==================== block 1
--- src/rtl/tt_sub_pkg.sv ---
// Shared constants for the bit-serial 6-bit subtractor: FSM encoding,
// default operand width and the Tiny Tapeout pin map.
package tt_sub_pkg;

    // Operand width fixed by the pin budget (legal range 1..6)
    localparam int DEF_WIDTH = 6;

    // FSM state encoding
    localparam logic [1:0] S_IDLE = 2'd0;
    localparam logic [1:0] S_RUN  = 2'd1;
    localparam logic [1:0] S_DONE = 2'd2;

    // Pin indices on ui_in / uo_out
    localparam int START_BIT = 7;
    localparam int BIN_BIT   = 6;
    localparam int DONE_BIT  = 7;
    localparam int BOUT_BIT  = 6;

    // Bit-index counter width: clog2(width), never below 1
    function automatic int cnt_width(input int width);
        return (width > 1) ? $clog2(width) : 1;
    endfunction

endpackage

--- src/rtl/serial_sub_cell.sv ---
// Combinational 1-bit full subtractor: d = a - b - bw_in, with borrow out.
module serial_sub_cell (
    input  logic a,
    input  logic b,
    input  logic bw_in,
    output logic d,
    output logic bw_out
);

    // Difference bit and borrow propagation for one bit position
    always_comb begin
        d      = a ^ b ^ bw_in;
        bw_out = (~a & b) | (~(a ^ b) & bw_in);
    end

endmodule

--- src/rtl/tt_um_6bitsub_serial.sv ---
// Bit-serial subtractor, Tiny Tapeout user module. Operands are captured on
// START, processed LSB-first one bit per clock, and the result is held with
// DONE until START is released. All uo_out bits come straight from flops.
module tt_um_6bitsub_serial
    import tt_sub_pkg::*;
#(
    parameter int WIDTH = DEF_WIDTH,
    parameter int CNT_W = cnt_width(WIDTH)
) (
    input  logic       clk,
    input  logic       rst_n,
    input  logic       ena,
    input  logic [7:0] ui_in,
    input  logic [7:0] uio_in,
    output logic [7:0] uo_out,
    output logic [7:0] uio_out,
    output logic [7:0] uio_oe
);

    logic [1:0]       state_q, state_d;
    logic [WIDTH-1:0] a_q, a_d;
    logic [WIDTH-1:0] b_q, b_d;
    logic             bw_q, bw_d;
    logic [CNT_W-1:0] cnt_q, cnt_d;
    logic [WIDTH-1:0] sh_q, sh_d;
    logic [WIDTH-1:0] d_q, d_d;
    logic             bout_q, bout_d;
    logic             done_q, done_d;

    logic             start;
    logic             last_bit;
    logic             cell_d;
    logic             cell_bw;
    logic [WIDTH-1:0] sh_next;

    // ena is always 1 when powered; uio_in[7:6] carry nothing
    logic unused_pins;
    assign unused_pins = &{1'b0, ena, uio_in[7:6]};

    assign start    = ui_in[START_BIT];
    assign last_bit = (cnt_q == CNT_W'(WIDTH - 1));

    serial_sub_cell u_cell (
        .a      (a_q[cnt_q]),
        .b      (b_q[cnt_q]),
        .bw_in  (bw_q),
        .d      (cell_d),
        .bw_out (cell_bw)
    );

    // New difference bit enters at the MSB so bit 0 lands at index 0 after WIDTH shifts
    assign sh_next = (sh_q >> 1) | (WIDTH'(cell_d) << (WIDTH - 1));

    // State register
    always_ff @(posedge clk or negedge rst_n) begin
        if (!rst_n) begin
            state_q <= S_IDLE;
        end else begin
            // NOTE: sequential state uses <= so every flop samples pre-edge values together.
            state_q <= state_d;
        end
    end

    // Next-state logic
    always_comb begin
        // NOTE: default first so every path assigns state_d and no latch is inferred.
        state_d = state_q;
        unique case (state_q)
            S_IDLE:  if (start)    state_d = S_RUN;
            S_RUN:   if (last_bit) state_d = S_DONE;
            S_DONE:  if (!start)   state_d = S_IDLE;
            default:               state_d = S_IDLE;
        endcase
    end

    // Datapath next values: capture in IDLE, one bit per edge in RUN, release in DONE
    always_comb begin
        a_d    = a_q;
        b_d    = b_q;
        bw_d   = bw_q;
        cnt_d  = cnt_q;
        sh_d   = sh_q;
        d_d    = d_q;
        bout_d = bout_q;
        done_d = done_q;
        unique case (state_q)
            S_IDLE: begin
                if (start) begin
                    a_d   = ui_in[WIDTH-1:0];
                    b_d   = uio_in[WIDTH-1:0];
                    bw_d  = ui_in[BIN_BIT];
                    cnt_d = '0;
                    sh_d  = '0;
                end
            end
            S_RUN: begin
                sh_d  = sh_next;
                bw_d  = cell_bw;
                cnt_d = cnt_q + CNT_W'(1);
                if (last_bit) begin
                    d_d    = sh_next;
                    bout_d = cell_bw;
                    done_d = 1'b1;
                    cnt_d  = '0;
                end
            end
            S_DONE: begin
                if (!start) done_d = 1'b0;
            end
            default: begin
                done_d = 1'b0;
            end
        endcase
    end

    // Datapath and output registers; reset clears any partial result
    always_ff @(posedge clk or negedge rst_n) begin
        if (!rst_n) begin
            // NOTE: every register is reset here, including the result, so an aborted run leaves nothing visible.
            a_q    <= '0;
            b_q    <= '0;
            bw_q   <= 1'b0;
            cnt_q  <= '0;
            sh_q   <= '0;
            d_q    <= '0;
            bout_q <= 1'b0;
            done_q <= 1'b0;
        end else begin
            a_q    <= a_d;
            b_q    <= b_d;
            bw_q   <= bw_d;
            cnt_q  <= cnt_d;
            sh_q   <= sh_d;
            d_q    <= d_d;
            bout_q <= bout_d;
            done_q <= done_d;
        end
    end

    // Output pin map; unused high difference bits read 0
    always_comb begin
        uo_out           = '0;
        uo_out[5:0]      = 6'(d_q);
        uo_out[BOUT_BIT] = bout_q;
        uo_out[DONE_BIT] = done_q;
        uio_out          = '0;
        uio_oe           = '0;
    end

endmodule

--- config.mk ---
export PLATFORM = sky130hd
export DESIGN_NAME = tt_um_6bitsub_serial
export DESIGN_NICKNAME = d
export VERILOG_FILES = /design/src/rtl/tt_sub_pkg.sv /design/src/rtl/serial_sub_cell.sv /design/src/rtl/tt_um_6bitsub_serial.sv
export SDC_FILE = /design/constraint.sdc
export NUM_CORES = 1
export LEC_CHECK = 0
export ABC_AREA = 1
export CELL_PAD_IN_SITES_DETAIL_PLACEMENT = 1
export CELL_PAD_IN_SITES_GLOBAL_PLACEMENT = 1
export CORE_ASPECT_RATIO = 1.75
export CORE_UTILIZATION = 35
export CTS_CLUSTER_DIAMETER = 100
export DETAILED_ROUTE_END_ITERATION = 8
export PLACE_DENSITY_LB_ADDON = 0.1
export REMOVE_ABC_BUFFERS = 1
export SLEW_MARGIN = 20
export SYNTH_ARGS = -nofsm -noshare
export SYNTH_HDL_FRONTEND = slang
export SYNTH_SLANG_ARGS = --single-unit
--- constraint.sdc ---
create_clock -name clk -period 2.1 [get_ports clk]
set_clock_uncertainty 0.05 [all_clocks]
set_input_delay 0.21 -clock clk [delete_from_list [all_inputs] [get_ports clk]]
set_output_delay 0.21 -clock clk [all_outputs]
set_load 0.02 [all_outputs]
==================== block 2
$ cat src/rtl/timer_pkg.sv
// Shared definitions for the countdown timer controller: command encodings,
// controller state codes, default widths and a command decoder.
package timer_pkg;

  localparam int CNT_W_DEF   = 16;
  localparam int PRESC_W_DEF = 8;

  localparam logic [1:0] CMD_LOAD  = 2'd0;
  localparam logic [1:0] CMD_START = 2'd1;
  localparam logic [1:0] CMD_STOP  = 2'd2;
  localparam logic [1:0] CMD_CLEAR = 2'd3;

  localparam logic [1:0] ST_IDLE  = 2'd0;
  localparam logic [1:0] ST_RUN   = 2'd1;
  localparam logic [1:0] ST_PAUSE = 2'd2;
  localparam logic [1:0] ST_DONE  = 2'd3;

  typedef struct packed {
    logic load;
    logic start;
    logic stop;
    logic clear;
  } cmd_dec_t;

  function automatic cmd_dec_t decode_cmd(input logic valid, input logic [1:0] op);
    cmd_dec_t d;
    d.load  = valid && (op == CMD_LOAD);
    d.start = valid && (op == CMD_START);
    d.stop  = valid && (op == CMD_STOP);
    d.clear = valid && (op == CMD_CLEAR);
    return d;
  endfunction

endpackage

$ cat src/rtl/timer_prescaler.sv
// Clock-enable divider: hit is high every div+1 enabled cycles; tick is the
// registered copy of hit, so it lines up with the count update it caused.
module timer_prescaler #(
  parameter int PRESC_W = 8
) (
  input  logic               clk,
  input  logic               reset,
  input  logic               en,
  input  logic               clr,
  input  logic [PRESC_W-1:0] div,
  output logic               hit,
  output logic [PRESC_W-1:0] cnt,
  output logic               tick
);

  assign hit = en && (cnt == div);

  always_ff @(posedge clk or negedge reset) begin
    if (!reset) begin
      cnt  <= '0;
      tick <= 1'b0;
    end else begin
      tick <= hit;
      if (clr || hit)
        cnt <= '0;
      else if (en)
        cnt <= cnt + 1'b1;
    end
  end

endmodule

$ cat src/rtl/timer_ctrl.sv
// Countdown timer controller: LOAD/START/STOP/CLEAR sequencing, one-shot and
// periodic modes, expire pulse and sticky irq. Optional capture port under
// the TIMER_CTRL_CAPTURE_EN macro.
module timer_ctrl
  import timer_pkg::*;
#(
  parameter int CNT_W   = CNT_W_DEF,
  parameter int PRESC_W = PRESC_W_DEF
) (
  input  logic               clk,
  input  logic               reset,
  input  logic               cmd_valid,
  input  logic [1:0]         cmd_op,
  input  logic [CNT_W-1:0]   cmd_data,
  input  logic               periodic,
  input  logic [PRESC_W-1:0] presc_div,
  output logic [CNT_W-1:0]   count,
  output logic               busy,
  output logic               tick,
  output logic               expire,
  output logic               irq
`ifdef TIMER_CTRL_CAPTURE_EN
  ,
  input  logic               cap_req,
  output logic [CNT_W-1:0]   cap_val,
  output logic               cap_valid
`endif
);

  logic [1:0]         state;
  logic [CNT_W-1:0]   reload;
  logic               mode_q;
  logic [PRESC_W-1:0] div_q;
  logic [PRESC_W-1:0] presc_cnt;
  logic               hit;
  cmd_dec_t           cmd;
  logic               run;
  logic               start_new;
  logic               resume;
  logic               pause;
  logic               presc_en;
  logic               terminal;

  assign cmd       = decode_cmd(cmd_valid, cmd_op);
  assign run       = (state == ST_RUN);
  assign start_new = cmd.start && ((state == ST_IDLE) || (state == ST_DONE));
  assign resume    = cmd.start && (state == ST_PAUSE);
  assign pause     = cmd.stop && run;
  // A STOP in the tick cycle freezes the prescaler so the tick is dropped.
  assign presc_en  = run && !cmd.stop;
  assign terminal  = hit && (count == '0);
  assign busy      = run;

  timer_prescaler #(
    .PRESC_W (PRESC_W)
  ) u_presc (
    .clk   (clk),
    .reset (reset),
    .en    (presc_en),
    .clr   (start_new),
    .div   (div_q),
    .hit   (hit),
    .cnt   (presc_cnt),
    .tick  (tick)
  );

  // NOTE: sequential state uses non-blocking assignments so every branch sees
  // the pre-edge values (e.g. a LOAD and a periodic reload in one cycle).
  always_ff @(posedge clk or negedge reset) begin
    if (!reset) begin
      state  <= ST_IDLE;
      reload <= '0;
      count  <= '0;
      mode_q <= 1'b0;
      div_q  <= '0;
      expire <= 1'b0;
      irq    <= 1'b0;
    end else begin
      expire <= terminal;

      if (cmd.load)
        reload <= cmd_data;

      if (terminal)
        irq <= 1'b1;
      else if (cmd.clear)
        irq <= 1'b0;

      if (start_new) begin
        count  <= reload;
        mode_q <= periodic;
        div_q  <= presc_div;
        state  <= ST_RUN;
      end else if (resume) begin
        state <= ST_RUN;
      end else if (pause) begin
        state <= ST_PAUSE;
      end else if (hit) begin
        if (count != '0)
          count <= count - 1'b1;
        else if (mode_q)
          count <= reload;
        else
          state <= ST_DONE;
      end
    end
  end

`ifdef TIMER_CTRL_CAPTURE_EN
  always_ff @(posedge clk or negedge reset) begin
    if (!reset) begin
      cap_val   <= '0;
      cap_valid <= 1'b0;
    end else begin
      cap_valid <= cap_req;
      if (cap_req)
        cap_val <= count;
    end
  end
`endif

endmodule

$ cat config.mk
export PLATFORM = sky130hd
export DESIGN_NAME = timer_ctrl
export DESIGN_NICKNAME = d
export VERILOG_FILES = /design/src/rtl/timer_pkg.sv /design/src/rtl/timer_prescaler.sv /design/src/rtl/timer_ctrl.sv
export SDC_FILE = /design/constraint.sdc
export NUM_CORES = 1
export LEC_CHECK = 0
export ABC_AREA = 1
export CORE_ASPECT_RATIO = 1.5
export CORE_MARGIN = 4
export CORE_UTILIZATION = 54
export DETAILED_ROUTE_END_ITERATION = 10
export PLACE_DENSITY = 0.85
export SYNTH_ARGS = -nofsm -noshare
export SYNTH_HDL_FRONTEND = slang
export SYNTH_HIERARCHICAL = 1
export SYNTH_SLANG_ARGS = --single-unit
export TNS_END_PERCENT = 30
$ cat constraint.sdc
create_clock -name clk -period 2.91 [get_ports clk]
set_input_delay 0.873 -clock clk [delete_from_list [all_inputs] [get_ports clk]]
set_output_delay 0.873 -clock clk [all_outputs]
set_load 0.01 [all_outputs]
**Block 2: placed cells, one color a class**

(4 px per µm)
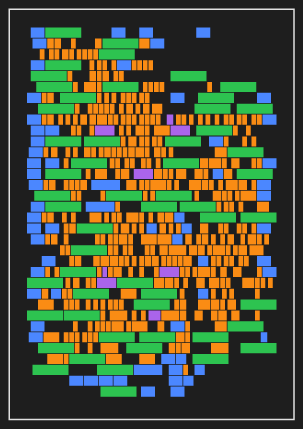
[registers] green | cells: 54
[clock drivers and dummy loads] purple | cells: 8
[remaining logic cells] orange | cells: 373
[remaining buffers and delay cells] blue | cells: 63
post-route cell area: 3930 µm²
Site Rows: 34
Seq/total area: 34.38%

==> reports/qor.yml, block 2 <==
outcome:
  outcome: "finished clean"
synth:
  ys_cells: 436
  postSynthCellCount: 436
  synthArstFlopShare_pct: 100.0
  ys_types: 34
power_and_ir_drop:
  p_per_area_nw_per_um2: 862.3
  p_switching_mw: 1.506
  pg_clk_uw: 416
  p_comb_mw: 1.74
  p_seq_mw: 1.23
global_routing:
  grt-ovfl-total: 0
  grt_max_degree: 32
place:
  place_inst: 562
  gp_congestion: 0.9537
route:
  wl_per_cell_um: 13.48
clock_network:
  clock_latency_ns: 0.31
  cts_tree: "yes"
final_layout:
  drive_gt1_share_pct: 12.05
  largest_registers: "count (16), reload (16)"
  final_common_cell: "nand2_1"
setup_path:
  startpoint_type: "primary input"
  critPathMaxFanout: 3
die:
  ioPinCount: 50
  die_area_um2: 7238
timing:
  hold_slack_ns: 0.4980
-- block 2: worst paths after layout --
kind	from	end	slack (ns)	depth (start not counted)
hold reg to reg	div_q[0]$_DFFE_PN0P_	div_q[0]$_DFFE_PN0P_	0.50	2
setup / recovery	cmd_op[0]	count[11]$_DFFE_PN0P_	0.31	15
max in group asynchronous	reset	count[14]$_DFFE_PN0P_	1.79	2
setup reg to reg	state[1]$_DFFE_PN0P_	count[11]$_DFFE_PN0P_	0.65	16
hold / removal	div_q[0]$_DFFE_PN0P_	div_q[0]$_DFFE_PN0P_	0.50	2
min in group asynchronous	reset	div_q[1]$_DFFE_PN0P_	0.55	1
-- block 2: per-layer routing --
layer	global-route usage (%)	wire, µm
met4	11.87	334
met3	3.051	400
met2	41.39	4084
met5	0	0
met1	24.51	2867
-- block 2: final cells by class --
type | count | share of cell area (%)
flip-flops and latches | 54 | 34.38
multi-input cells | 315 | 39.48
inverters | 58 | 5.667
repair buffers | 63 | 15.98
clock inverters | 2 | 0.3502
well taps | 72 | 2.292
clock buffers | 6 | 1.847
-- block 2: critical path: cells and delay by family --
family,cells,cell delay [ns]
compound gates,2,0.35
buf+inv,6,0.86
simple gates,7,0.71
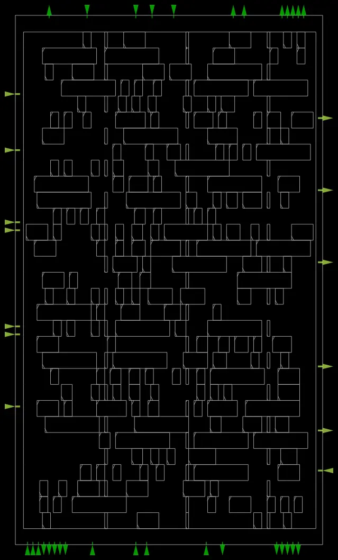
**Above:** block 1 (placed standard cells).
Site Rows: 31
Finished Layout Cells: 251
core footprint: 4189 µm²
seq_cells: 31
Filler Cell Count: 533

==> reports/qor.yml, block 1 <==
setup_path:
  slowest_stage: "dfrtp_1"
global_routing:
  grt_pass1_vias: 1236
  grt-ovfl-total: 0
synth:
  most_common_cell: "nand2_1"
  ys_seq_share_pct: 50.24
  yosysChipArea_um2: 1544
  largest_area_cell: "dfrtp_1"
  ff_type: "dfrtp_1"
timing:
  tns_ns: 0
  period_needed_ns: 1.923
power_and_ir_drop:
  pg_clk_uw: 457
  seqPwrFrac_pct: 37.9
  p_comb_mw: 1.26
  p_seq_mw: 1.05
  pwr-share-comb_pct: 45.6
clock_network:
  cts_hold_buf: 0
  clock_path_buffers: 2
die:
  ioPinCount: 43
  nWellTaps: 49
  die_w_um: 52.21
  die_y_um: 89.86
final_layout:
  seqCellArea_um2: 775.7
  buffer_area_share_pct: 13.47
  area_growth_pct: 17.91
  n_all_inverters: 18
place:
  dp_slack_ns: 0.1772
  port_buffers: 23
route:
  vias: 1133
outcome:
  outcome: "finished clean"
block 1: worst register-to-register path, delay by kind of cell (launching register included):
family	cells	cell delay (ns)
adders and majority gates	1	0.44
DFF	1	0.59
buffers and inverters	1	0.10
and+or+nand+nor	8	0.68
block 1: final timing paths:
| path | to | slack [ns] | depth (start not counted) |
|---|---|---|---|
| hold reg to reg | b_q[2]$_DFFE_PN0P_ | 0.43 | 2 |
| hold / removal | state_q[0]$_DFFE_PN0P_ | 0.27 | 2 |
| setup / recovery | bw_q$_DFFE_PN0P_ | 0.18 | 10 |
| min in group clk | b_q[2]$_DFFE_PN0P_ | 0.40 | 3 |
| setup reg to reg | bw_q$_DFFE_PN0P_ | 0.18 | 10 |
| max in group asynchronous | a_q[4]$_DFFE_PN0P_ | 1.44 | 2 |
block 1: per-layer routing:
| metal | global-route usage, % | vias to the layer above | wire, µm | part of all wire (%) |
|---|---|---|---|---|
| met5 | 0 | - | 0 | 0 |
| met2 | 27.67 | 25 | 1777 | 57 |
| met3 | 4.061 | 9 | 109 | 3.5 |
| met4 | 8.553 | 0 | 99 | 3.2 |
| met1 | 16.54 | 540 | 1140 | 36 |
| li1 | - | 559 | - | - |

==> layout pictures side by side <==
Placement density heat map.
Plate I
(6 px per µm) 5 x 9 tiles, from dark blue (low) to red (high), 0 to 100% covered.
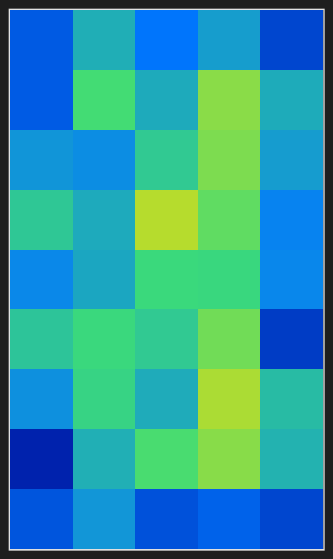
Plate II
(4 px per µm) 7 x 10 tiles, from dark blue (low) to red (high), 0 to 100% covered.
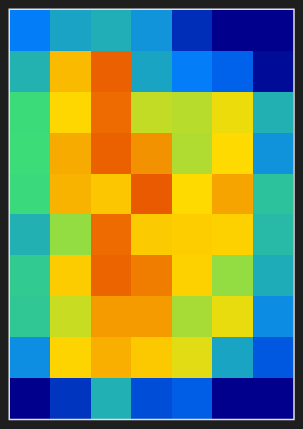
| picture | from |
|---|---|
| Plate II | block 2 |
| Plate I | block 1 |
Of these, highest utilization: Plate II
Of these, largest die: Plate II


==================== block 3
[config.mk]
export PLATFORM = sky130hd
export DESIGN_NAME = data_mem_responder
export DESIGN_NICKNAME = d
export VERILOG_FILES = /design/src/rtl/data_mem_responder.sv
export SDC_FILE = /design/constraint.sdc
export NUM_CORES = 2
export LEC_CHECK = 0
export ABC_CLOCK_PERIOD_IN_PS = 4200
export CAP_MARGIN = 20
export CORE_ASPECT_RATIO = 1.5
export CORE_MARGIN = 2
export CORE_UTILIZATION = 45
export CTS_CLUSTER_DIAMETER = 60
export DETAILED_ROUTE_END_ITERATION = 10
export SYNTH_ARGS = -nofsm -noshare
export SYNTH_HDL_FRONTEND = slang
export SYNTH_SLANG_ARGS = --single-unit
[constraint.sdc]
create_clock -name clk -period 4.2 [get_ports clk]
set_input_delay 0.84 -clock clk [delete_from_list [all_inputs] [get_ports clk]]
set_output_delay 0.84 -clock clk [all_outputs]
set_load 0.05 [all_outputs]
[src/rtl/data_mem_responder.sv]
// data_mem_responder
// Memory-side responder for MEM-stage data requests. Each accepted request
// is serviced with a fixed LATENCY (accept in cycle T, ack in T+LATENCY).
// mem_stall freezes the pipeline from accept until the ack cycle.
//
// Ports:
//   clk        rising-edge clock
//   reset      asynchronous, active-high reset
//   mem_read   load request, held until ack
//   mem_write  store request, held until ack
//   addr       word address
//   wdata      store data
//   rdata      load data, valid with mem_ack on a load, held until next load
//   mem_ack    one-cycle completion pulse
//   mem_stall  pipeline freeze request (combinational)
//   req_err    one-cycle pulse after accept when read and write were both high
//   parity_err (DATA_MEM_PARITY_EN only) stored parity mismatch on a load
//
// Optional feature: define DATA_MEM_PARITY_EN to store an even-parity bit
// per word and report mismatches on loads through parity_err.
//
// FSM states:
//   state | meaning
//   IDLE  | waiting for a request; accepts on mem_read|mem_write
//   BUSY  | request captured, latency counter running
//   DONE  | ack cycle; store commits at end of cycle, load data already valid

module data_mem_responder #(
    parameter int DATA_W  = 8,
    parameter int ADDR_W  = 8,
    parameter int LATENCY = 2
) (
    input  logic              clk,
    input  logic              reset,
    input  logic              mem_read,
    input  logic              mem_write,
    input  logic [ADDR_W-1:0] addr,
    input  logic [DATA_W-1:0] wdata,
    output logic [DATA_W-1:0] rdata,
    output logic              mem_ack,
    output logic              mem_stall,
    output logic              req_err
`ifdef DATA_MEM_PARITY_EN
    ,
    output logic              parity_err
`endif
);

    typedef enum logic [1:0] {
        IDLE = 2'd0,
        BUSY = 2'd1,
        DONE = 2'd2
    } state_t;

    localparam logic [3:0] CNT_LOAD = 4'(LATENCY - 1);

    state_t            state;
    state_t            next_state;
    logic [3:0]        cnt;
    logic [ADDR_W-1:0] cap_addr;
    logic [DATA_W-1:0] cap_wdata;
    logic              cap_write;

    logic              req;
    logic              accept;
    logic              enter_done;
    logic              rd_op;
    logic [ADDR_W-1:0] rd_addr;

    logic [DATA_W-1:0] mem [2**ADDR_W];
`ifdef DATA_MEM_PARITY_EN
    logic              par_mem [2**ADDR_W];
`endif

    assign req    = mem_read | mem_write;
    assign accept = (state == IDLE) && req;

    // With LATENCY=1 the load data is fetched straight from the live inputs
    // on the accept edge, before the capture registers are valid.
    assign enter_done = (next_state == DONE) && (state != DONE);
    assign rd_op      = (state == IDLE) ? (mem_read & ~mem_write) : ~cap_write;
    assign rd_addr    = (state == IDLE) ? addr : cap_addr;

    // State register
    always_ff @(posedge clk or posedge reset) begin
        if (reset) begin
            state <= IDLE;
        end else begin
            state <= next_state;
        end
    end

    // Next-state logic. The counter is loaded with LATENCY-1 and leaves BUSY
    // on the edge where it decrements to 0, giving LATENCY-1 BUSY cycles.
    always_comb begin
        next_state = state;
        case (state)
            IDLE: begin
                if (req) begin
                    next_state = (LATENCY == 1) ? DONE : BUSY;
                end
            end
            BUSY: begin
                if (cnt <= 4'd1) begin
                    next_state = DONE;
                end
            end
            DONE:    next_state = IDLE;
            default: next_state = IDLE;
        endcase
    end

    // Outputs. Stall drops in DONE so the pipeline advances on the ack cycle.
    always_comb begin
        mem_ack   = 1'b0;
        mem_stall = 1'b0;
        case (state)
            IDLE:    mem_stall = req;
            BUSY:    mem_stall = 1'b1;
            DONE:    mem_ack   = 1'b1;
            default: ;
        endcase
    end

    // Capture, latency counter, load data and error pulses
    always_ff @(posedge clk or posedge reset) begin
        if (reset) begin
            cnt       <= 4'd0;
            cap_addr  <= '0;
            cap_wdata <= '0;
            cap_write <= 1'b0;
            rdata     <= '0;
            req_err   <= 1'b0;
`ifdef DATA_MEM_PARITY_EN
            parity_err <= 1'b0;
`endif
        end else begin
            req_err <= accept & mem_read & mem_write;

            if (accept) begin
                cap_addr  <= addr;
                cap_wdata <= wdata;
                cap_write <= mem_write;   // a combined request executes as a write
                cnt       <= CNT_LOAD;
            end else if (state == BUSY && cnt != 4'd0) begin
                cnt <= cnt - 4'd1;
            end

            if (enter_done && rd_op) begin
                rdata <= mem[rd_addr];
            end

`ifdef DATA_MEM_PARITY_EN
            parity_err <= enter_done && rd_op && (par_mem[rd_addr] != ^mem[rd_addr]);
`endif
        end
    end

    // Storage array, not reset. A store commits at the end of its ack cycle;
    // a reset before that edge leaves the array untouched.
    always_ff @(posedge clk) begin
        if (state == DONE && cap_write) begin
            mem[cap_addr] <= cap_wdata;
`ifdef DATA_MEM_PARITY_EN
            par_mem[cap_addr] <= ^cap_wdata;
`endif
        end
    end

endmodule

==================== block 4
$ cat src/rtl/bpsk_tx_scheduler.sv
// bpsk_tx_scheduler
// Frame-level controller in front of the BPSK modulator. Picks one of N_REQ
// byte-stream requesters round-robin and holds the modulator in reset while
// the first byte is loaded. It then hands the modulator one byte per
// data_finish pulse and afterwards keeps the modulator in reset for a guard
// interval.
//
// Optional feature: define BPSK_SCHED_PREAMBLE_EN to prepend PREAMBLE_LEN
// copies of PREAMBLE_BYTE to every frame. Without the macro no preamble
// logic is built and the first payload byte is taken in the grant cycle.
module bpsk_tx_scheduler #(
    parameter int                    DATA_WIDTH    = 8,
    parameter int                    N_REQ         = 2,
    parameter int                    PREAMBLE_LEN  = 4,
    parameter logic [DATA_WIDTH-1:0] PREAMBLE_BYTE = 8'h55,
    parameter int                    GUARD_CYCLES  = 16
) (
    input  logic                                       clk,
    input  logic                                       rst,
    input  logic [N_REQ-1:0]                           req_valid,
    input  logic [N_REQ*DATA_WIDTH-1:0]                req_data,
    input  logic [N_REQ-1:0]                           req_last,
    output logic [N_REQ-1:0]                           req_ready,
    output logic                                       mod_n_rst,
    output logic [DATA_WIDTH-1:0]                      mod_data,
    input  logic                                       mod_finish,
    output logic [((N_REQ > 1) ? $clog2(N_REQ) : 1)-1:0] grant,
    output logic                                       busy,
    output logic                                       frame_done,
    output logic                                       underrun
);

    localparam int GW  = (N_REQ > 1) ? $clog2(N_REQ) : 1;
    localparam int GCW = (GUARD_CYCLES > 1) ? $clog2(GUARD_CYCLES) : 1;
    localparam logic [GCW-1:0] GUARD_LOAD = GCW'(GUARD_CYCLES - 1);

    typedef enum logic [1:0] {
        IDLE  = 2'd0,
        LOAD  = 2'd1,
        RUN   = 2'd2,
        GUARD = 2'd3
    } state_t;

    state_t state;
    state_t state_next;

    // Round-robin bookkeeping: until the first grant after reset the search
    // starts at index 0, afterwards it starts just past the last grant.
    logic           granted_once;
    int             rr_base;
    logic           pick_valid;
    logic [GW-1:0]  pick_idx;

    // Byte source currently addressed: the candidate in IDLE, the owner
    // of the frame otherwise.
    logic [GW-1:0]         src_idx;
    logic                  sel_valid;
    logic                  sel_last;
    logic [DATA_WIDTH-1:0] sel_data;

    // Frame progress.
    logic           last_seen;
    logic [GCW-1:0] guard_cnt;
    logic           pre_pending;

    // Decoded events for the current cycle.
    logic idle_take;
    logic fin_run;
    logic run_pre;
    logic run_take;
    logic run_done;
    logic run_under;

`ifdef BPSK_SCHED_PREAMBLE_EN
    localparam int PCW = $clog2(PREAMBLE_LEN + 1);
    logic [PCW-1:0] pre_cnt;

    // Preamble bytes still owed for this frame.
    assign pre_pending = (pre_cnt < PCW'(PREAMBLE_LEN));
`else
    assign pre_pending = 1'b0;
`endif

    // Find the first valid requester in rotating order from rr_base.
    // NOTE: every variable of a combinational block gets a default first so
    // no path leaves it unassigned, which would otherwise infer a latch.
    always_comb begin
        rr_base    = 0;
        pick_valid = 1'b0;
        pick_idx   = '0;
        if (granted_once && (int'(grant) != N_REQ - 1)) begin
            rr_base = int'(grant) + 1;
        end
        for (int k = 0; k < N_REQ; k++) begin
            for (int i = 0; i < N_REQ; i++) begin
                if (!pick_valid && req_valid[i] &&
                    ((i == rr_base + k) || (i == rr_base + k - N_REQ))) begin
                    pick_valid = 1'b1;
                    pick_idx   = GW'(i);
                end
            end
        end
    end

    assign src_idx = (state == IDLE) ? pick_idx : grant;

    // Multiplex the addressed requester's valid, last flag and byte.
    always_comb begin
        sel_valid = 1'b0;
        sel_last  = 1'b0;
        sel_data  = '0;
        for (int i = 0; i < N_REQ; i++) begin
            if (src_idx == GW'(i)) begin
                sel_valid = req_valid[i];
                sel_last  = req_last[i];
                sel_data  = req_data[i*DATA_WIDTH +: DATA_WIDTH];
            end
        end
    end

    // Decode what happens on the coming edge. A mod_finish only matters in
    // RUN; the priority is preamble, then end of frame, then next payload
    // byte, and an empty requester aborts the frame.
    always_comb begin
        idle_take = (state == IDLE) && pick_valid;
        fin_run   = (state == RUN) && mod_finish;
        run_pre   = fin_run && pre_pending;
        run_done  = fin_run && !pre_pending && last_seen;
        run_take  = fin_run && !pre_pending && !last_seen && sel_valid;
        run_under = fin_run && !pre_pending && !last_seen && !sel_valid;
    end

    // State register.
    // NOTE: registers are written with non-blocking assignments so every
    // flop samples the pre-edge values regardless of block ordering.
    always_ff @(posedge clk or posedge rst) begin
        if (rst) begin
            state <= IDLE;
        end else begin
            state <= state_next;
        end
    end

    // Next-state logic.
    always_comb begin
        state_next = state;
        case (state)
            IDLE: begin
                if (idle_take) begin
                    state_next = LOAD;
                end
            end
            LOAD: begin
                state_next = RUN;
            end
            RUN: begin
                if (run_done || run_under) begin
                    state_next = GUARD;
                end
            end
            GUARD: begin
                if (guard_cnt == '0) begin
                    state_next = IDLE;
                end
            end
            default: begin
                state_next = IDLE;
            end
        endcase
    end

    // Combinational outputs: one-hot ready to the granted source only, and
    // the busy flag. Ready is held low while reset is asserted so a waiting
    // requester cannot see a handshake during reset.
    always_comb begin
        req_ready = '0;
        for (int i = 0; i < N_REQ; i++) begin
`ifndef BPSK_SCHED_PREAMBLE_EN
            if (idle_take && (pick_idx == GW'(i))) begin
                req_ready[i] = 1'b1;
            end
`endif
            if (run_take && (grant == GW'(i))) begin
                req_ready[i] = 1'b1;
            end
        end
        if (rst) begin
            req_ready = '0;
        end
        busy = (state != IDLE);
    end

    // Frame datapath: modulator byte and reset, grant, counters, pulses.
    always_ff @(posedge clk or posedge rst) begin
        if (rst) begin
            mod_n_rst    <= 1'b0;
            mod_data     <= '0;
            grant        <= '0;
            granted_once <= 1'b0;
            last_seen    <= 1'b0;
            guard_cnt    <= '0;
            frame_done   <= 1'b0;
            underrun     <= 1'b0;
`ifdef BPSK_SCHED_PREAMBLE_EN
            pre_cnt      <= '0;
`endif
        end else begin
            frame_done <= 1'b0;
            underrun   <= 1'b0;
            case (state)
                IDLE: begin
                    if (idle_take) begin
                        grant        <= pick_idx;
                        granted_once <= 1'b1;
`ifdef BPSK_SCHED_PREAMBLE_EN
                        mod_data     <= PREAMBLE_BYTE;
                        pre_cnt      <= PCW'(1);
                        last_seen    <= 1'b0;
`else
                        mod_data     <= sel_data;
                        last_seen    <= sel_last;
`endif
                    end
                end
                LOAD: begin
                    mod_n_rst <= 1'b1;
                end
                RUN: begin
                    if (run_pre) begin
                        mod_data <= PREAMBLE_BYTE;
`ifdef BPSK_SCHED_PREAMBLE_EN
                        pre_cnt  <= pre_cnt + PCW'(1);
`endif
                    end
                    if (run_take) begin
                        mod_data  <= sel_data;
                        last_seen <= sel_last;
                    end
                    if (run_done || run_under) begin
                        mod_n_rst  <= 1'b0;
                        guard_cnt  <= GUARD_LOAD;
                        frame_done <= run_done;
                        underrun   <= run_under;
                    end
                end
                GUARD: begin
                    if (guard_cnt != '0) begin
                        guard_cnt <= guard_cnt - GCW'(1);
                    end
                end
                default: begin
                    mod_n_rst <= 1'b0;
                end
            endcase
        end
    end

endmodule

$ cat config.mk
export PLATFORM = sky130hd
export DESIGN_NAME = bpsk_tx_scheduler
export DESIGN_NICKNAME = d
export VERILOG_FILES = /design/src/rtl/bpsk_tx_scheduler.sv
export SDC_FILE = /design/constraint.sdc
export NUM_CORES = 1
export LEC_CHECK = 0
export ABC_AREA = 1
export CORE_MARGIN = 3
export CORE_UTILIZATION = 42
export CTS_CLUSTER_SIZE = 10
export DETAILED_ROUTE_END_ITERATION = 12
export GPL_ROUTABILITY_DRIVEN = 0
export GPL_TIMING_DRIVEN = 0
export PLACE_DENSITY = 0.76
export RECOVER_POWER = 50
export SLEW_MARGIN = 20
export SYNTH_ARGS = -nofsm -noshare
export SYNTH_HDL_FRONTEND = slang
export SYNTH_SLANG_ARGS = --single-unit
export TNS_END_PERCENT = 30
$ cat constraint.sdc
create_clock -name clk -period 1.8 [get_ports clk]
set_input_delay 0.36 -clock clk [delete_from_list [all_inputs] [get_ports clk]]
set_output_delay 0.36 -clock clk [all_outputs]
set_load 0.02 [all_outputs]
**Block 3: wires at chosen ports, followed through buffers**

(1 px per µm)
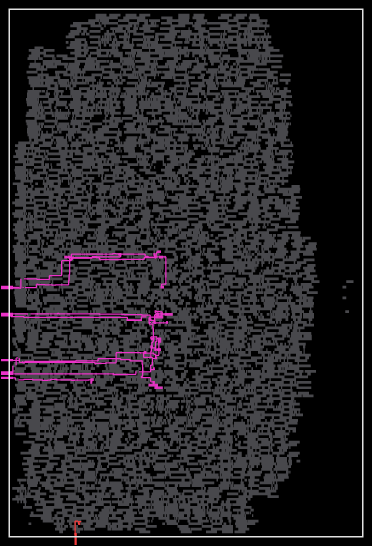
[`addr`] magenta | bits: 8 | direction: input | end cells: 31 | buffers: 12 | wire: 1550 µm
[`reset`] red | bits: 1 | direction: input | end cells: 1 | buffers: 1 | wire: 22.9 µm
IO Port Bufs: 30
I/O Pins: 31

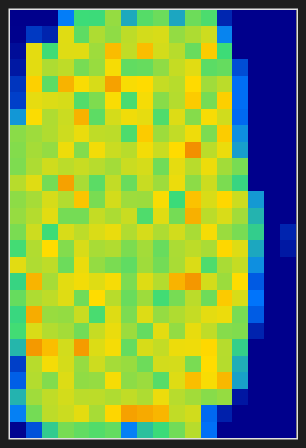
**Above:** block 3 (placement density heat map).
18 x 26 tiles, from dark blue (low) to red (high), 0 to 100% covered.
mean over tiles: 51%
tiles over 75% full: 7.9%
fullest tile: 84%
nearly empty tiles: 17%
final core occ: 53.78%
core footprint: 180400 µm²
fp util: 45.30%

==> reports/qor.yml, block 3 <==
outcome:
  outcome: "finished clean"
route:
  finalWirelength_um: 260000
  drtIter0Drc: 6292
timing:
  tns_ns: 0
  hold_slack_ns: 0.4062
clock_network:
  path_clk_slew_ns: 0.07
power_and_ir_drop:
  p_switching_mw: 27.95
  p_seq_mw: 26.9
  power_top_consumer: "combinational logic"
setup_path:
  cp-end-kind: "flip-flop"
  ff2ff_path_depth: 15
  worstReg2RegEnd: "rdata[2]$_DFFE_PP0P_"
final_layout:
  comb_share_pct: 18.57
  drive_gt1_share_pct: 18.49
  seq_share_pct: 64.24
global_routing:
  antenna_found_initial: 9
block 3: cells by family after synthesis:
kind of cell,count (synthesis)
buffers and inverters,363
xor gates and xnor gates,3
AOI/OAI and AO/OA,617
adders and majority gates,3
and+or+nand+nor,2369
muxes,228
DFF,2080
block 3: synth_stat cells (all sizes together) (4+ instances only):
cell type  instances  area, µm²
nor4              15      93.84
a32o               8      80.08
a22o              14      122.6
nand3            397       1987
a2111oi            7      61.31
nor3              14      70.07
a31oi            166       1039
clkbuf           167      626.9
a221oi            17      148.9
inv                4      15.01
nand4            118      738.2
o2111ai            7      61.31
and3              41      256.5
o211ai             5      37.54
a21oi            117      585.6
mux4              96       2162
buf              192      992.2
a22oi             34      260.3
mux2               6      67.56
mux2i            126       1261
a311oi            19      166.4
nand2b             6      37.54
nor2             301       1132
o21ai             41      205.2
a32oi            101      884.6
nor2b             10      62.56
dfrtp             32      800.8
nand2           1443       5419
and2               7      43.79
edfxtp          2048      61500
o22ai             32      200.2
a211oi            13      97.59
o221ai            18      157.7
block 3: registers in the layout, indices dropped and copies added, names as in the netlist:
register,count
cap_addr,8
cap_wdata,8
cap_write,1
cnt,4
mem,2048
rdata,8
req_err,1
state,2
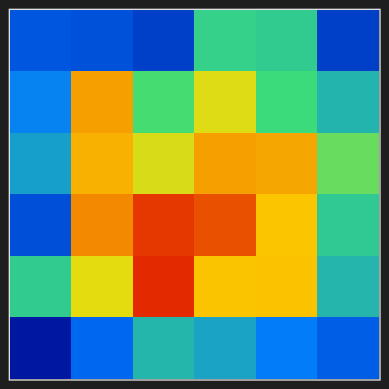
**Above:** block 4 (placement density heat map).
(6 px per µm) 6 x 6 tiles, from dark blue (low) to red (high), 0 to 100% covered.
fullest tile: 95%
mean over tiles: 51%
densest ninth of the die: middle
tiles over 75% full: 31%
final core occ: 69.34%
fp util: 45.44%

==> reports/qor.yml, block 4 <==
setup_path:
  cp-end-kind: "primary output"
  rrSetupSlack_ns: -0.02
  crit_start: "state[1]$_DFFE_PP0P_"
  ff2ff_path_depth: 13
  cp.required_ns: 1.44
  max_stage_delay_ns: 0.44
place:
  dp_slack_ns: -1.011
outcome:
  outcome: "complete, but fails checks"
  violations: "negative setup slack"
die:
  ioPinCount: 38
  rows: 19
final_layout:
  antenna_cells: 0
clock_network:
  clock_latency_ns: 0.30
  cts_root_buf: "clkbuf_4"
timing:
  worstMarginPinSlew_ns: 0.7749
  tns_ns: -0.7368
  setup_ws_ns: -0.3083
  skew_ns: 0.002524
  setup_viol: 11
synth:
  netlist_area_um2: 1296
  synthArstFlopShare_pct: 100.0
  postSynthCellCount: 162
global_routing:
  grt_pass1_vias: 1306
route:
  ant_nets: 0
[block 4: logic make-up (layout without fill, tap and decap cells)]
group	count (synthesis)	count (layout)	synth area share, %
flops	20	20	38.61
compound gates	8	8	3.958
fa+ha+maj	6	6	5.791
simple gates	111	111	45.85
buf+inv	17	72	5.791
[block 4: metal layers]
metal	GRT usage, %	part of all wire [%]	vias up
met4	3.939	0.88	0
met5	0	0	-
li1	-	-	639
met3	2.935	5.9	6
met1	21.47	43	578
met2	35.58	50	35
[block 4: timing repair]
| item | CTS | global route |
|---|---|---|
| endpoints found under the setup margin | 8 | 17 |
| gates cloned | 0 | 0 |
| gates resized | 22 | 2 |
| pin swaps | 9 | 2 |
| buffers inserted | 13 | 1 |
[block 4: where the power goes]
group	switching (mW)	leakage, nW	internal [mW]
logic	1.48	0.703	1.14
clock network	0.143	0.0279	0.225
registers	0.161	0.239	0.655
total	1.78	0.970	2.02
[block 4: cell type report]
cell class	instances	area, µm²
fillers	220	874.6
multi-input cells	125	828.3
flip-flops and latches	20	500.5
repair buffers	51	474.2
inverters	15	61.31
well taps	31	38.79
clock inverters	1	30.03
clock buffers	3	22.52
plain buffers	2	22.52

==================== block 5
**config.mk**
```make
export PLATFORM = sky130hd
export DESIGN_NAME = exec_ctrl
export DESIGN_NICKNAME = d
export VERILOG_FILES = /design/src/rtl/exec_ctrl.sv
export SDC_FILE = /design/constraint.sdc
export NUM_CORES = 1
export LEC_CHECK = 0
export CORE_ASPECT_RATIO = 1.75
export CORE_MARGIN = 1.5
export CORE_UTILIZATION = 40
export DETAILED_ROUTE_END_ITERATION = 6
export PLACE_DENSITY_LB_ADDON = 0.3
export SYNTH_ARGS = -nofsm -noshare
export SYNTH_HDL_FRONTEND = slang
export SYNTH_SLANG_ARGS = --single-unit
```
**constraint.sdc**
```tcl
create_clock -name clk -period 2.3 [get_ports clk]
set_input_delay 0.46 -clock clk [delete_from_list [all_inputs] [get_ports clk]]
set_output_delay 0.46 -clock clk [all_outputs]
set_load 0.05 [all_outputs]
```
**src/rtl/exec_ctrl.sv**
```systemverilog
// Execute-phase control sequencer: requests a fetch, decodes the latched IR and
// steps the register-file, ALU and memory strobes through one instruction.
module exec_ctrl #(
  parameter int unsigned MEM_TIMEOUT = 16
) (
  input  logic        clk,
  input  logic        reset,
  input  logic        run,
  input  logic        fetch_done,
  input  logic [15:0] IR,
  input  logic        MFC,
  output logic        fetch_start,
  output logic [3:0]  RF_addr_A,
  output logic [3:0]  RF_addr_B,
  output logic [3:0]  RF_wr_addr,
  output logic        RF_write,
  output logic        Y_write,
  output logic [2:0]  ALU_op,
  output logic        Z_write,
  output logic        Z_read,
  output logic        MAR_write,
  output logic        MDR_write,
  output logic        MDR_mem_write,
  output logic        MDR_read,
  output logic        MEM_EN,
  output logic        MEM_RW,
  output logic        halted,
  output logic        bus_error,
  output logic        illegal
);

  typedef enum logic [3:0] {
    StIdle, StFreq, StFwait, StDecode, StEx1, StEx2, StEx3, StMa,
    StSd, StMrd, StMwr, StMwait, StLdm, StLwb, StHalt
  } state_e;

  localparam logic [7:0] TimeoutLast = 8'(MEM_TIMEOUT - 1);

  state_e      state_q, state_d;
  logic [15:0] ir_q;
  logic [7:0]  wait_cnt_q;
  logic        bus_error_q;
  logic        mem_timeout;

  logic [3:0] op, rd, rs, rt;
  assign op = ir_q[15:12];
  assign rd = ir_q[11:8];
  assign rs = ir_q[7:4];
  assign rt = ir_q[3:0];

  // MFC on the final wait cycle still completes the access.
  assign mem_timeout = (state_q == StMwait) && !MFC && (wait_cnt_q == TimeoutLast);

  always_ff @(posedge clk or negedge reset) begin
    if (!reset) begin
      state_q <= StIdle;
    end else begin
      state_q <= state_d;
    end
  end

  always_ff @(posedge clk or negedge reset) begin
    if (!reset) begin
      ir_q        <= '0;
      wait_cnt_q  <= '0;
      bus_error_q <= 1'b0;
    end else begin
      if (state_q == StFwait && fetch_done) begin
        ir_q <= IR;
      end
      if (state_q != StMwait) begin
        wait_cnt_q <= '0;
      end else if (!MFC) begin
        wait_cnt_q <= wait_cnt_q + 8'd1;
      end
      if (mem_timeout) begin
        bus_error_q <= 1'b1;
      end
    end
  end

  assign bus_error = bus_error_q;

  always_comb begin
    state_d       = state_q;
    fetch_start   = 1'b0;
    RF_addr_A     = 4'd0;
    RF_addr_B     = 4'd0;
    RF_wr_addr    = 4'd0;
    RF_write      = 1'b0;
    Y_write       = 1'b0;
    ALU_op        = 3'd0;
    Z_write       = 1'b0;
    Z_read        = 1'b0;
    MAR_write     = 1'b0;
    MDR_write     = 1'b0;
    MDR_mem_write = 1'b0;
    MDR_read      = 1'b0;
    MEM_EN        = 1'b0;
    MEM_RW        = 1'b0;
    halted        = 1'b0;
    illegal       = 1'b0;
    unique case (state_q)
      StIdle: begin
        if (run) state_d = StFreq;
      end
      StFreq: begin
        fetch_start = 1'b1;
        state_d     = StFwait;
      end
      StFwait: begin
        if (fetch_done) state_d = StDecode;
      end
      StDecode: begin
        if (op == 4'd0) begin
          state_d = StFreq;
        end else if (op <= 4'd4) begin
          state_d = StEx1;
        end else if (op == 4'd5 || op == 4'd6) begin
          state_d = StMa;
        end else if (op == 4'd7) begin
          state_d = StHalt;
        end else begin
          illegal = 1'b1;
          state_d = StFreq;
        end
      end
      StEx1: begin
        RF_addr_A = rs;
        Y_write   = 1'b1;
        state_d   = StEx2;
      end
      StEx2: begin
        RF_addr_B = rt;
        ALU_op    = 3'(op - 4'd1);
        Z_write   = 1'b1;
        state_d   = StEx3;
      end
      StEx3: begin
        Z_read     = 1'b1;
        RF_wr_addr = rd;
        RF_write   = 1'b1;
        state_d    = StFreq;
      end
      StMa: begin
        RF_addr_A = rs;
        MAR_write = 1'b1;
        state_d   = (op == 4'd6) ? StSd : StMrd;
      end
      StSd: begin
        RF_addr_B = rt;
        MDR_write = 1'b1;
        state_d   = StMwr;
      end
      StMrd: begin
        MEM_EN  = 1'b1;
        MEM_RW  = 1'b1;
        state_d = StMwait;
      end
      StMwr: begin
        MEM_EN  = 1'b1;
        state_d = StMwait;
      end
      StMwait: begin
        if (MFC) begin
          state_d = (op == 4'd6) ? StFreq : StLdm;
        end else if (mem_timeout) begin
          state_d = StHalt;
        end
      end
      StLdm: begin
        MDR_mem_write = 1'b1;
        state_d       = StLwb;
      end
      StLwb: begin
        MDR_read   = 1'b1;
        RF_wr_addr = rd;
        RF_write   = 1'b1;
        state_d    = StFreq;
      end
      StHalt: begin
        halted = 1'b1;
      end
      default: begin
        state_d = StIdle;
      end
    endcase
  end

endmodule
```
==================== block 6
`config.mk`:
```
export PLATFORM = sky130hd
export DESIGN_NAME = pmp_arbiter
export DESIGN_NICKNAME = d
export VERILOG_FILES = /design/src/rtl/pmp_pkg.sv /design/src/rtl/pmp_rr_arb.sv /design/src/rtl/pmp_arbiter.sv
export SDC_FILE = /design/constraint.sdc
export NUM_CORES = 1
export LEC_CHECK = 0
export ABC_CLOCK_PERIOD_IN_PS = 4200
export CELL_PAD_IN_SITES_DETAIL_PLACEMENT = 0
export CELL_PAD_IN_SITES_GLOBAL_PLACEMENT = 1
export CORE_ASPECT_RATIO = 0.6
export CORE_MARGIN = 2
export CORE_UTILIZATION = 27
export CTS_BUF_LIST = sky130_fd_sc_hd__clkbuf_8
export CTS_CLUSTER_DIAMETER = 150
export DETAILED_ROUTE_END_ITERATION = 12
export HOLD_SLACK_MARGIN = 0.15
export PLACE_DENSITY_LB_ADDON = 0.1
export SETUP_SLACK_MARGIN = 0.05
export SKIP_LAST_GASP = 1
export SLEW_MARGIN = 10
export SYNTH_ARGS = -nofsm -noshare
export SYNTH_HDL_FRONTEND = slang
export SYNTH_HIERARCHICAL = 1
export SYNTH_SLANG_ARGS = --single-unit
```
`constraint.sdc`:
```
create_clock -name clock -period 4.2 [get_ports clock]
set_input_delay 0.84 -clock clock [delete_from_list [all_inputs] [get_ports clock]]
set_output_delay 0.84 -clock clock [all_outputs]
set_load 0.05 [all_outputs]
```
`src/rtl/pmp_pkg.sv`:
```
// pmp_pkg: shared state, operation and size encodings for the PMP arbiter.
package pmp_pkg;

  typedef enum logic [2:0] {
    ST_IDLE   = 3'd0,
    ST_CHECK  = 3'd1,
    ST_RESP   = 3'd2,
    ST_CSR_WR = 3'd3,
    ST_SETTLE = 3'd4
  } state_e;

  localparam logic [1:0] OP_READ  = 2'd0;
  localparam logic [1:0] OP_WRITE = 2'd1;
  localparam logic [1:0] OP_EXEC  = 2'd2;

  localparam logic [1:0] SZ_BYTE = 2'd0;
  localparam logic [1:0] SZ_HALF = 2'd1;
  localparam logic [1:0] SZ_WORD = 2'd2;

  localparam int PERM_ALLOW_BIT = 0;

endpackage

```
`src/rtl/pmp_rr_arb.sv`:
```
// pmp_rr_arb: 2-way round-robin arbiter (bit 0 = fetch, bit 1 = LSU).
// Only built when PMP_ARB_RR_EN is defined.
`ifdef PMP_ARB_RR_EN
module pmp_rr_arb (
  input  logic       clock,
  input  logic       reset,
  input  logic [1:0] req,
  output logic [1:0] gnt
);

  logic last_ls;

  // On a tie the requester that did not win last time goes first.
  always_comb begin
    gnt = req;
    if (req[0] && req[1]) begin
      gnt = last_ls ? 2'b01 : 2'b10;
    end
  end

  always_ff @(posedge clock) begin
    if (!reset) begin
      last_ls <= 1'b1;
    end else if (|gnt) begin
      last_ls <= gnt[1];
    end
  end

endmodule
`endif

```
`src/rtl/pmp_arbiter.sv`:
```
// pmp_arbiter: shares one PMP checker between fetch, LSU and the PMP CSR write path.
// Define PMP_ARB_RR_EN for round-robin fetch/LSU arbitration; default is LSU-over-fetch priority.
module pmp_arbiter
  import pmp_pkg::*;
#(
  parameter int AW     = 32,
  parameter int SETTLE = 1
) (
  input  logic          clock,
  input  logic          reset,
  input  logic          if_req_valid,
  input  logic          ls_req_valid,
  output logic          if_req_ready,
  output logic          ls_req_ready,
  input  logic [AW-1:0] if_addr,
  input  logic [AW-1:0] ls_addr,
  input  logic [1:0]    if_size,
  input  logic [1:0]    ls_size,
  input  logic [1:0]    ls_oper,
  input  logic [1:0]    priv_mode,
  output logic          if_resp_valid,
  output logic          ls_resp_valid,
  output logic          if_resp_fault,
  output logic          ls_resp_fault,
  input  logic          csr_wr_valid,
  output logic          csr_wr_ready,
  input  logic [AW-1:0] csr_addr,
  input  logic [31:0]   csr_wdata,
  output logic [31:0]   csr_rdata,
  output logic [AW-1:0] pmp_addr,
  output logic [1:0]    pmp_size,
  output logic [1:0]    pmp_oper,
  output logic [1:0]    pmp_priv_mode,
  output logic          pmp_wr_en,
  output logic [AW-1:0] pmp_rw_addr,
  output logic [31:0]   pmp_wdata,
  input  logic [1:0]    pmp_permission,
  input  logic [31:0]   pmp_rdata
);

  localparam logic [1:0] SETTLE_INIT = (SETTLE > 0) ? 2'(SETTLE - 1) : 2'd0;

  state_e        state, state_nxt;
  logic [AW-1:0] addr_q, wr_addr_q;
  logic [31:0]   wr_data_q;
  logic [1:0]    size_q, oper_q, priv_q, settle_cnt;
  logic          owner_ls_q, fault_q;
  logic          idle, grant_en, resp_cyc;
  logic [1:0]    arb_req, gnt;
  logic          unused_perm;

  // Pending CSR writes block check grants so the checker never sees a half-written config.
  assign idle     = reset && (state == ST_IDLE);
  assign grant_en = idle && !csr_wr_valid;
  assign arb_req  = {ls_req_valid, if_req_valid} & {2{grant_en}};

`ifdef PMP_ARB_RR_EN
  pmp_rr_arb u_rr_arb (
    .clock (clock),
    .reset (reset),
    .req   (arb_req),
    .gnt   (gnt)
  );
`else
  assign gnt = {arb_req[1], arb_req[0] & ~arb_req[1]};
`endif

  assign if_req_ready = gnt[0];
  assign ls_req_ready = gnt[1];
  assign csr_wr_ready = idle && csr_wr_valid;

  assign resp_cyc      = (state == ST_RESP);
  assign if_resp_valid = resp_cyc && !owner_ls_q;
  assign ls_resp_valid = resp_cyc && owner_ls_q;
  assign if_resp_fault = if_resp_valid && fault_q;
  assign ls_resp_fault = ls_resp_valid && fault_q;

  assign pmp_addr      = addr_q;
  assign pmp_size      = size_q;
  assign pmp_oper      = oper_q;
  assign pmp_priv_mode = priv_q;
  assign pmp_wr_en     = (state == ST_CSR_WR);
  assign pmp_rw_addr   = pmp_wr_en ? wr_addr_q : csr_addr;
  assign pmp_wdata     = wr_data_q;
  assign csr_rdata     = pmp_rdata;
  assign unused_perm   = pmp_permission[1];

  always_comb begin
    state_nxt = state;
    case (state)
      ST_IDLE: begin
        if (csr_wr_ready)  state_nxt = ST_CSR_WR;
        else if (|gnt)     state_nxt = ST_CHECK;
      end
      ST_CHECK:  state_nxt = ST_RESP;
      ST_RESP:   state_nxt = ST_IDLE;
      ST_CSR_WR: state_nxt = (SETTLE > 0) ? ST_SETTLE : ST_IDLE;
      ST_SETTLE: if (settle_cnt == 2'd0) state_nxt = ST_IDLE;
      default:   state_nxt = ST_IDLE;
    endcase
  end

  // Request fields are captured at grant and held until the next grant.
  always_ff @(posedge clock) begin
    if (!reset) begin
      state      <= ST_IDLE;
      addr_q     <= '0;
      size_q     <= SZ_BYTE;
      oper_q     <= OP_READ;
      priv_q     <= 2'd0;
      owner_ls_q <= 1'b0;
      fault_q    <= 1'b0;
      wr_addr_q  <= '0;
      wr_data_q  <= '0;
      settle_cnt <= 2'd0;
    end else begin
      state <= state_nxt;
      if (csr_wr_ready) begin
        wr_addr_q <= csr_addr;
        wr_data_q <= csr_wdata;
      end
      if (|gnt) begin
        owner_ls_q <= gnt[1];
        addr_q     <= gnt[1] ? ls_addr : if_addr;
        size_q     <= gnt[1] ? ls_size : if_size;
        oper_q     <= gnt[1] ? ls_oper : OP_EXEC;
        priv_q     <= priv_mode;
      end
      if (state == ST_CHECK) begin
        fault_q <= ~pmp_permission[PERM_ALLOW_BIT];
      end
      if (state == ST_CSR_WR) begin
        settle_cnt <= SETTLE_INIT;
      end else if (state == ST_SETTLE && settle_cnt != 2'd0) begin
        settle_cnt <= settle_cnt - 2'd1;
      end
    end
  end

endmodule

```
==================== block 7
===== config.mk =====
export PLATFORM = sky130hd
export DESIGN_NAME = fetch_unit
export DESIGN_NICKNAME = d
export VERILOG_FILES = /design/src/rtl/fetch_unit.sv
export SDC_FILE = /design/constraint.sdc
export NUM_CORES = 1
export LEC_CHECK = 0
export ABC_AREA = 1
export CAP_MARGIN = 20
export CORE_ASPECT_RATIO = 1.2
export CORE_UTILIZATION = 30
export DETAILED_ROUTE_END_ITERATION = 10
export PLACE_DENSITY = 0.52
export SYNTH_ARGS = -nofsm -noshare
export SYNTH_HDL_FRONTEND = slang
export SYNTH_SLANG_ARGS = --single-unit

===== constraint.sdc =====
create_clock -name clk -period 2.9 [get_ports clk]
set_clock_uncertainty 0.1 [all_clocks]
set_input_delay 0.29 -clock clk [delete_from_list [all_inputs] [get_ports clk]]
set_output_delay 0.29 -clock clk [all_outputs]
set_load 0.03 [all_outputs]

===== src/rtl/fetch_unit.sv =====
`default_nettype none
// ============================================================================
// Module   : fetch_unit
// Purpose  : PC sequencer feeding a synchronous instruction ROM, with a
//            DEPTH-entry prefetch FIFO and branch/jump redirect handling.
// Revision : 1.0 - initial release
// ============================================================================
module fetch_unit #(
  parameter int                ADDR_W     = 8,
  parameter int                INST_W     = 16,
  parameter int                OFF_W      = 8,
  parameter int                DEPTH      = 2,
  parameter logic [ADDR_W-1:0] RESET_PC   = '0,
  parameter bit                REL_BRANCH = 1'b1
) (
  input  logic              clk,
  input  logic              reset,
  output logic              imem_req,
  output logic [ADDR_W-1:0] imem_addr,
  input  logic [INST_W-1:0] imem_data,
  output logic              inst_valid,
  input  logic              inst_ready,
  output logic [INST_W-1:0] inst,
  output logic [ADDR_W-1:0] inst_pc,
  input  logic              redirect,
  input  logic [ADDR_W-1:0] branch_pc,
  input  logic [OFF_W-1:0]  branch_offset
);

  localparam int CW = $clog2(DEPTH + 1);
  localparam int PW = (DEPTH > 1) ? $clog2(DEPTH) : 1;

  logic [ADDR_W-1:0] fetch_pc_q, fetch_pc_d;
  logic              inflight_q, inflight_d;
  logic [ADDR_W-1:0] inflight_pc_q, inflight_pc_d;
  logic [CW-1:0]     count_q, count_d;
  logic [PW-1:0]     rd_ptr_q, rd_ptr_d;
  logic [PW-1:0]     wr_ptr_q, wr_ptr_d;
  logic [ADDR_W-1:0] mem_pc_q   [DEPTH];
  logic [INST_W-1:0] mem_inst_q [DEPTH];

  logic              w_pop;
  logic              w_push;
  logic [CW:0]       w_occ;
  logic [CW:0]       w_lim;
  logic [ADDR_W-1:0] w_off_sx;
  logic [ADDR_W-1:0] w_off_zx;
  logic [ADDR_W-1:0] w_target;

  function automatic logic [PW-1:0] ptr_inc(input logic [PW-1:0] p);
    if (p == PW'(DEPTH - 1)) return '0;
    return p + PW'(1);
  endfunction

  if (OFF_W == ADDR_W) begin : g_off_full
    assign w_off_sx = branch_offset;
    assign w_off_zx = branch_offset;
  end else begin : g_off_ext
    assign w_off_sx = {{(ADDR_W-OFF_W){branch_offset[OFF_W-1]}}, branch_offset};
    assign w_off_zx = {{(ADDR_W-OFF_W){1'b0}}, branch_offset};
  end

  assign w_target = REL_BRANCH ? (branch_pc + w_off_sx) : w_off_zx;

  assign inst_valid = (count_q != '0);
  assign inst       = mem_inst_q[rd_ptr_q];
  assign inst_pc    = mem_pc_q[rd_ptr_q];
  assign imem_addr  = fetch_pc_q;

  assign w_pop  = inst_valid & inst_ready;
  // A redirect squashes the returning word: it belongs to the old path.
  assign w_push = inflight_q & ~redirect;

  // Reserve a slot for every outstanding read; a pop this cycle frees one.
  assign w_occ    = {1'b0, count_q} + {{CW{1'b0}}, inflight_q};
  assign w_lim    = (CW+1)'(DEPTH) + {{CW{1'b0}}, w_pop};
  assign imem_req = reset & ~redirect & (w_occ < w_lim);

  always_comb begin
    fetch_pc_d    = fetch_pc_q;
    inflight_d    = imem_req;
    inflight_pc_d = inflight_pc_q;
    count_d       = count_q;
    rd_ptr_d      = rd_ptr_q;
    wr_ptr_d      = wr_ptr_q;
    if (imem_req) begin
      fetch_pc_d    = fetch_pc_q + ADDR_W'(1);
      inflight_pc_d = fetch_pc_q;
    end
    if (redirect) begin
      fetch_pc_d = w_target;
      count_d    = '0;
      rd_ptr_d   = '0;
      wr_ptr_d   = '0;
    end else begin
      if (w_push) wr_ptr_d = ptr_inc(wr_ptr_q);
      if (w_pop)  rd_ptr_d = ptr_inc(rd_ptr_q);
      if (w_push && !w_pop)      count_d = count_q + CW'(1);
      else if (!w_push && w_pop) count_d = count_q - CW'(1);
    end
  end

  always_ff @(posedge clk or negedge reset) begin
    if (!reset) begin
      fetch_pc_q    <= RESET_PC;
      inflight_q    <= 1'b0;
      inflight_pc_q <= '0;
      count_q       <= '0;
      rd_ptr_q      <= '0;
      wr_ptr_q      <= '0;
    end else begin
      fetch_pc_q    <= fetch_pc_d;
      inflight_q    <= inflight_d;
      inflight_pc_q <= inflight_pc_d;
      count_q       <= count_d;
      rd_ptr_q      <= rd_ptr_d;
      wr_ptr_q      <= wr_ptr_d;
    end
  end

  // Storage is cleared too so the head reads as zero while in reset.
  always_ff @(posedge clk or negedge reset) begin
    if (!reset) begin
      for (int i = 0; i < DEPTH; i++) begin
        mem_pc_q[i]   <= '0;
        mem_inst_q[i] <= '0;
      end
    end else if (w_push) begin
      mem_pc_q[wr_ptr_q]   <= inflight_pc_q;
      mem_inst_q[wr_ptr_q] <= imem_data;
    end
  end

endmodule
`default_nettype wire


==================== block 8
===== src/rtl/aes_pkg.sv =====
// Shared types and constants for the AES-128 iterative datapath controller.
package aes_pkg;

  localparam int NR_AES128 = 10;
  localparam int SEL_W_DEF = 4;

  typedef enum logic [1:0] {
    IDLE = 2'd0,
    RND  = 2'd1,
    FIN  = 2'd2,
    DONE = 2'd3
  } ctrl_state_t;

  typedef logic [SEL_W_DEF-1:0] key_sel_t;

endpackage


===== src/rtl/aes_round_ctrl.sv =====
// Round sequencer for the iterative AES-128 encryption datapath: loads a
// block, steps the round-key select 0..NR, bypasses MixColumns on the final
// round and holds the ciphertext under a valid/ready result handshake.
module aes_round_ctrl
  import aes_pkg::*;
#(
  parameter int NR    = NR_AES128,
  parameter int SEL_W = SEL_W_DEF
) (
  input  logic             clk,
  input  logic             rst_n,
  input  logic             in_valid,
  output logic             in_ready,
  input  logic             key_ready,
  output logic             state_load,
  output logic             state_en,
  output logic             mix_en,
  output logic [SEL_W-1:0] key_sel,
  output logic [SEL_W-1:0] round_idx,
  output logic             out_valid,
  input  logic             out_ready
);

  // Round on which the FSM leaves RND; the following cycle is the final round.
  localparam logic [SEL_W-1:0] LAST_MIX_RND = SEL_W'(NR - 1);
  localparam logic [SEL_W-1:0] FIRST_RND    = SEL_W'(1);

  ctrl_state_t      state_q, state_d;
  logic [SEL_W-1:0] round_q, round_d;
  logic             acc;

  // Key select and debug round number both follow the round counter directly.
  assign key_sel   = round_q;
  assign round_idx = round_q;

  // Ready in IDLE, or in DONE on the same cycle the result is consumed so a
  // new block can enter without a bubble.
  assign in_ready = (state_q == IDLE) | ((state_q == DONE) & out_ready);

  // key_ready only matters at acceptance; the key schedule is assumed stable
  // for the rest of the block.
  assign acc = in_valid & in_ready & key_ready;

  // Next-state, round-counter and datapath control decode.
  always_comb begin
    state_d    = state_q;
    round_d    = round_q;
    state_load = 1'b0;
    state_en   = 1'b0;
    mix_en     = 1'b0;
    out_valid  = 1'b0;
    unique case (state_q)
      IDLE: begin
        if (acc) begin
          state_load = 1'b1;
          round_d    = FIRST_RND;
          state_d    = RND;
        end
      end
      RND: begin
        state_en = 1'b1;
        mix_en   = 1'b1;
        round_d  = round_q + 1'b1;
        if (round_q == LAST_MIX_RND) begin
          state_d = FIN;
        end
      end
      FIN: begin
        // Final round: MixColumns bypassed, key_sel is NR here.
        state_en = 1'b1;
        round_d  = '0;
        state_d  = DONE;
      end
      DONE: begin
        out_valid = 1'b1;
        if (out_ready) begin
          if (acc) begin
            state_load = 1'b1;
            round_d    = FIRST_RND;
            state_d    = RND;
          end else begin
            state_d = IDLE;
          end
        end
      end
      default: begin
        state_d = IDLE;
        round_d = '0;
      end
    endcase
  end

  // State and round counter registers; reset discards any block in flight.
  always_ff @(posedge clk or negedge rst_n) begin
    if (!rst_n) begin
      state_q <= IDLE;
      round_q <= '0;
    end else begin
      state_q <= state_d;
      round_q <= round_d;
    end
  end

endmodule


===== config.mk =====
export PLATFORM = sky130hd
export DESIGN_NAME = aes_round_ctrl
export DESIGN_NICKNAME = d
export VERILOG_FILES = /design/src/rtl/aes_pkg.sv /design/src/rtl/aes_round_ctrl.sv
export SDC_FILE = /design/constraint.sdc
export NUM_CORES = 1
export LEC_CHECK = 0
export CAP_MARGIN = 20
export CORE_AREA = 2 2 39 41
export DETAILED_ROUTE_END_ITERATION = 10
export DIE_AREA = 0 0 41 43
export PLACE_DENSITY_LB_ADDON = 0.08
export SYNTH_ARGS = -nofsm -noshare
export SYNTH_HDL_FRONTEND = slang
export SYNTH_SLANG_ARGS = --single-unit

===== constraint.sdc =====
create_clock -name clk -period 3.59 [get_ports clk]
set_input_delay 0.359 -clock clk [delete_from_list [all_inputs] [get_ports clk]]
set_output_delay 0.359 -clock clk [all_outputs]
set_load 0.02 [all_outputs]

**Block 5: placed cells, one color a class**

(6 px per µm)
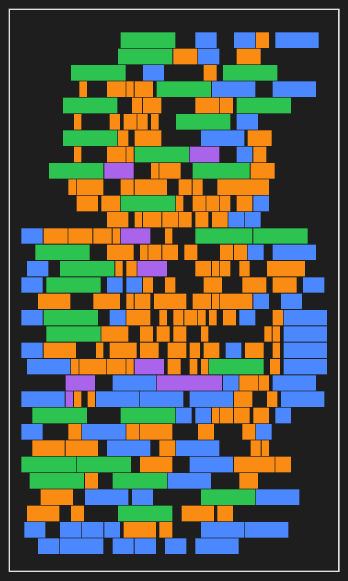
[remaining logic cells] orange | cells: 144
[remaining buffers and delay cells] blue | cells: 66
[clock drivers and dummy loads] purple | cells: 8
[registers] green | cells: 29
final core occ: 65.68%
core footprint: 4444 µm²
Site Rows: 32

==> reports/qor.yml, block 5 <==
setup_path:
  cp-end-kind: "primary output"
  r2r_start: "state_q[0]$_DFFE_PN0P_"
final_layout:
  n_clock_buffer: 7
  final_cell_area_um2: 2919
  comb_share_pct: 37.46
  num-nonclk-buffers: 66
clock_network:
  post_cts_buffers: 2
  cts_hold_buf: 0
  clock_sinks: 29
outcome:
  outcome: "finished clean"
run:
  cap_violations: 0
synth:
  ys_warn_count: 0
  syn_nets: 209
  ys_types: 48
route:
  ant_nets: 0
timing:
  drv_slew: 0
  period_needed_ns: 2.234
global_routing:
  use_met2_pct: 34.52
-- block 5: Yosys cell counts (6+ instances only) --
master	instances	area share, %
ha_1	6	4.0
mux2_4	11	8.8
nand3_1	7	1.9
and2_1	12	4.0
nor2b_1	7	2.3
mux2_2	7	4.2
dfrtp_1	29	39
nor2_1	26	5.2
-- block 5: worst paths after layout --
check / cells after the start / slack [ns] / endpoint
setup / recovery: 5 / 0.07 / RF_addr_B[1]
setup reg to reg: 5 / 0.45 / state_q[1]$_DFFE_PN0P_
hold / removal: 1 / 0.50 / ir_q[7]$_DFFE_PN0P_
max in group asynchronous: 2 / 1.44 / state_q[3]$_DFFE_PN0P_
hold reg to reg: 1 / 0.50 / ir_q[7]$_DFFE_PN0P_
min in group asynchronous: 2 / 0.57 / ir_q[8]$_DFFE_PN0P_
-- block 5: power groups by stage --
| stage | clock [mW] | combinational [mW] | sequential (mW) |
|---|---|---|---|
| after floorplan | 0 | 1.45 | 0.800 |
| after global placement | 0 | 2.12 | 0.864 |
| after detailed placement | 0 | 2.13 | 0.879 |
| after CTS | 0.559 | 2.18 | 0.865 |
| after global routing | 0.570 | 2.43 | 0.891 |
| final | 0.545 | 2.27 | 0.861 |
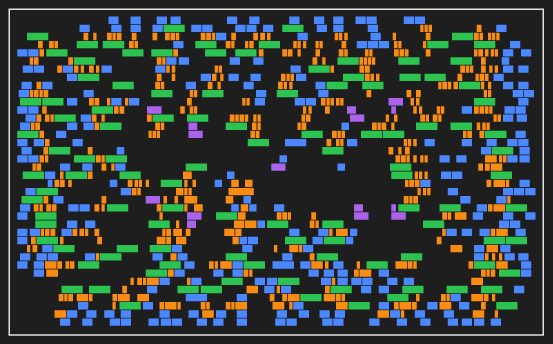
**Above:** block 6 (placed cells, one color a class).
(3 px per µm)
[registers] green | cells: 109
[remaining buffers and delay cells] blue | cells: 261
[remaining logic cells] orange | cells: 436
[clock drivers and dummy loads] purple | cells: 15
core footprint: 17880 µm²
Seq/total area: 29.19%
final core occ: 41.82%
post-route cell area: 7476 µm²
Site Rows: 38

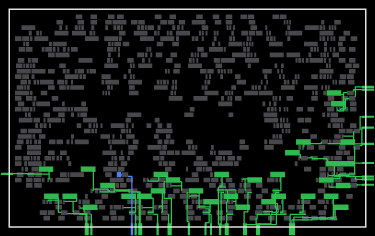
**Above:** block 6 (wires at chosen ports, followed through buffers).
(2 px per µm)
[`ls_resp_fault`] blue | bits: 1 | direction: output | end cells: 1 | buffers: 1 | wire: 26.9 µm
[`pmp_addr`] green | bits: 32 | direction: output | end cells: 32 | buffers: 32 | wire: 936 µm
IO Port Bufs: 251
I/O Pins: 317

==> reports/qor.yml, block 6 <==
clock_network:
  clock_sinks: 109
  htree_num_levels: 3
outcome:
  outcome: "finished clean"
global_routing:
  track_usage_pct: 17.36
  grt_pass1_vias: 4916
setup_path:
  max_stage_delay_ns: 0.70
  crit_family: "buffers and inverters"
  cp-endpoint: "pmp_rw_addr[23]"
timing:
  finalClockPeriodUsage_pct: 84.65
  skew_ns: 0.01821
power_and_ir_drop:
  leakagePower_nw: 2.760
  power_top_consumer: "registers"
  p_seq_mw: 1.18
  p_per_area_nw_per_um2: 356.6
synth:
  synth.area.top_cells: "dfxtp_1 45%, nand2_1 15%, o21ai_0 10%, nand3_1 6.8%, o221a_1 6.7%"
  topCombFamilyByArea: "simple AND/OR/NAND/NOR gates"
  mux_area_share_pct: 0
final_layout:
  final_cell_mix: "242 x clkdlybuf4s50_1, 198 x nand2_1, 109 x dfxtp_1, 102 x o21ai_0, 66 x nand3_1"
  n_fill_cell: 1826
route:
  drtIter0Drc: 259
worst_hold_path:
  whs_endpoint: "pmp_oper[0]$_SDFFE_PN0P_"
die:
  die_area_um2: 19200
-- block 6: through the flow --
stage	total power [mW]	worst slack [ns]	std cells	util, %	area [µm²]
2_1_floorplan	1.791	0.5761	633	-	4878
3_3_place_gp	2.082	0.7259	1046	40.85	7303
3_5_place_dp	2.091	0.7025	1046	40.85	7303
4_1_cts	2.713	0.2738	1061	41.80	7472
5_1_grt	2.809	0.4224	1061	41.82	7476
6_report	2.666	0.6447	1061	41.82	7476
-- block 6: layer usage --
| metal | vias up | wire length, µm | track usage [%] |
|---|---|---|---|
| li1 | 2482 | - | - |
| met1 | 2349 | 7920 | 22.74 |
| met2 | 179 | 7481 | 27.46 |
| met3 | 30 | 1601 | 6.259 |
| met4 | 0 | 172 | 3.747 |
| met5 | - | 0 | 0 |
-- block 6: state kept, by name, summed over array words and instances, names as in the netlist --
| signal | count |
|---|---|
| fault_q | 1 |
| owner_ls_q | 1 |
| pmp_addr | 32 |
| pmp_oper | 2 |
| pmp_priv_mode | 2 |
| pmp_size | 2 |
| pmp_wdata | 32 |
| settle_cnt | 2 |
| state | 3 |
| wr_addr_q | 32 |
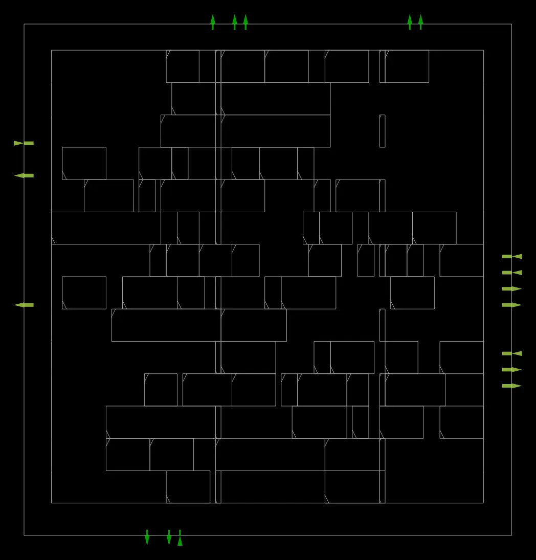
**Above:** block 8 (placed standard cells).
core footprint: 1384 µm²
Finished Layout Cells: 83
# Taps: 16
seq_cells: 6

==> reports/qor.yml, block 8 <==
outcome:
  outcome: "finished clean"
route:
  dr.pass1.iters: 2
  ant_nets: 0
setup_path:
  cp.required_ns: 3.23
power_and_ir_drop:
  leakagePower_nw: 0.2915
  p_int_uw: 346.0
  power_top_consumer: "combinational logic"
  irDropWorstVdd_mv: 0.4834
clock_network:
  path_clk_slew_ns: 0.05
final_layout:
  n_all_inverters: 6
  fin_nets: 80
place:
  place_inst: 80
timing:
  drv_slew: 0
  hold_viol_final: 0
synth:
  synth.area.top_cells: "dfrtp_1 30%, ha_1 15%, mux2i_1 5.9%, buf_4 5.9%, inv_1 4.4%"
  ys_warn_count: 0
global_routing:
  grt_max_degree: 9
  grt_pass1_wl_um: 1593
worst_hold_path:
  hold_path.class: "in2async"
block 8: critical path, cell delays in order, from the launching register on:
cell	delay (ns)
dfrtp_1	0.41
inv_1	0.12
ha_1	0.24
a21o_1	0.12
nand3_1	0.10
nor2_1	0.10
clkdlybuf4s50_1	0.61
block 8: per-layer routing:
layer,track usage (%),vias up,part of all wire (%)
li1,-,211,-
met1,17.88,194,47
met2,19.38,12,44
met3,1.571,2,6.4
met4,8.000,0,2.0
met5,0,-,0
block 8: final timing paths:
kind                                          end  slack, ns
setup reg to reg           key_sel[1]$_DFFE_PN0P_       1.96
min in group clk           state_q[1]$_DFFE_PN0P_       0.58
max in group asynchronous  key_sel[3]$_DFFE_PN0P_       3.01
setup / recovery                       state_load       1.29
hold reg to reg            state_q[1]$_DFFE_PN0P_       0.58
hold / removal             key_sel[1]$_DFFE_PN0P_       0.36
block 8: kinds of logic (layout without fill, tap and decap cells):
kind of cell	count (synthesis)	count (layout)	share of synthesized area, %
buf+inv	10	26	10.34
simple gates	17	17	20.20
flops	6	6	29.56
fa+ha+maj	6	6	14.78
mux	5	5	10.34
compound gates	7	7	14.78
block 8: sequential cells by signal (all words and copies together), names as in the netlist:
name / cells
key_sel: 4
state_q: 2
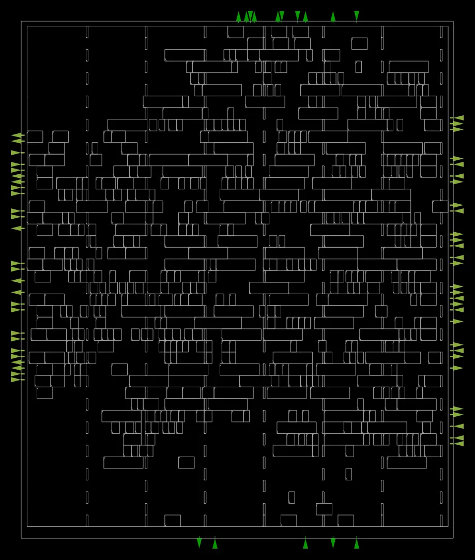
**Above:** block 7 (placed standard cells).
Finished Layout Cells: 684
Seq/total area: 36.83%

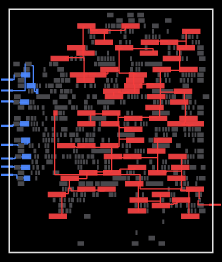
**Above:** block 7 (wires at chosen ports, followed through buffers).
(2 px per µm)
[`reset`] red | bits: 1 | direction: input | end cells: 70 | buffers: 2 | wire: 644 µm
[`branch_pc`] blue | bits: 8 | direction: input | end cells: 9 | buffers: 8 | wire: 81.0 µm
I/O Pins: 70
IO Port Bufs: 69

==> reports/qor.yml, block 7 <==
power_and_ir_drop:
  p_per_area_nw_per_um2: 962.5
  pwr-share-clk_pct: 25.4
timing:
  period_needed_ns: 2.625
  hold_viol_final: 0
  relSlewSlack_pct: 41.37
  setup_ws_ns: 0.2748
final_layout:
  n_clock_buffer: 9
  comb_share_pct: 31.89
  antenna_cells: 0
  buffer_area_share_pct: 15.80
place:
  dp_slack_ns: 0.5922
setup_path:
  slowest_stage: "clkdlybuf4s50_1"
  crit_top_cell: "ha_1"
route:
  drt-met1-wl_um: 3783
  drcViolationCount: 0
  drtIter0Drc: 145
  vias: 2973
outcome:
  outcome: "finished clean"
die:
  rows: 43
  nWellTaps: 157
synth:
  synth.avg_cell_area_um2: 7.794
[block 7: final timing paths]
kind / startpoint / to / cells past startpoint
worst max-delay path: inflight_q$_DFF_PN0_ / imem_req / 5
worst min-delay path: reset / mem_inst_q[5]$_DFFE_PN0P_ / 2
worst max register to register: inflight_q$_DFF_PN0_ / imem_addr[4]$_DFFE_PN0P_ / 7
worst min register to register: inflight_pc_q[4]$_DFFE_PN0P_ / inflight_pc_q[4]$_DFFE_PN0P_ / 2
max in group asynchronous: reset / imem_addr[2]$_DFFE_PN0P_ / 2
min in group clk: inflight_pc_q[4]$_DFFE_PN0P_ / inflight_pc_q[4]$_DFFE_PN0P_ / 2
[block 7: state kept, by name (all words and copies together) (netlist names)]
signal,cells
mem_inst_q,32
imem_addr,8
rd_ptr_q,1
mem_pc_q,16
inflight_q,1
count_q,2
inflight_pc_q,8
wr_ptr_q,1
[block 7: cells by family (layout without fill, tap and decap cells)]
kind of cell,count (synthesis),in the layout,share of synthesized area [%]
AND/OR/NAND/NOR,218,218,25.55
AND-OR/OR-AND,77,77,11.55
buffers and inverters,74,148,8.894
flip-flops,69,69,48.90
adder cells (fa/ha/maj),11,11,4.111
XOR/XNOR,4,4,0.9924

==> notes/layouts.md <==
Pictures saved along the way, in no particular order.

The metal 1 layer.
shot_01.png
(3 px per µm) Supply wires on this layer in gray. Cells faint in the background.
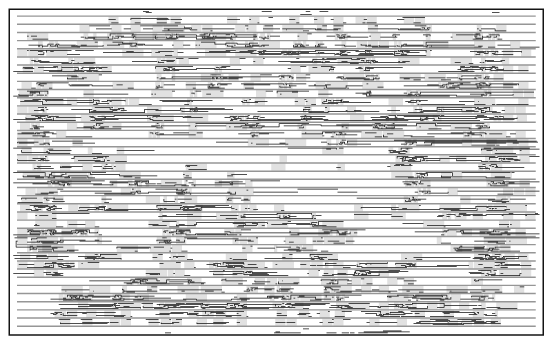
shot_02.png
(12 px per µm) Supply wires on this layer in gray. Cells faint in the background.
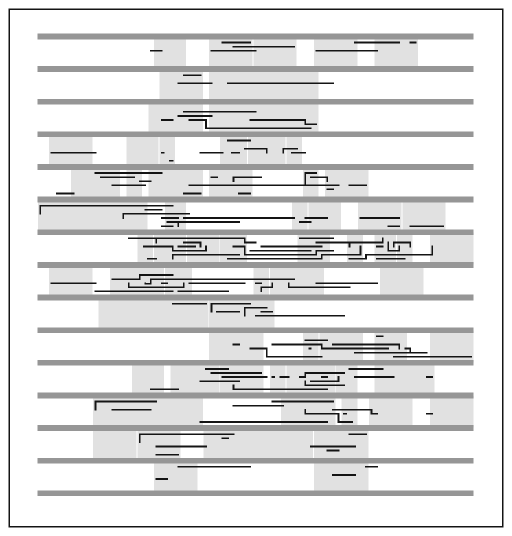
shot_03.png
(4 px per µm) Supply wires on this layer in gray. Cells faint in the background.
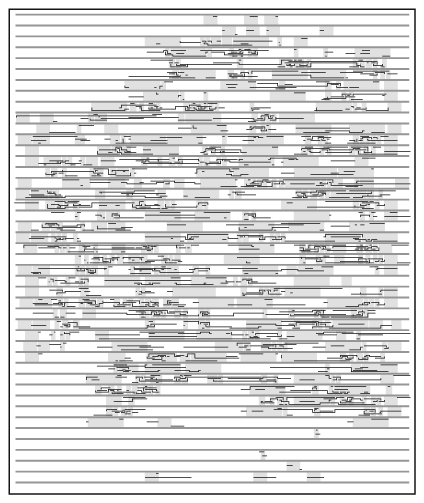
shot_04.png
(6 px per µm) Supply wires on this layer in gray. Cells faint in the background.
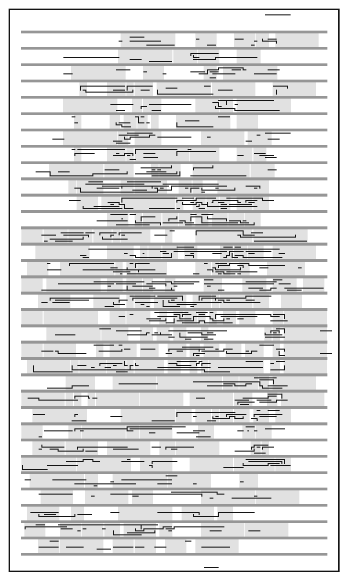
shot_03.png: block 7
shot_01.png: block 6
shot_02.png: block 8
shot_04.png: block 5
- smallest die: shot_02.png
- largest die: shot_01.png

Key to shot_04.png:
nets with wire on the layer: 228
longest straight run: 31.7 µm
wire length on this layer: 1680 µm


==================== block 9
**Block 9: the metal 1 layer**

(3 px per µm) Supply wires on this layer in gray. Cells faint in the background.
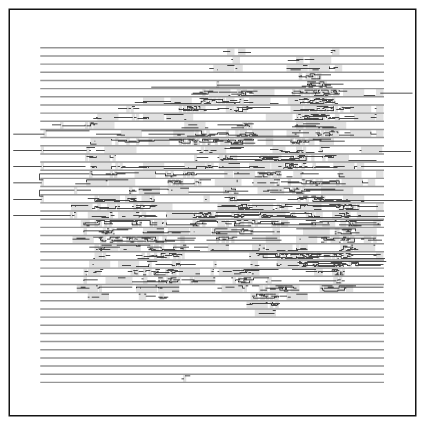

$ cat config.mk
export PLATFORM = sky130hd
export DESIGN_NAME = p1_display_scanner
export DESIGN_NICKNAME = d
export VERILOG_FILES = /design/src/rtl/p1_disp_pkg.sv /design/src/rtl/hex7seg.sv /design/src/rtl/p1_display_scanner.sv
export SDC_FILE = /design/constraint.sdc
export NUM_CORES = 1
export LEC_CHECK = 0
export ABC_AREA = 1
export CORE_MARGIN = 10
export CORE_UTILIZATION = 25
export CTS_CLUSTER_SIZE = 16
export DETAILED_ROUTE_END_ITERATION = 10
export DONT_BUFFER_PORTS = 1
export MAX_ROUTING_LAYER = met4
export PLACE_DENSITY_LB_ADDON = 0.3
export SYNTH_ARGS = -nofsm -noshare
export SYNTH_HDL_FRONTEND = slang
export SYNTH_SLANG_ARGS = --single-unit
$ cat constraint.sdc
create_clock -name CLK -period 2.31 [get_ports CLK]
set_input_delay 0.3465 -clock CLK [delete_from_list [all_inputs] [get_ports CLK]]
set_output_delay 0.3465 -clock CLK [all_outputs]
set_load 0.1 [all_outputs]
$ cat src/rtl/p1_disp_pkg.sv
// Shared constants for the P1 display scanner: digit count, blank pattern,
// active-high hex segment table and the digit-to-anode one-hot table.
package p1_disp_pkg;

    localparam int NUM_DIGITS = 4;

    typedef logic [1:0] digit_t;

    // Segment patterns are {g,f,e,d,c,b,a}; bit set means segment lit.
    localparam logic [6:0] SEG_BLANK = 7'h00;

    // Packed table indexed by nibble; entry 0 sits in the least significant slot.
    localparam logic [15:0][6:0] HEX_SEG = {
        7'h71, 7'h79, 7'h5E, 7'h39,   // F E d C
        7'h7C, 7'h77, 7'h6F, 7'h7F,   // b A 9 8
        7'h07, 7'h7D, 7'h6D, 7'h66,   // 7 6 5 4
        7'h4F, 7'h5B, 7'h06, 7'h3F    // 3 2 1 0
    };

    localparam logic [NUM_DIGITS-1:0][3:0] DIGIT_AN = {
        4'b1000, 4'b0100, 4'b0010, 4'b0001
    };

endpackage

$ cat src/rtl/hex7seg.sv
// Combinational nibble-to-segment decoder, active-high {g..a} output.
module hex7seg
    import p1_disp_pkg::*;
(
    input  logic [3:0] value,
    output logic [6:0] seg
);

    assign seg = HEX_SEG[value];

endmodule

$ cat src/rtl/p1_display_scanner.sv
// Synchronises and debounces the MCU51 P1 port, counts accepted changes and
// scans both values onto a 4-digit multiplexed 7-segment display.
module p1_display_scanner
    import p1_disp_pkg::*;
#(
    parameter int SCAN_DIV       = 25000,
    parameter int STABLE_CYCLES  = 16,
    parameter bit SEG_ACTIVE_LOW = 1'b1
) (
    input  logic       CLK,
    input  logic       reset,
    input  logic [7:0] p1_in,
    output logic [6:0] seg,
    output logic       dp,
    output logic [3:0] an,
    output logic [7:0] p1_value,
    output logic [7:0] change_cnt,
    output logic       change_pulse
);

    localparam int              STAB_W   = $clog2(STABLE_CYCLES + 1);
    localparam int              DIV_W    = $clog2(SCAN_DIV);
    localparam logic [STAB_W-1:0] STAB_MAX = STAB_W'(STABLE_CYCLES - 1);
    localparam logic [DIV_W-1:0]  DIV_MAX  = DIV_W'(SCAN_DIV - 1);
    localparam logic [6:0]      SEG_POL  = SEG_ACTIVE_LOW ? 7'h7F : 7'h00;
    localparam logic [3:0]      AN_POL   = SEG_ACTIVE_LOW ? 4'hF  : 4'h0;
    localparam logic            DP_POL   = SEG_ACTIVE_LOW;

    generate
        if (STABLE_CYCLES < 1 || SCAN_DIV < 2) begin : g_param_check
            $error("p1_display_scanner: need STABLE_CYCLES>=1 and SCAN_DIV>=2");
        end
    endgenerate

    logic [7:0]        sync1, sync2, candidate;
    logic [STAB_W-1:0] stab_cnt;
    logic [DIV_W-1:0]  div_cnt;
    digit_t            digit;
    logic [3:0]        digit_src;
    logic [6:0]        seg_hi;

    // NOTE: sequential state uses non-blocking assignments so every register
    // samples pre-edge values; blocking here would collapse sync1/sync2 into one flop.
    always_ff @(posedge CLK) begin
        if (reset) begin
            sync1        <= '0;
            sync2        <= '0;
            candidate    <= '0;
            stab_cnt     <= '0;
            p1_value     <= '0;
            change_cnt   <= '0;
            change_pulse <= 1'b0;
        end else begin
            sync1        <= p1_in;
            sync2        <= sync1;
            change_pulse <= 1'b0;
            // Any movement restarts the window, so A->B->A never gets accepted.
            if (sync2 != candidate) begin
                candidate <= sync2;
                stab_cnt  <= '0;
            end else if (stab_cnt < STAB_MAX) begin
                stab_cnt <= stab_cnt + STAB_W'(1);
            end else if (candidate != p1_value) begin
                p1_value     <= candidate;
                change_cnt   <= change_cnt + 8'd1;
                change_pulse <= 1'b1;
            end
        end
    end

    always_ff @(posedge CLK) begin
        if (reset) begin
            div_cnt <= '0;
            digit   <= '0;
        end else if (div_cnt == DIV_MAX) begin
            div_cnt <= '0;
            digit   <= (digit == digit_t'(NUM_DIGITS - 1)) ? digit_t'(0) : digit + digit_t'(1);
        end else begin
            div_cnt <= div_cnt + DIV_W'(1);
        end
    end

    // NOTE: give always_comb outputs a default first so no path leaves them
    // unassigned, which would infer a latch.
    always_comb begin
        digit_src = p1_value[3:0];
        case (digit)
            2'd1:    digit_src = p1_value[7:4];
            2'd2:    digit_src = change_cnt[3:0];
            2'd3:    digit_src = change_cnt[7:4];
            default: digit_src = p1_value[3:0];
        endcase
    end

    hex7seg u_hex7seg (
        .value (digit_src),
        .seg   (seg_hi)
    );

    // Polarity is folded in with an XOR mask; blank is "nothing lit" in either polarity.
    always_ff @(posedge CLK) begin
        if (reset) begin
            an  <= AN_POL;
            seg <= SEG_BLANK ^ SEG_POL;
            dp  <= DP_POL;
        end else begin
            an  <= DIGIT_AN[digit] ^ AN_POL;
            seg <= seg_hi ^ SEG_POL;
            dp  <= (digit == digit_t'(2)) ^ DP_POL;
        end
    end

endmodule

==================== block 10
### config.mk
export PLATFORM = sky130hd
export DESIGN_NAME = fwd_hazard_ctrl_flat
export DESIGN_NICKNAME = d
export VERILOG_FILES = /design/src/rtl/fwd_hazard_ctrl_pkg.sv /design/src/rtl/fwd_hazard_ctrl_if.sv /design/src/rtl/fwd_hazard_ctrl_fwd_select.sv /design/src/rtl/fwd_hazard_ctrl.sv /design/src/flat_wrapper.sv
export SDC_FILE = /design/constraint.sdc
export NUM_CORES = 1
export LEC_CHECK = 0
export CAP_MARGIN = 5
export CORE_UTILIZATION = 30
export DETAILED_ROUTE_END_ITERATION = 6
export PLACE_DENSITY = 0.71
export SLEW_MARGIN = 20
export SYNTH_ARGS = -nofsm -noshare
export SYNTH_HDL_FRONTEND = slang
export SYNTH_SLANG_ARGS = --single-unit
export TNS_END_PERCENT = 5
### constraint.sdc
create_clock -name clk -period 2.2 [get_ports clk]
set_input_delay 0.55 -clock clk [delete_from_list [all_inputs] [get_ports clk]]
set_output_delay 0.55 -clock clk [all_outputs]
set_load 0.02 [all_outputs]
### src/rtl/fwd_hazard_ctrl_pkg.sv
// Shared definitions for the EX-stage forwarding / load-use hazard controller.
// Holds the operand-mux select encoding, default widths and the select-priority helper.
// Pure declarations: no latency, no flow control.
package fwd_hazard_ctrl_pkg;

  localparam int DEF_REG_AW = 5;   // 32 GPRs
  localparam int DEF_CNT_W  = 32;  // performance counter width
  localparam int REG_ZERO   = 0;   // $0 is hard-wired zero and never forwarded

  // EX-stage operand mux select encoding
  typedef enum logic [1:0] {
    FWD_RF  = 2'd0,  // register file value
    FWD_WB  = 2'd1,  // MEM/WB pipeline register result
    FWD_MEM = 2'd2   // EX/MEM pipeline register result
  } fwd_sel_e;

  // Nearest producer wins: the instruction one stage ahead beats the one two stages ahead.
  function automatic fwd_sel_e pick_sel(input logic ex_match, input logic mem_match);
    if (ex_match) begin
      return FWD_MEM;
    end
    if (mem_match) begin
      return FWD_WB;
    end
    return FWD_RF;
  endfunction

endpackage

### src/rtl/fwd_hazard_ctrl_if.sv
// Interface bundling the ID-stage hazard inputs and the controller's select/stall outputs.
// master = pipeline datapath (drives ID info, flush, mem_wait); slave = hazard controller.
// Ports: id_* instruction fields, flush, mem_wait -> fwd_a_sel, fwd_b_sel, stall, bubble, stall_cnt, fwd_cnt.
interface fwd_hazard_ctrl_if #(
  parameter int REG_AW = 5,
  parameter int CNT_W  = 32
);

  logic              id_valid;
  logic [REG_AW-1:0] id_rs;
  logic [REG_AW-1:0] id_rt;
  logic              id_use_rs;
  logic              id_use_rt;
  logic [REG_AW-1:0] id_dst;
  logic              id_regwrite;
  logic              id_memread;
  logic              flush;
  logic              mem_wait;

  logic [1:0]        fwd_a_sel;
  logic [1:0]        fwd_b_sel;
  logic              stall;
  logic              bubble;
  logic [CNT_W-1:0]  stall_cnt;
  logic [CNT_W-1:0]  fwd_cnt;

  modport master (
    output id_valid, id_rs, id_rt, id_use_rs, id_use_rt, id_dst, id_regwrite, id_memread,
    output flush, mem_wait,
    input  fwd_a_sel, fwd_b_sel, stall, bubble, stall_cnt, fwd_cnt
  );

  modport slave (
    input  id_valid, id_rs, id_rt, id_use_rs, id_use_rt, id_dst, id_regwrite, id_memread,
    input  flush, mem_wait,
    output fwd_a_sel, fwd_b_sel, stall, bubble, stall_cnt, fwd_cnt
  );

endinterface

### src/rtl/fwd_hazard_ctrl_fwd_select.sv
// fwd_select: picks the operand mux source for one EX operand from the EX and MEM shadow records.
// Latency: purely combinational; the caller registers the result on the EX-entry edge.
// Backpressure: none; the caller gates use_src when the operand is unused or the slot is a bubble.
// Ports: src/use_src (operand), ex_* and mem_* producer records -> sel.
import fwd_hazard_ctrl_pkg::*;

module fwd_select #(
  parameter int REG_AW = DEF_REG_AW
) (
  input  logic [REG_AW-1:0] src,
  input  logic              use_src,
  input  logic              ex_valid,
  input  logic              ex_regwrite,
  input  logic [REG_AW-1:0] ex_dst,
  input  logic              mem_valid,
  input  logic              mem_regwrite,
  input  logic [REG_AW-1:0] mem_dst,
  output fwd_sel_e          sel
);

  logic ex_match;
  logic mem_match;

  // A producer writing $0 never forwards: the register file already returns zero.
  assign ex_match  = use_src & ex_valid & ex_regwrite &
                     (ex_dst != REG_AW'(REG_ZERO)) & (ex_dst == src);
  assign mem_match = use_src & mem_valid & mem_regwrite &
                     (mem_dst != REG_AW'(REG_ZERO)) & (mem_dst == src);

  assign sel = pick_sel(ex_match, mem_match);

endmodule

### src/rtl/fwd_hazard_ctrl.sv
// fwd_hazard_ctrl: EX operand forwarding selects and load-use stall/bubble for the 5-stage MIPS pipe.
// Latency: selects registered on the edge an instruction enters EX; stall/bubble combinational.
// Backpressure: mem_wait freezes all records and selects; stall holds PC and IF/ID for one cycle.
// Ports: clk, rst_n (async active-low), bus (fwd_hazard_ctrl_if.slave).
// Optional feature macro HAZ_PERF_CNT_EN: builds saturating stall_cnt/fwd_cnt (tied to 0 otherwise).
import fwd_hazard_ctrl_pkg::*;

module fwd_hazard_ctrl #(
  parameter int REG_AW = DEF_REG_AW,
  parameter int CNT_W  = DEF_CNT_W
) (
  input  logic                clk,
  input  logic                rst_n,
  fwd_hazard_ctrl_if.slave    bus
);

  // Shadow of the instruction currently in EX; memread is needed for load-use detection.
  typedef struct packed {
    logic              valid;
    logic [REG_AW-1:0] dst;
    logic              regwrite;
    logic              memread;
  } ex_rec_t;

  // Shadow of the instruction in MEM. A WB-stage producer needs no record: the register
  // file writes before it reads, so the ID-stage read already sees the WB result.
  typedef struct packed {
    logic              valid;
    logic [REG_AW-1:0] dst;
    logic              regwrite;
  } mem_rec_t;

  ex_rec_t  ex_q;
  mem_rec_t mem_q;
  fwd_sel_e sel_a_q;
  fwd_sel_e sel_b_q;
  fwd_sel_e sel_a_d;
  fwd_sel_e sel_b_d;

  logic load_hit;
  logic stall;
  logic bubble;
  logic enter_ex;

  // Load in EX whose result the ID instruction needs: it is not available until after MEM.
  assign load_hit = ex_q.valid & ex_q.memread & ex_q.regwrite &
                    (ex_q.dst != REG_AW'(REG_ZERO)) & bus.id_valid &
                    ((bus.id_use_rs & (bus.id_rs == ex_q.dst)) |
                     (bus.id_use_rt & (bus.id_rt == ex_q.dst)));

  // A frozen pipeline cannot stall or bubble; a flushed instruction is discarded instead of held.
  assign stall    = load_hit & ~bus.flush & ~bus.mem_wait;
  assign bubble   = stall | (bus.flush & ~bus.mem_wait);
  assign enter_ex = bus.id_valid & ~bubble;

  // Selects are computed from the pre-edge records: the current EX occupant will be in MEM
  // (EX/MEM result) and the current MEM occupant in WB (MEM/WB result) once the ID instruction
  // reaches EX. Gating use_src with enter_ex forces 0 for bubbles and invalid slots.
  fwd_select #(.REG_AW(REG_AW)) u_sel_a (
    .src          (bus.id_rs),
    .use_src      (bus.id_use_rs & enter_ex),
    .ex_valid     (ex_q.valid),
    .ex_regwrite  (ex_q.regwrite),
    .ex_dst       (ex_q.dst),
    .mem_valid    (mem_q.valid),
    .mem_regwrite (mem_q.regwrite),
    .mem_dst      (mem_q.dst),
    .sel          (sel_a_d)
  );

  fwd_select #(.REG_AW(REG_AW)) u_sel_b (
    .src          (bus.id_rt),
    .use_src      (bus.id_use_rt & enter_ex),
    .ex_valid     (ex_q.valid),
    .ex_regwrite  (ex_q.regwrite),
    .ex_dst       (ex_q.dst),
    .mem_valid    (mem_q.valid),
    .mem_regwrite (mem_q.regwrite),
    .mem_dst      (mem_q.dst),
    .sel          (sel_b_d)
  );

  always_ff @(posedge clk or negedge rst_n) begin
    if (!rst_n) begin
      ex_q    <= '0;
      mem_q   <= '0;
      sel_a_q <= FWD_RF;
      sel_b_q <= FWD_RF;
    end else if (!bus.mem_wait) begin
      mem_q.valid    <= ex_q.valid;
      mem_q.dst      <= ex_q.dst;
      mem_q.regwrite <= ex_q.regwrite;
      if (enter_ex) begin
        ex_q.valid    <= 1'b1;
        ex_q.dst      <= bus.id_dst;
        ex_q.regwrite <= bus.id_regwrite;
        ex_q.memread  <= bus.id_memread;
      end else begin
        ex_q <= '0;
      end
      sel_a_q <= sel_a_d;
      sel_b_q <= sel_b_d;
    end
  end

  assign bus.fwd_a_sel = sel_a_q;
  assign bus.fwd_b_sel = sel_b_q;
  assign bus.stall     = stall;
  assign bus.bubble    = bubble;

`ifdef HAZ_PERF_CNT_EN
  logic [CNT_W-1:0] stall_cnt_q;
  logic [CNT_W-1:0] fwd_cnt_q;
  logic             fwd_event;

  // Counts instructions entering EX that use at least one bypass path.
  assign fwd_event = enter_ex & ((sel_a_d != FWD_RF) | (sel_b_d != FWD_RF));

  // Both counters saturate so long runs never wrap back to a misleading small value.
  always_ff @(posedge clk or negedge rst_n) begin
    if (!rst_n) begin
      stall_cnt_q <= '0;
      fwd_cnt_q   <= '0;
    end else if (!bus.mem_wait) begin
      if (stall && !(&stall_cnt_q)) begin
        stall_cnt_q <= stall_cnt_q + CNT_W'(1);
      end
      if (fwd_event && !(&fwd_cnt_q)) begin
        fwd_cnt_q <= fwd_cnt_q + CNT_W'(1);
      end
    end
  end

  assign bus.stall_cnt = stall_cnt_q;
  assign bus.fwd_cnt   = fwd_cnt_q;
`else
  assign bus.stall_cnt = '0;
  assign bus.fwd_cnt   = '0;
`endif

endmodule

### src/flat_wrapper.sv
// flat-port wrapper written by rule: the top's interface ports become plain ports
module fwd_hazard_ctrl_flat 
#(
  parameter int REG_AW = DEF_REG_AW,
  parameter int CNT_W  = DEF_CNT_W
)
  (clk, rst_n, bus_id_valid, bus_id_rs, bus_id_rt, bus_id_use_rs, bus_id_use_rt, bus_id_dst, bus_id_regwrite, bus_id_memread, bus_flush, bus_mem_wait, bus_fwd_a_sel, bus_fwd_b_sel, bus_stall, bus_bubble, bus_stall_cnt, bus_fwd_cnt);
  fwd_hazard_ctrl_if #(.REG_AW(REG_AW), .CNT_W(CNT_W)) bus_i ();
  input  logic clk;
  input  logic rst_n;
  input wire logic [$bits(bus_i.id_valid)-1:0] bus_id_valid;
  input wire logic [$bits(bus_i.id_rs)-1:0] bus_id_rs;
  input wire logic [$bits(bus_i.id_rt)-1:0] bus_id_rt;
  input wire logic [$bits(bus_i.id_use_rs)-1:0] bus_id_use_rs;
  input wire logic [$bits(bus_i.id_use_rt)-1:0] bus_id_use_rt;
  input wire logic [$bits(bus_i.id_dst)-1:0] bus_id_dst;
  input wire logic [$bits(bus_i.id_regwrite)-1:0] bus_id_regwrite;
  input wire logic [$bits(bus_i.id_memread)-1:0] bus_id_memread;
  input wire logic [$bits(bus_i.flush)-1:0] bus_flush;
  input wire logic [$bits(bus_i.mem_wait)-1:0] bus_mem_wait;
  output wire logic [$bits(bus_i.fwd_a_sel)-1:0] bus_fwd_a_sel;
  output wire logic [$bits(bus_i.fwd_b_sel)-1:0] bus_fwd_b_sel;
  output wire logic [$bits(bus_i.stall)-1:0] bus_stall;
  output wire logic [$bits(bus_i.bubble)-1:0] bus_bubble;
  output wire logic [$bits(bus_i.stall_cnt)-1:0] bus_stall_cnt;
  output wire logic [$bits(bus_i.fwd_cnt)-1:0] bus_fwd_cnt;
  assign bus_i.id_valid = bus_id_valid;
  assign bus_i.id_rs = bus_id_rs;
  assign bus_i.id_rt = bus_id_rt;
  assign bus_i.id_use_rs = bus_id_use_rs;
  assign bus_i.id_use_rt = bus_id_use_rt;
  assign bus_i.id_dst = bus_id_dst;
  assign bus_i.id_regwrite = bus_id_regwrite;
  assign bus_i.id_memread = bus_id_memread;
  assign bus_i.flush = bus_flush;
  assign bus_i.mem_wait = bus_mem_wait;
  assign bus_fwd_a_sel = bus_i.fwd_a_sel;
  assign bus_fwd_b_sel = bus_i.fwd_b_sel;
  assign bus_stall = bus_i.stall;
  assign bus_bubble = bus_i.bubble;
  assign bus_stall_cnt = bus_i.stall_cnt;
  assign bus_fwd_cnt = bus_i.fwd_cnt;
  fwd_hazard_ctrl #(.REG_AW(REG_AW), .CNT_W(CNT_W)) u_core (.clk(clk), .rst_n(rst_n), .bus(bus_i));
endmodule
==================== block 11
--- config.mk ---
export PLATFORM = sky130hd
export DESIGN_NAME = ch_param_loader
export DESIGN_NICKNAME = d
export VERILOG_FILES = /design/src/rtl/ch_param_pkg.sv /design/src/rtl/ch_param_bank.sv /design/src/rtl/ch_param_loader.sv
export SDC_FILE = /design/constraint.sdc
export NUM_CORES = 1
export LEC_CHECK = 0
export CAP_MARGIN = 0
export CORE_ASPECT_RATIO = 0.75
export CORE_UTILIZATION = 25
export CTS_BUF_LIST = sky130_fd_sc_hd__clkbuf_16
export DETAILED_ROUTE_END_ITERATION = 6
export HOLD_SLACK_MARGIN = 0.12
export MAX_ROUTING_LAYER = met4
export PLACE_DENSITY = 0.55
export SETUP_SLACK_MARGIN = 0.5
export SLEW_MARGIN = 20
export SYNTH_ARGS = -nofsm -noshare
export SYNTH_HDL_FRONTEND = slang
export SYNTH_SLANG_ARGS = --single-unit
--- constraint.sdc ---
create_clock -name clk -period 2.6 [get_ports clk]
set_input_delay 0.52 -clock clk [delete_from_list [all_inputs] [get_ports clk]]
set_output_delay 0.52 -clock clk [all_outputs]
set_load 0.1 [all_outputs]
--- src/rtl/ch_param_pkg.sv ---
// rtl/ch_param_pkg.sv - shared states, pids, ack codes and defaults for the channel parameter loader
package ch_param_pkg;

   typedef enum logic [2:0] {
      ST_IDLE,
      ST_HDR,
      ST_DHI,
      ST_DLO,
      ST_CSUM,
      ST_EXEC
   } state_t;

   typedef enum logic [1:0] {
      ACK_OK        = 2'd0,
      ACK_BAD_CSUM  = 2'd1,
      ACK_BAD_ADDR  = 2'd2,
      ACK_BAD_VALUE = 2'd3
   } ack_t;

   localparam logic [3:0] PID_FEQ   = 4'h0;
   localparam logic [3:0] PID_SCL   = 4'h1;
   localparam logic [3:0] PID_DUTY  = 4'h2;
   localparam logic [3:0] PID_DELAY = 4'h3;
   localparam logic [3:0] PID_APPLY = 4'hF;

   localparam logic [7:0] SYNC_BYTE = 8'hA5;

   localparam logic [15:0] DEF_FEQ   = 16'd1000;
   localparam logic [15:0] DEF_SCL   = 16'd50000;
   localparam logic [15:0] DEF_DUTY  = 16'd0;
   localparam logic [15:0] DEF_DELAY = 16'd0;

   localparam int MIN_DIV_DEF = 763;

endpackage

--- src/rtl/ch_param_bank.sv ---
// rtl/ch_param_bank.sv - per-channel shadow and active parameter registers
// Writes land in shadow only; apply copies every channel's shadow to active at once.
module ch_param_bank
   import ch_param_pkg::*;
#(
   parameter int NUM_CH = 4
) (
   input  logic                 clk,
   input  logic                 rst,
   input  logic                 wr_en,
   input  logic [3:0]           wr_ch,
   input  logic [1:0]           wr_sel,
   input  logic [15:0]          wr_data,
   input  logic                 apply,
   output logic [NUM_CH*16-1:0] ch_feq,
   output logic [NUM_CH*16-1:0] ch_scl,
   output logic [NUM_CH*16-1:0] ch_duty,
   output logic [NUM_CH*16-1:0] ch_delay,
   output logic                 apply_pulse
);

   logic [15:0] sh_feq   [NUM_CH];
   logic [15:0] sh_scl   [NUM_CH];
   logic [15:0] sh_duty  [NUM_CH];
   logic [15:0] sh_delay [NUM_CH];

   always_ff @(posedge clk) begin
      if (rst) begin
         for (int i = 0; i < NUM_CH; i++) begin
            sh_feq[i]              <= DEF_FEQ;
            sh_scl[i]              <= DEF_SCL;
            sh_duty[i]             <= DEF_DUTY;
            sh_delay[i]            <= DEF_DELAY;
            ch_feq[i*16 +: 16]     <= DEF_FEQ;
            ch_scl[i*16 +: 16]     <= DEF_SCL;
            ch_duty[i*16 +: 16]    <= DEF_DUTY;
            ch_delay[i*16 +: 16]   <= DEF_DELAY;
         end
         apply_pulse <= 1'b0;
      end else begin
         // pulse is registered alongside the active copy so both appear on the same cycle
         apply_pulse <= apply;
         for (int i = 0; i < NUM_CH; i++) begin
            if (wr_en && wr_ch == 4'(i)) begin
               case (wr_sel)
                  2'd0: sh_feq[i]   <= wr_data;
                  2'd1: sh_scl[i]   <= wr_data;
                  2'd2: sh_duty[i]  <= wr_data;
                  2'd3: sh_delay[i] <= wr_data;
                  default: ;
               endcase
            end
            if (apply) begin
               ch_feq[i*16 +: 16]   <= sh_feq[i];
               ch_scl[i*16 +: 16]   <= sh_scl[i];
               ch_duty[i*16 +: 16]  <= sh_duty[i];
               ch_delay[i*16 +: 16] <= sh_delay[i];
            end
         end
      end
   end

endmodule

--- src/rtl/ch_param_loader.sv ---
// rtl/ch_param_loader.sv - byte-stream frame parser, FSM and inter-byte timeout
// Define CH_PARAM_CHECKSUM_EN for 5-byte frames carrying an XOR checksum; otherwise frames are 4 bytes.
module ch_param_loader
   import ch_param_pkg::*;
#(
   parameter int NUM_CH      = 4,
   parameter int TIMEOUT_CYC = 50000,
   parameter int MIN_DIV     = MIN_DIV_DEF
) (
   input  logic                 clk,
   input  logic                 rst,
   input  logic [7:0]           in_data,
   input  logic                 in_valid,
   output logic                 in_ready,
   output logic [NUM_CH*16-1:0] ch_feq,
   output logic [NUM_CH*16-1:0] ch_scl,
   output logic [NUM_CH*16-1:0] ch_duty,
   output logic [NUM_CH*16-1:0] ch_delay,
   output logic                 apply_pulse,
   output logic                 ack_valid,
   output logic [1:0]           ack_code
);

   localparam int              CW       = $clog2(TIMEOUT_CYC + 2);
   localparam logic [CW-1:0]   TO_MAX   = CW'(TIMEOUT_CYC);
   localparam logic [15:0]     MIN_VAL  = 16'(MIN_DIV);
   localparam logic [4:0]      NUM_CH_V = 5'(NUM_CH);

   state_t        state, state_nxt;
   logic [7:0]    hdr;
   logic [15:0]   data;
`ifdef CH_PARAM_CHECKSUM_EN
   logic [7:0]    csum;
`endif
   logic [CW-1:0] to_cnt;
   logic [3:0]    ch, pid;
   logic          accept, in_frame, timeout, is_exec, is_apply;
   logic          wr_en, apply;
   ack_t          code;

   assign in_ready = (state != ST_EXEC);
   assign accept   = in_valid && in_ready;
   assign ch       = hdr[7:4];
   assign pid      = hdr[3:0];
   assign is_exec  = (state == ST_EXEC);
   assign is_apply = (pid == PID_APPLY);
   assign in_frame = (state == ST_HDR) || (state == ST_DHI) ||
                     (state == ST_DLO) || (state == ST_CSUM);
   assign timeout  = in_frame && !accept && (to_cnt == TO_MAX);

   // later assignments take priority: checksum over address over value
   always_comb begin
      code = ACK_OK;
      if ((pid == PID_FEQ || pid == PID_SCL) && data < MIN_VAL)
         code = ACK_BAD_VALUE;
      if (!is_apply && (pid[3:2] != 2'b00 || {1'b0, ch} >= NUM_CH_V))
         code = ACK_BAD_ADDR;
`ifdef CH_PARAM_CHECKSUM_EN
      if (csum != (hdr ^ data[15:8] ^ data[7:0]))
         code = ACK_BAD_CSUM;
`endif
   end

   assign ack_valid = is_exec;
   assign ack_code  = is_exec ? code : ACK_OK;
   assign wr_en     = is_exec && (code == ACK_OK) && !is_apply;
   assign apply     = is_exec && (code == ACK_OK) && is_apply;

   always_comb begin
      state_nxt = state;
      unique case (state)
         ST_IDLE: if (accept && in_data == SYNC_BYTE) state_nxt = ST_HDR;
         ST_HDR:  if (accept) state_nxt = ST_DHI;
         ST_DHI:  if (accept) state_nxt = ST_DLO;
`ifdef CH_PARAM_CHECKSUM_EN
         ST_DLO:  if (accept) state_nxt = ST_CSUM;
`else
         ST_DLO:  if (accept) state_nxt = ST_EXEC;
`endif
         ST_CSUM: if (accept) state_nxt = ST_EXEC;
         ST_EXEC: state_nxt = ST_IDLE;
         default: state_nxt = ST_IDLE;
      endcase
      if (timeout)
         state_nxt = ST_IDLE;
   end

   always_ff @(posedge clk) begin
      if (rst)
         state <= ST_IDLE;
      else
         state <= state_nxt;
   end

   always_ff @(posedge clk) begin
      if (rst) begin
         hdr  <= 8'h00;
         data <= 16'h0000;
`ifdef CH_PARAM_CHECKSUM_EN
         csum <= 8'h00;
`endif
      end else if (accept) begin
         case (state)
            ST_HDR:  hdr        <= in_data;
            ST_DHI:  data[15:8] <= in_data;
            ST_DLO:  data[7:0]  <= in_data;
`ifdef CH_PARAM_CHECKSUM_EN
            ST_CSUM: csum       <= in_data;
`endif
            default: ;
         endcase
      end
   end

   // saturates at TO_MAX; one further idle cycle there trips the timeout
   always_ff @(posedge clk) begin
      if (rst || !in_frame || accept)
         to_cnt <= '0;
      else if (to_cnt != TO_MAX)
         to_cnt <= to_cnt + 1'b1;
   end

   ch_param_bank #(
      .NUM_CH (NUM_CH)
   ) u_bank (
      .clk         (clk),
      .rst         (rst),
      .wr_en       (wr_en),
      .wr_ch       (ch),
      .wr_sel      (pid[1:0]),
      .wr_data     (data),
      .apply       (apply),
      .ch_feq      (ch_feq),
      .ch_scl      (ch_scl),
      .ch_duty     (ch_duty),
      .ch_delay    (ch_delay),
      .apply_pulse (apply_pulse)
   );

endmodule

**Block 10: the metal 1 layer**

(6 px per µm) Supply wires on this layer in gray. Cells faint in the background.
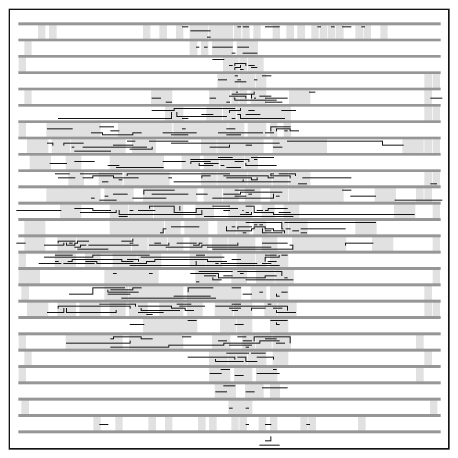
wire length on this layer: 1170 µm
share of all routed wire: 42%
longest straight run: 24.8 µm
total routed wirelength: 2766 µm
met1 usage: 12.66%
routed vias: 1044

==> reports/qor.yml, block 10 <==
outcome:
  outcome: "complete, but fails checks"
  violations: "negative setup slack"
timing:
  drv_slew: 0
  setup_viol: 2
  rsz0062_at_grt: "true"
  setup_ws_ns: -0.2646
clock_network:
  clock_latency_ns: 0.26
die:
  die_area_um2: 5330
place:
  hpwl_um: 2180
worst_hold_path:
  min_path_cells: 2
synth:
  yosys.area_share.simple_pct: 7.444
  synth.avg_cell_area_um2: 10.08
  netlist_top_cells_count: "64 x buf_4, 19 x dfrtp_1, 16 x xor2_1"
setup_path:
  startpoint_type: "flip-flop"
  crit_type: "reg2out"
final_layout:
  buffer_area_share_pct: 25.30
  fin_util_pct: 39.48
power_and_ir_drop:
  irDropWorstVdd_mv: 0.4276
  p_int_uw: 601.3
  p_switching_uw: 308.7
route:
  wl_per_cell_um: 10.13
  wl_met2_um: 1393
## block 10: cells in the final DEF, fill, tap and decap left out, types with 2 or more instances in the layout
master | synthesis | routed
buf_4 | 64 | 25
inv_1 | 2 | 2
a22o_2 | 2 | 2
clkbuf_8 | 0 | 3
clkdlybuf4s50_1 | 0 | 18
conb_1 | 1 | 64
clkdlybuf4s15_1 | 0 | 4
nor4_1 | 4 | 3
nand4_1 | 2 | 2
xnor2_1 | 4 | 4
dfrtp_1 | 19 | 18
dlygate4sd2_1 | 0 | 3
mux2_2 | 7 | 7
a22o_1 | 7 | 7
nand2_1 | 3 | 3
xor2_1 | 16 | 16
buf_6 | 0 | 2
a21o_1 | 2 | 2
## block 10: state kept, by name, summed over array words and instances, names as in the netlist
| signal | cells |
|---|---|
| u_core.bus.fwd_b_sel | 2 |
| u_core.bus.fwd_a_sel | 2 |
| u_core.mem_q | 7 |
| u_core.ex_q | 8 |
## block 10: worst max-delay path: stages, from the launching register on
cell and delay [ns]:
dfrtp_1 0.39, buf_4 0.14, or3_4 0.32, o311a_4 0.32, and4_4 0.20, a21o_1 0.16
buf_6 0.13
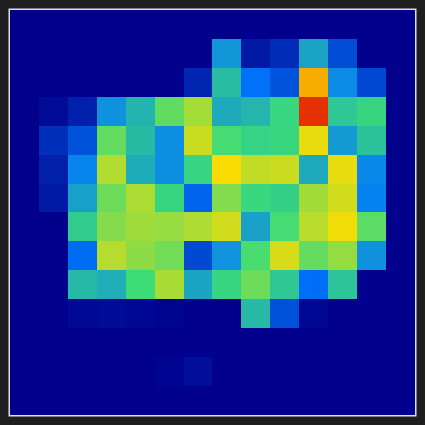
**Above:** block 9 (placement density heat map).
(3 px per µm) 14 x 14 tiles, from dark blue (low) to red (high), 0 to 100% covered.
densest ninth of the die: middle
fullest tile: 94%
nearly empty tiles: 51%
tiles over 75% full: 1.0%
mean over tiles: 21%
core footprint: 12770 µm²
fp util: 25.89%

## Picture notes: 'the metal 1 layer' of block 9
share of all routed wire: 48%
nets with wire on the layer: 464
longest straight run: 51.5 µm
routed vias: 2688
total routed wirelength: 7206 µm

==> reports/qor.yml, block 9 <==
power_and_ir_drop:
  leakagePower_nw: 1.741
  p_total_mw: 3.035
route:
  dr.pass1.iters: 4
  routed_via_density: 4.116
  drcViolationCount: 0
global_routing:
  grt_max_degree: 36
setup_path:
  crit_type: "reg2reg"
  path_buffers: 3
  cp-endpoint: "seg[3]$_SDFF_PP1_"
  arrival_ns: 2.20
  critPathMaxFanout: 7
  startpoint_type: "flip-flop"
  rrSetupSlack_ns: 0.33
  crit_top_cell: "nand2_1"
  slowest_stage: "dfxtp_1"
  cp.required_ns: 2.53
die:
  die_area_um2: 18230
  die_w_um: 135.0
synth:
  synth-edff-count: 0
  postSynthCellCount: 444
  ys_seq_share_pct: 44.80
  netlist_area_um2: 3307
  most_common_cell: "nand2_1"
final_layout:
  antenna_cells: 0
  final_cell_area_um2: 4061
  fin_cells: 653
clock_network:
  post_cts_buffers: 0
timing:
  timing.fmax_mhz: 505.0
outcome:
  outcome: "finished clean"
==> block 9: per-layer routing <==
| metal | vias to the layer above | part of all wire [%] | GRT usage, % |
|---|---|---|---|
| li1 | 1440 | - | - |
| met3 | 13 | 5.9 | 2.967 |
| met5 | - | 0 | - |
| met4 | 0 | 1.9 | 3.768 |
| met2 | 53 | 44 | 12.84 |
| met1 | 1182 | 48 | 10.03 |
==> block 9: registers in the layout, summed over array words and instances (netlist names) <==
register / flops
dp: 1
stab_cnt: 5
sync2: 8
digit: 2
candidate: 8
change_pulse: 1
sync1: 8
seg: 7
p1_value: 8
change_cnt: 8
div_cnt: 15
an: 3
==> block 9: final cells by class <==
class / count / area, µm² / share of cell area [%]
Timing Repair Buffer: 31 / 245.2 / 6.038
Clock buffer: 12 / 266.5 / 6.562
Inverter: 68 / 255.2 / 6.285
Multi-Input combinational cell: 292 / 1524 / 37.52
Sequential cell: 74 / 1483 / 36.51
Clock inverter: 4 / 72.57 / 1.787
Tap cell: 172 / 215.2 / 5.299
==> block 9: power breakdown <==
| part | switching [mW] | internal, mW |
|---|---|---|
| sequential | 0.0147 | 1.31 |
| clock | 0.525 | 1.03 |
| combinational | 0.116 | 0.0408 |
| total | 0.656 | 2.38 |
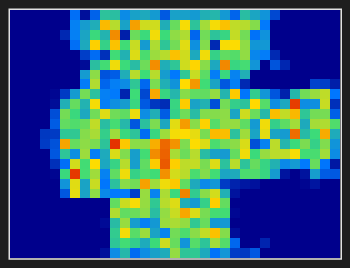
**Above:** block 11 (placement density heat map).
(1 px per µm) 33 x 25 tiles, from dark blue (low) to red (high), 0 to 100% covered.
emptiest ninth of the die: bottom right
nearly empty tiles: 35%
mean over tiles: 31%
fullest tile: 94%
fp util: 25.47%
final core occ: 33.51%
core footprint: 79400 µm²

==> reports/qor.yml, block 11 <==
synth:
  adder_share_pct: 0.1237
  mux_area_share_pct: 0.04950
  synthArstFlopShare_pct: 0
  ys.flops: 556
  ys_sh_xor_pct: 0.6064
  most_common_cell: "nand2_1"
  ff_type: "dfxtp_1"
run:
  cap_violations: 0
final_layout:
  comb_area_um2: 6321
  final_cell_mix: "659 x nand2_1, 306 x buf_4, 290 x dfxtp_1, 256 x edfxtp_1, 236 x a21oi_1"
outcome:
  violations: "negative setup slack"
  outcome: "complete, but fails checks"
clock_network:
  clock_latency_ns: 0.63
  ctsResizeCount: 65
  cts_tree: "yes"
  htree_num_levels: 2
timing:
  setup_viol: 1
  setup_ws_ns: -0.05022
  rsz0062_at_grt: "true"
place:
  hpwl_um: 46610
worst_hold_path:
  hold_path.class: "in2reg"
  whs_endpoint: "ch_scl[35]$_SDFFE_PP0P_"
  min_from: "rst"
route:
  drtIter0Drc: 1660
  drt-met1-wl_um: 30990
setup_path:
  path_buffers: 1
  arrival_ns: 2.13
power_and_ir_drop:
  p_per_area_nw_per_um2: 669.4
  p_total_mw: 17.81
block 11: flip-flops by register name (all words and copies together) (netlist names):
signal / cells
ch_delay: 64
ch_duty: 64
ch_feq: 64
ch_scl: 58
data: 16
hdr: 8
state: 3
to_cnt: 16
u_bank.apply_pulse: 1
u_bank.ch_scl: 6
u_bank.sh_delay: 64
u_bank.sh_duty: 64
u_bank.sh_feq: 64
u_bank.sh_scl: 64
block 11: power by group through the flow:
stage / Sequential, mW / Clock (mW) / Combinational (mW)
6_report: 9.27 / 8.24 / 0.302
4_1_cts: 9.27 / 8.38 / 0.302
5_1_grt: 9.27 / 8.73 / 0.316
3_5_place_dp: 9.46 / 0 / 0.254
3_3_place_gp: 9.46 / 0 / 0.247
2_1_floorplan: 9.44 / 0 / 0.147
block 11: metrics by stage:
step	setup TNS (ns)	hold WS, ns	cells	area (µm²)	util, %
after floorplan	0	0.4331	2026	20380	-
after global placement	0	0.4460	3258	23740	29.90
after detailed placement	0	0.4487	3258	23740	29.90
after CTS	-0.06481	0.1855	3395	26300	33.13
after global routing	-0.09486	0.2284	3412	26610	33.51
final	-0.05022	0.2303	3412	26610	33.51

==> screenshots <==
Wires at chosen ports, followed through buffers.
picture 1
(4 px per µm)
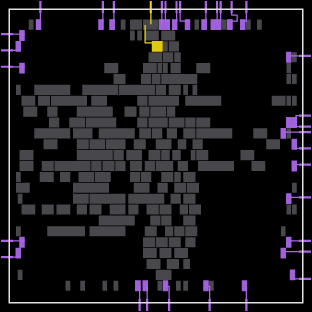
picture 2
(2 px per µm)
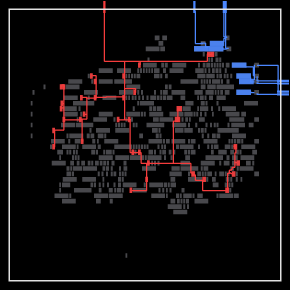
picture 3
(1 px per µm)
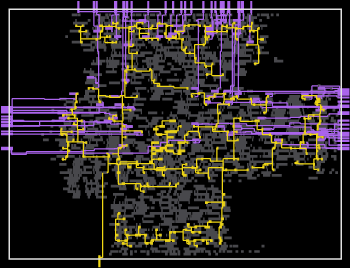
Picture 3 is block 11.
Picture 1 is block 10.
Picture 2 is block 9.
Of these, fewest cells: picture 1
Of these, smallest die: picture 1

Key to picture 1:
[`bus_bubble`] yellow | bits: 1 | direction: output | end cells: 1 | buffers: 1 | wire: 9.50 µm
[`bus_stall_cnt`] purple | bits: 32 | direction: output | end cells: 32 | buffers: 0 | wire: 92.9 µm


==================== block 12
**Block 12: placement density heat map**

(4 px per µm) 11 x 11 tiles, from dark blue (low) to red (high), 0 to 100% covered.
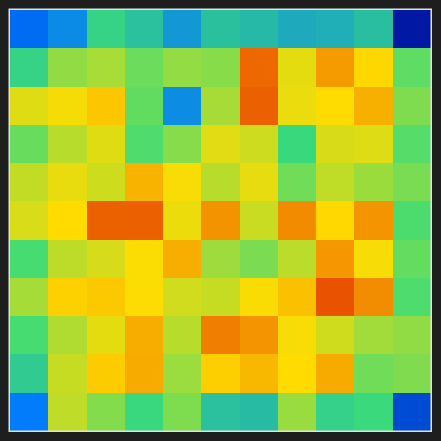
**Block 12: placed cells, one color a class**

(4 px per µm)
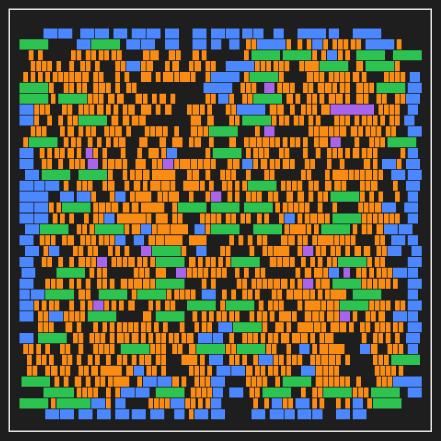
`src/rtl/pc_gen_stage_pkg.sv`:
```
// Shared CPU constants: boot/exception vectors (also used by CP0) and the
// PC-generation state encoding.
package pc_gen_stage_pkg;

    localparam logic [31:0] RESET_ADDR = 32'hbfc00000;
    localparam logic [31:0] EXC_ADDR   = 32'hbfc00380;

    typedef enum logic [1:0] {
        StBoot = 2'd0,
        StRun  = 2'd1,
        StHold = 2'd2
    } pc_state_e;

endpackage

```
`src/rtl/pc_sel_mux.sv`:
```
// Priority select of the next fetch PC: exception entry, ERET, branch
// redirect, then the fall-through (PC+4 or a buffered redirect).
module pc_sel_mux
    import pc_gen_stage_pkg::*;
(
    input  logic        exc_flush,
    input  logic        eret,
    input  logic [31:0] epc,
    input  logic        br_valid,
    input  logic [31:0] br_target,
    input  logic [31:0] fallthrough,
    output logic [31:0] npc
);

    always_comb begin
        npc = fallthrough;
        if (exc_flush) begin
            npc = EXC_ADDR;
        end else if (eret) begin
            npc = epc;
        end else if (br_valid) begin
            npc = br_target;
        end
    end

endmodule

```
`src/rtl/pc_gen_stage.sv`:
```
// PC generation stage: holds the fetch PC, drives the instruction-SRAM address
// one cycle ahead of data, and buffers a branch redirect across stalls.
module pc_gen_stage
    import pc_gen_stage_pkg::*;
(
    input  logic        clk,
    input  logic        rst,
    input  logic        stall,
    input  logic        exc_flush,
    input  logic        eret,
    input  logic [31:0] epc,
    input  logic        br_valid,
    input  logic [31:0] br_target,
    output logic [31:0] inst_sram_addr,
    output logic [31:0] PC_next,
    output logic        IRWrite,
    output logic        PC_AdEL
);

    pc_state_e   state, state_d;
    logic [31:0] pc_r, pc_d;
    logic [31:0] pend_r, pend_d;
    logic [31:0] npc, fallthrough;
    logic        br_sel, trap;
    logic [31:0] addr_c;
    logic        irw_c;

    // Redirects from ID are ignored in BOOT; in HOLD the buffered target
    // replaces the sequential address.
    assign br_sel      = br_valid && (state != StBoot);
    assign fallthrough = (state == StHold) ? pend_r : pc_r + 32'd4;
    assign trap        = exc_flush || eret;

    pc_sel_mux u_pc_sel_mux (
        .exc_flush   (exc_flush),
        .eret        (eret),
        .epc         (epc),
        .br_valid    (br_sel),
        .br_target   (br_target),
        .fallthrough (fallthrough),
        .npc         (npc)
    );

    always_comb begin
        state_d = state;
        pc_d    = pc_r;
        pend_d  = pend_r;
        addr_c  = pc_r;
        irw_c   = 1'b0;
        unique case (state)
            StBoot: begin
                state_d = StRun;
                if (trap) begin
                    pc_d   = npc;
                    addr_c = npc;
                end
            end
            StRun, StHold: begin
                if (trap) begin
                    pc_d    = npc;
                    addr_c  = npc;
                    irw_c   = ~stall;
                    pend_d  = 32'd0;
                    state_d = StRun;
                end else if (stall) begin
                    // Re-read the current PC so returning data stays consistent.
                    if (br_valid) begin
                        pend_d  = br_target;
                        state_d = StHold;
                    end
                end else begin
                    pc_d    = npc;
                    addr_c  = npc;
                    irw_c   = 1'b1;
                    state_d = StRun;
                end
            end
            default: begin
                state_d = StBoot;
                pc_d    = RESET_ADDR;
                pend_d  = 32'd0;
            end
        endcase
    end

    always_ff @(posedge clk) begin
        if (rst) begin
            state  <= StBoot;
            pc_r   <= RESET_ADDR;
            pend_r <= 32'd0;
        end else begin
            state  <= state_d;
            pc_r   <= pc_d;
            pend_r <= pend_d;
        end
    end

    assign inst_sram_addr = rst ? RESET_ADDR : addr_c;
    assign PC_next        = rst ? RESET_ADDR : pc_r;
    assign IRWrite        = rst ? 1'b0 : irw_c;
    assign PC_AdEL        = (PC_next[1:0] != 2'b00);

endmodule
```
`config.mk`:
```
export PLATFORM = sky130hd
export DESIGN_NAME = pc_gen_stage
export DESIGN_NICKNAME = d
export VERILOG_FILES = /design/src/rtl/pc_gen_stage_pkg.sv /design/src/rtl/pc_sel_mux.sv /design/src/rtl/pc_gen_stage.sv
export SDC_FILE = /design/constraint.sdc
export NUM_CORES = 1
export LEC_CHECK = 0
export ABC_AREA = 1
export CORE_MARGIN = 2
export CORE_UTILIZATION = 56
export CTS_BUF_LIST = sky130_fd_sc_hd__clkbuf_4
export DETAILED_ROUTE_END_ITERATION = 7
export PLACE_DENSITY = 0.85
export SETUP_SLACK_MARGIN = 0.4
export SLEW_MARGIN = 30
export SYNTH_ARGS = -nofsm -noshare
export SYNTH_HDL_FRONTEND = slang
export SYNTH_HIERARCHICAL = 1
export SYNTH_SLANG_ARGS = --single-unit
```
`constraint.sdc`:
```
create_clock -name clk -period 4.04 [get_ports clk]
set_clock_uncertainty 0.05 [all_clocks]
set_input_delay 0.404 -clock clk [delete_from_list [all_inputs] [get_ports clk]]
set_output_delay 0.404 -clock clk [all_outputs]
set_load 0.05 [all_outputs]
```
==> reports/qor.yml <==
timing:
  finalClockPeriodUsage_pct: 84.74
  drv_slew: 0
  rsz0062_at_grt: "false"
clock_network:
  htree_num_levels: 3
  cts_tree: "yes"
synth:
  ys_cells: 1092
  top_area_share_pct: 30.27
power_and_ir_drop:
  irDropWorstVdd_mv: 0.2269
setup_path:
  ff2ff_path_depth: 17
  crit_chain: "ha_2 > nand2_2 > nor2_4 > nand2_4 > nor2_4 > nand3_1 > nand3_1 > nand2_1 > inv_1 > nand2_1 > nand3_1 > nand2_1 > o211ai_1 > o21ai_0 > nor2_1 > nor2_1 > buf_4"
  cp-end-kind: "primary output"
  max_stage_delay_ns: 0.38
  crit_type: "reg2out"
outcome:
  outcome: "finished clean"
final_layout:
  area_growth_pct: 25.97
  n_all_inverters: 139
global_routing:
  grt-ovfl-total: 0
## Picture notes: 'placement density heat map' of block 12
mean over tiles: 64%
fullest tile: 91%
tiles over 75% full: 25%
fp util: 58.08%
core footprint: 9864 µm²
final core occ: 73.16%

## Picture notes: 'placed cells, one color a class' of block 12
[remaining buffers and delay cells] blue | cells: 151
[clock drivers and dummy loads] purple | cells: 16
[remaining logic cells] orange | cells: 974
[registers] green | cells: 66
post-route cell area: 7217 µm²
Seq/total area: 18.38%
Site Rows: 36

## kinds of logic after synthesis
| kind of cell | after synthesis | share of synthesized area (%) |
|---|---|---|
| AND/OR/NAND/NOR | 742 | 51.98 |
| buffers and inverters | 191 | 15.33 |
| AND-OR/OR-AND | 88 | 8.605 |
| flip-flops | 66 | 23.06 |
| adder cells (fa/ha/maj) | 4 | 0.8736 |
| XOR/XNOR | 1 | 0.1529 |
## power by group through the flow
stage	sequential (mW)	clock [mW]	combinational (mW)
global route	0.760	0.503	0.824
finish	0.752	0.478	0.755
CTS	0.750	0.479	0.741
global placement	0.763	0	0.735
floorplan	0.753	0	0.511
detailed placement	0.765	0	0.739
## flip-flops by register name, summed over array words and instances (netlist names)
name,count
pc_r,32
pend_r,32
state,2
## timing repair
item / 4_1_cts / 5_1_grt
setup buffers: 0 / 2
pin swaps: 0 / 7
gates resized: 1 / 12
setup endpoints to repair: 5 / 12
## stage by stage
step	instances	utilization (%)	power [mW]
2_1_floorplan	1092	-	1.264
3_3_place_gp	1322	71.27	1.498
3_5_place_dp	1322	71.27	1.503
4_1_cts	1338	72.68	1.971
5_1_grt	1340	73.16	2.086
6_report	1340	73.16	1.985


==> layout pictures side by side <==
Wires at chosen ports, followed through buffers.
image #1
(4 px per µm)
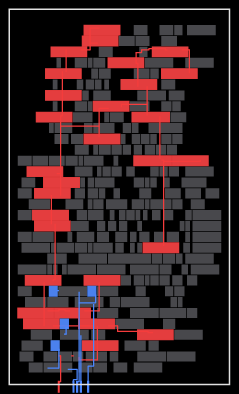
image #2
(3 px per µm)
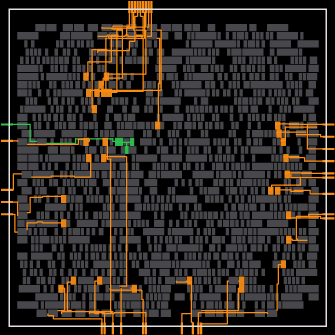
image #3
(6 px per µm)
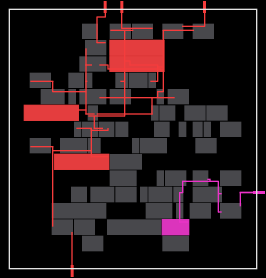
image #4
(4 px per µm)
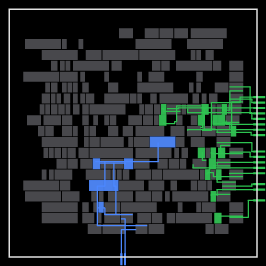
image #5
(4 px per µm)
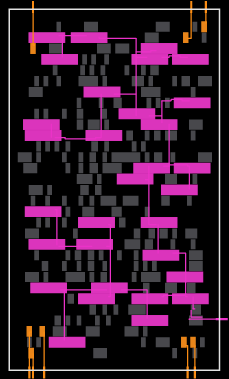
image #6
(3 px per µm)
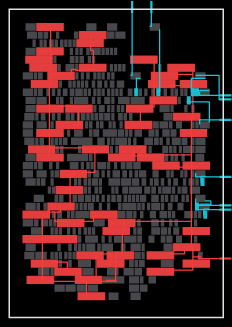
The one with the largest die is image #2.
The one with the fewest cells is image #3.
block 12 -> image #2
block 8 -> image #3
block 1 -> image #5
block 4 -> image #4
block 5 -> image #1
block 2 -> image #6


==> notes/layouts.md <==
Pictures saved along the way, in no particular order.

Placed cells, one color a class.
panel A
(6 px per µm)
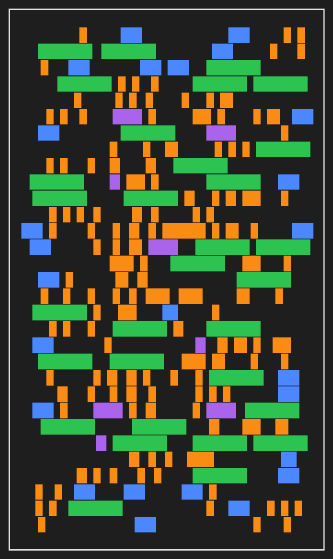
panel B
(8 px per µm)
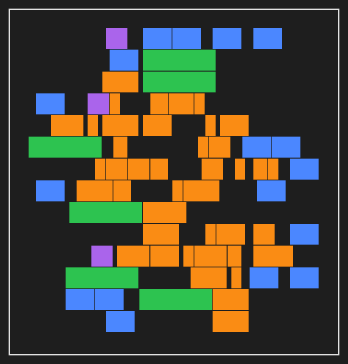
panel C
(1 px per µm)
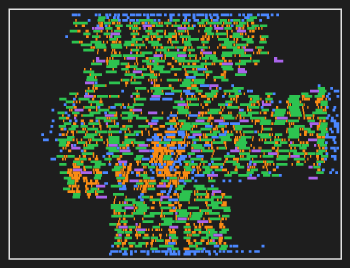
panel D
(4 px per µm)
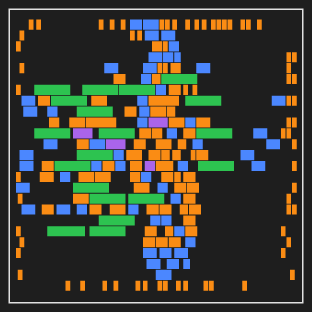
panel E
(6 px per µm)
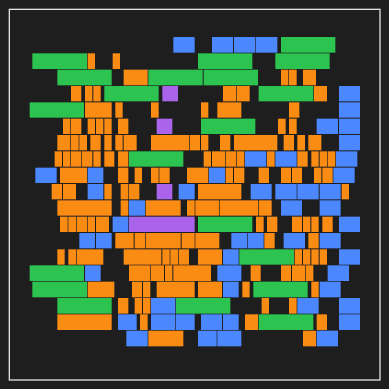
panel F
(3 px per µm)
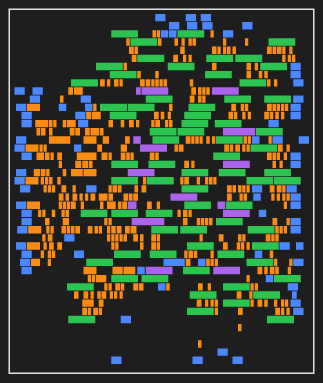
Panel C is block 11.
Panel A is block 1.
Panel E is block 4.
Panel F is block 7.
Panel B is block 8.
Panel D is block 10.

Key to panel B:
[clock-net drivers] purple | cells: 3
[registers] green | cells: 6
[remaining buffers and delay cells] blue | cells: 17
[remaining logic cells] orange | cells: 41

Power is estimated from default activity; no workload was simulated.
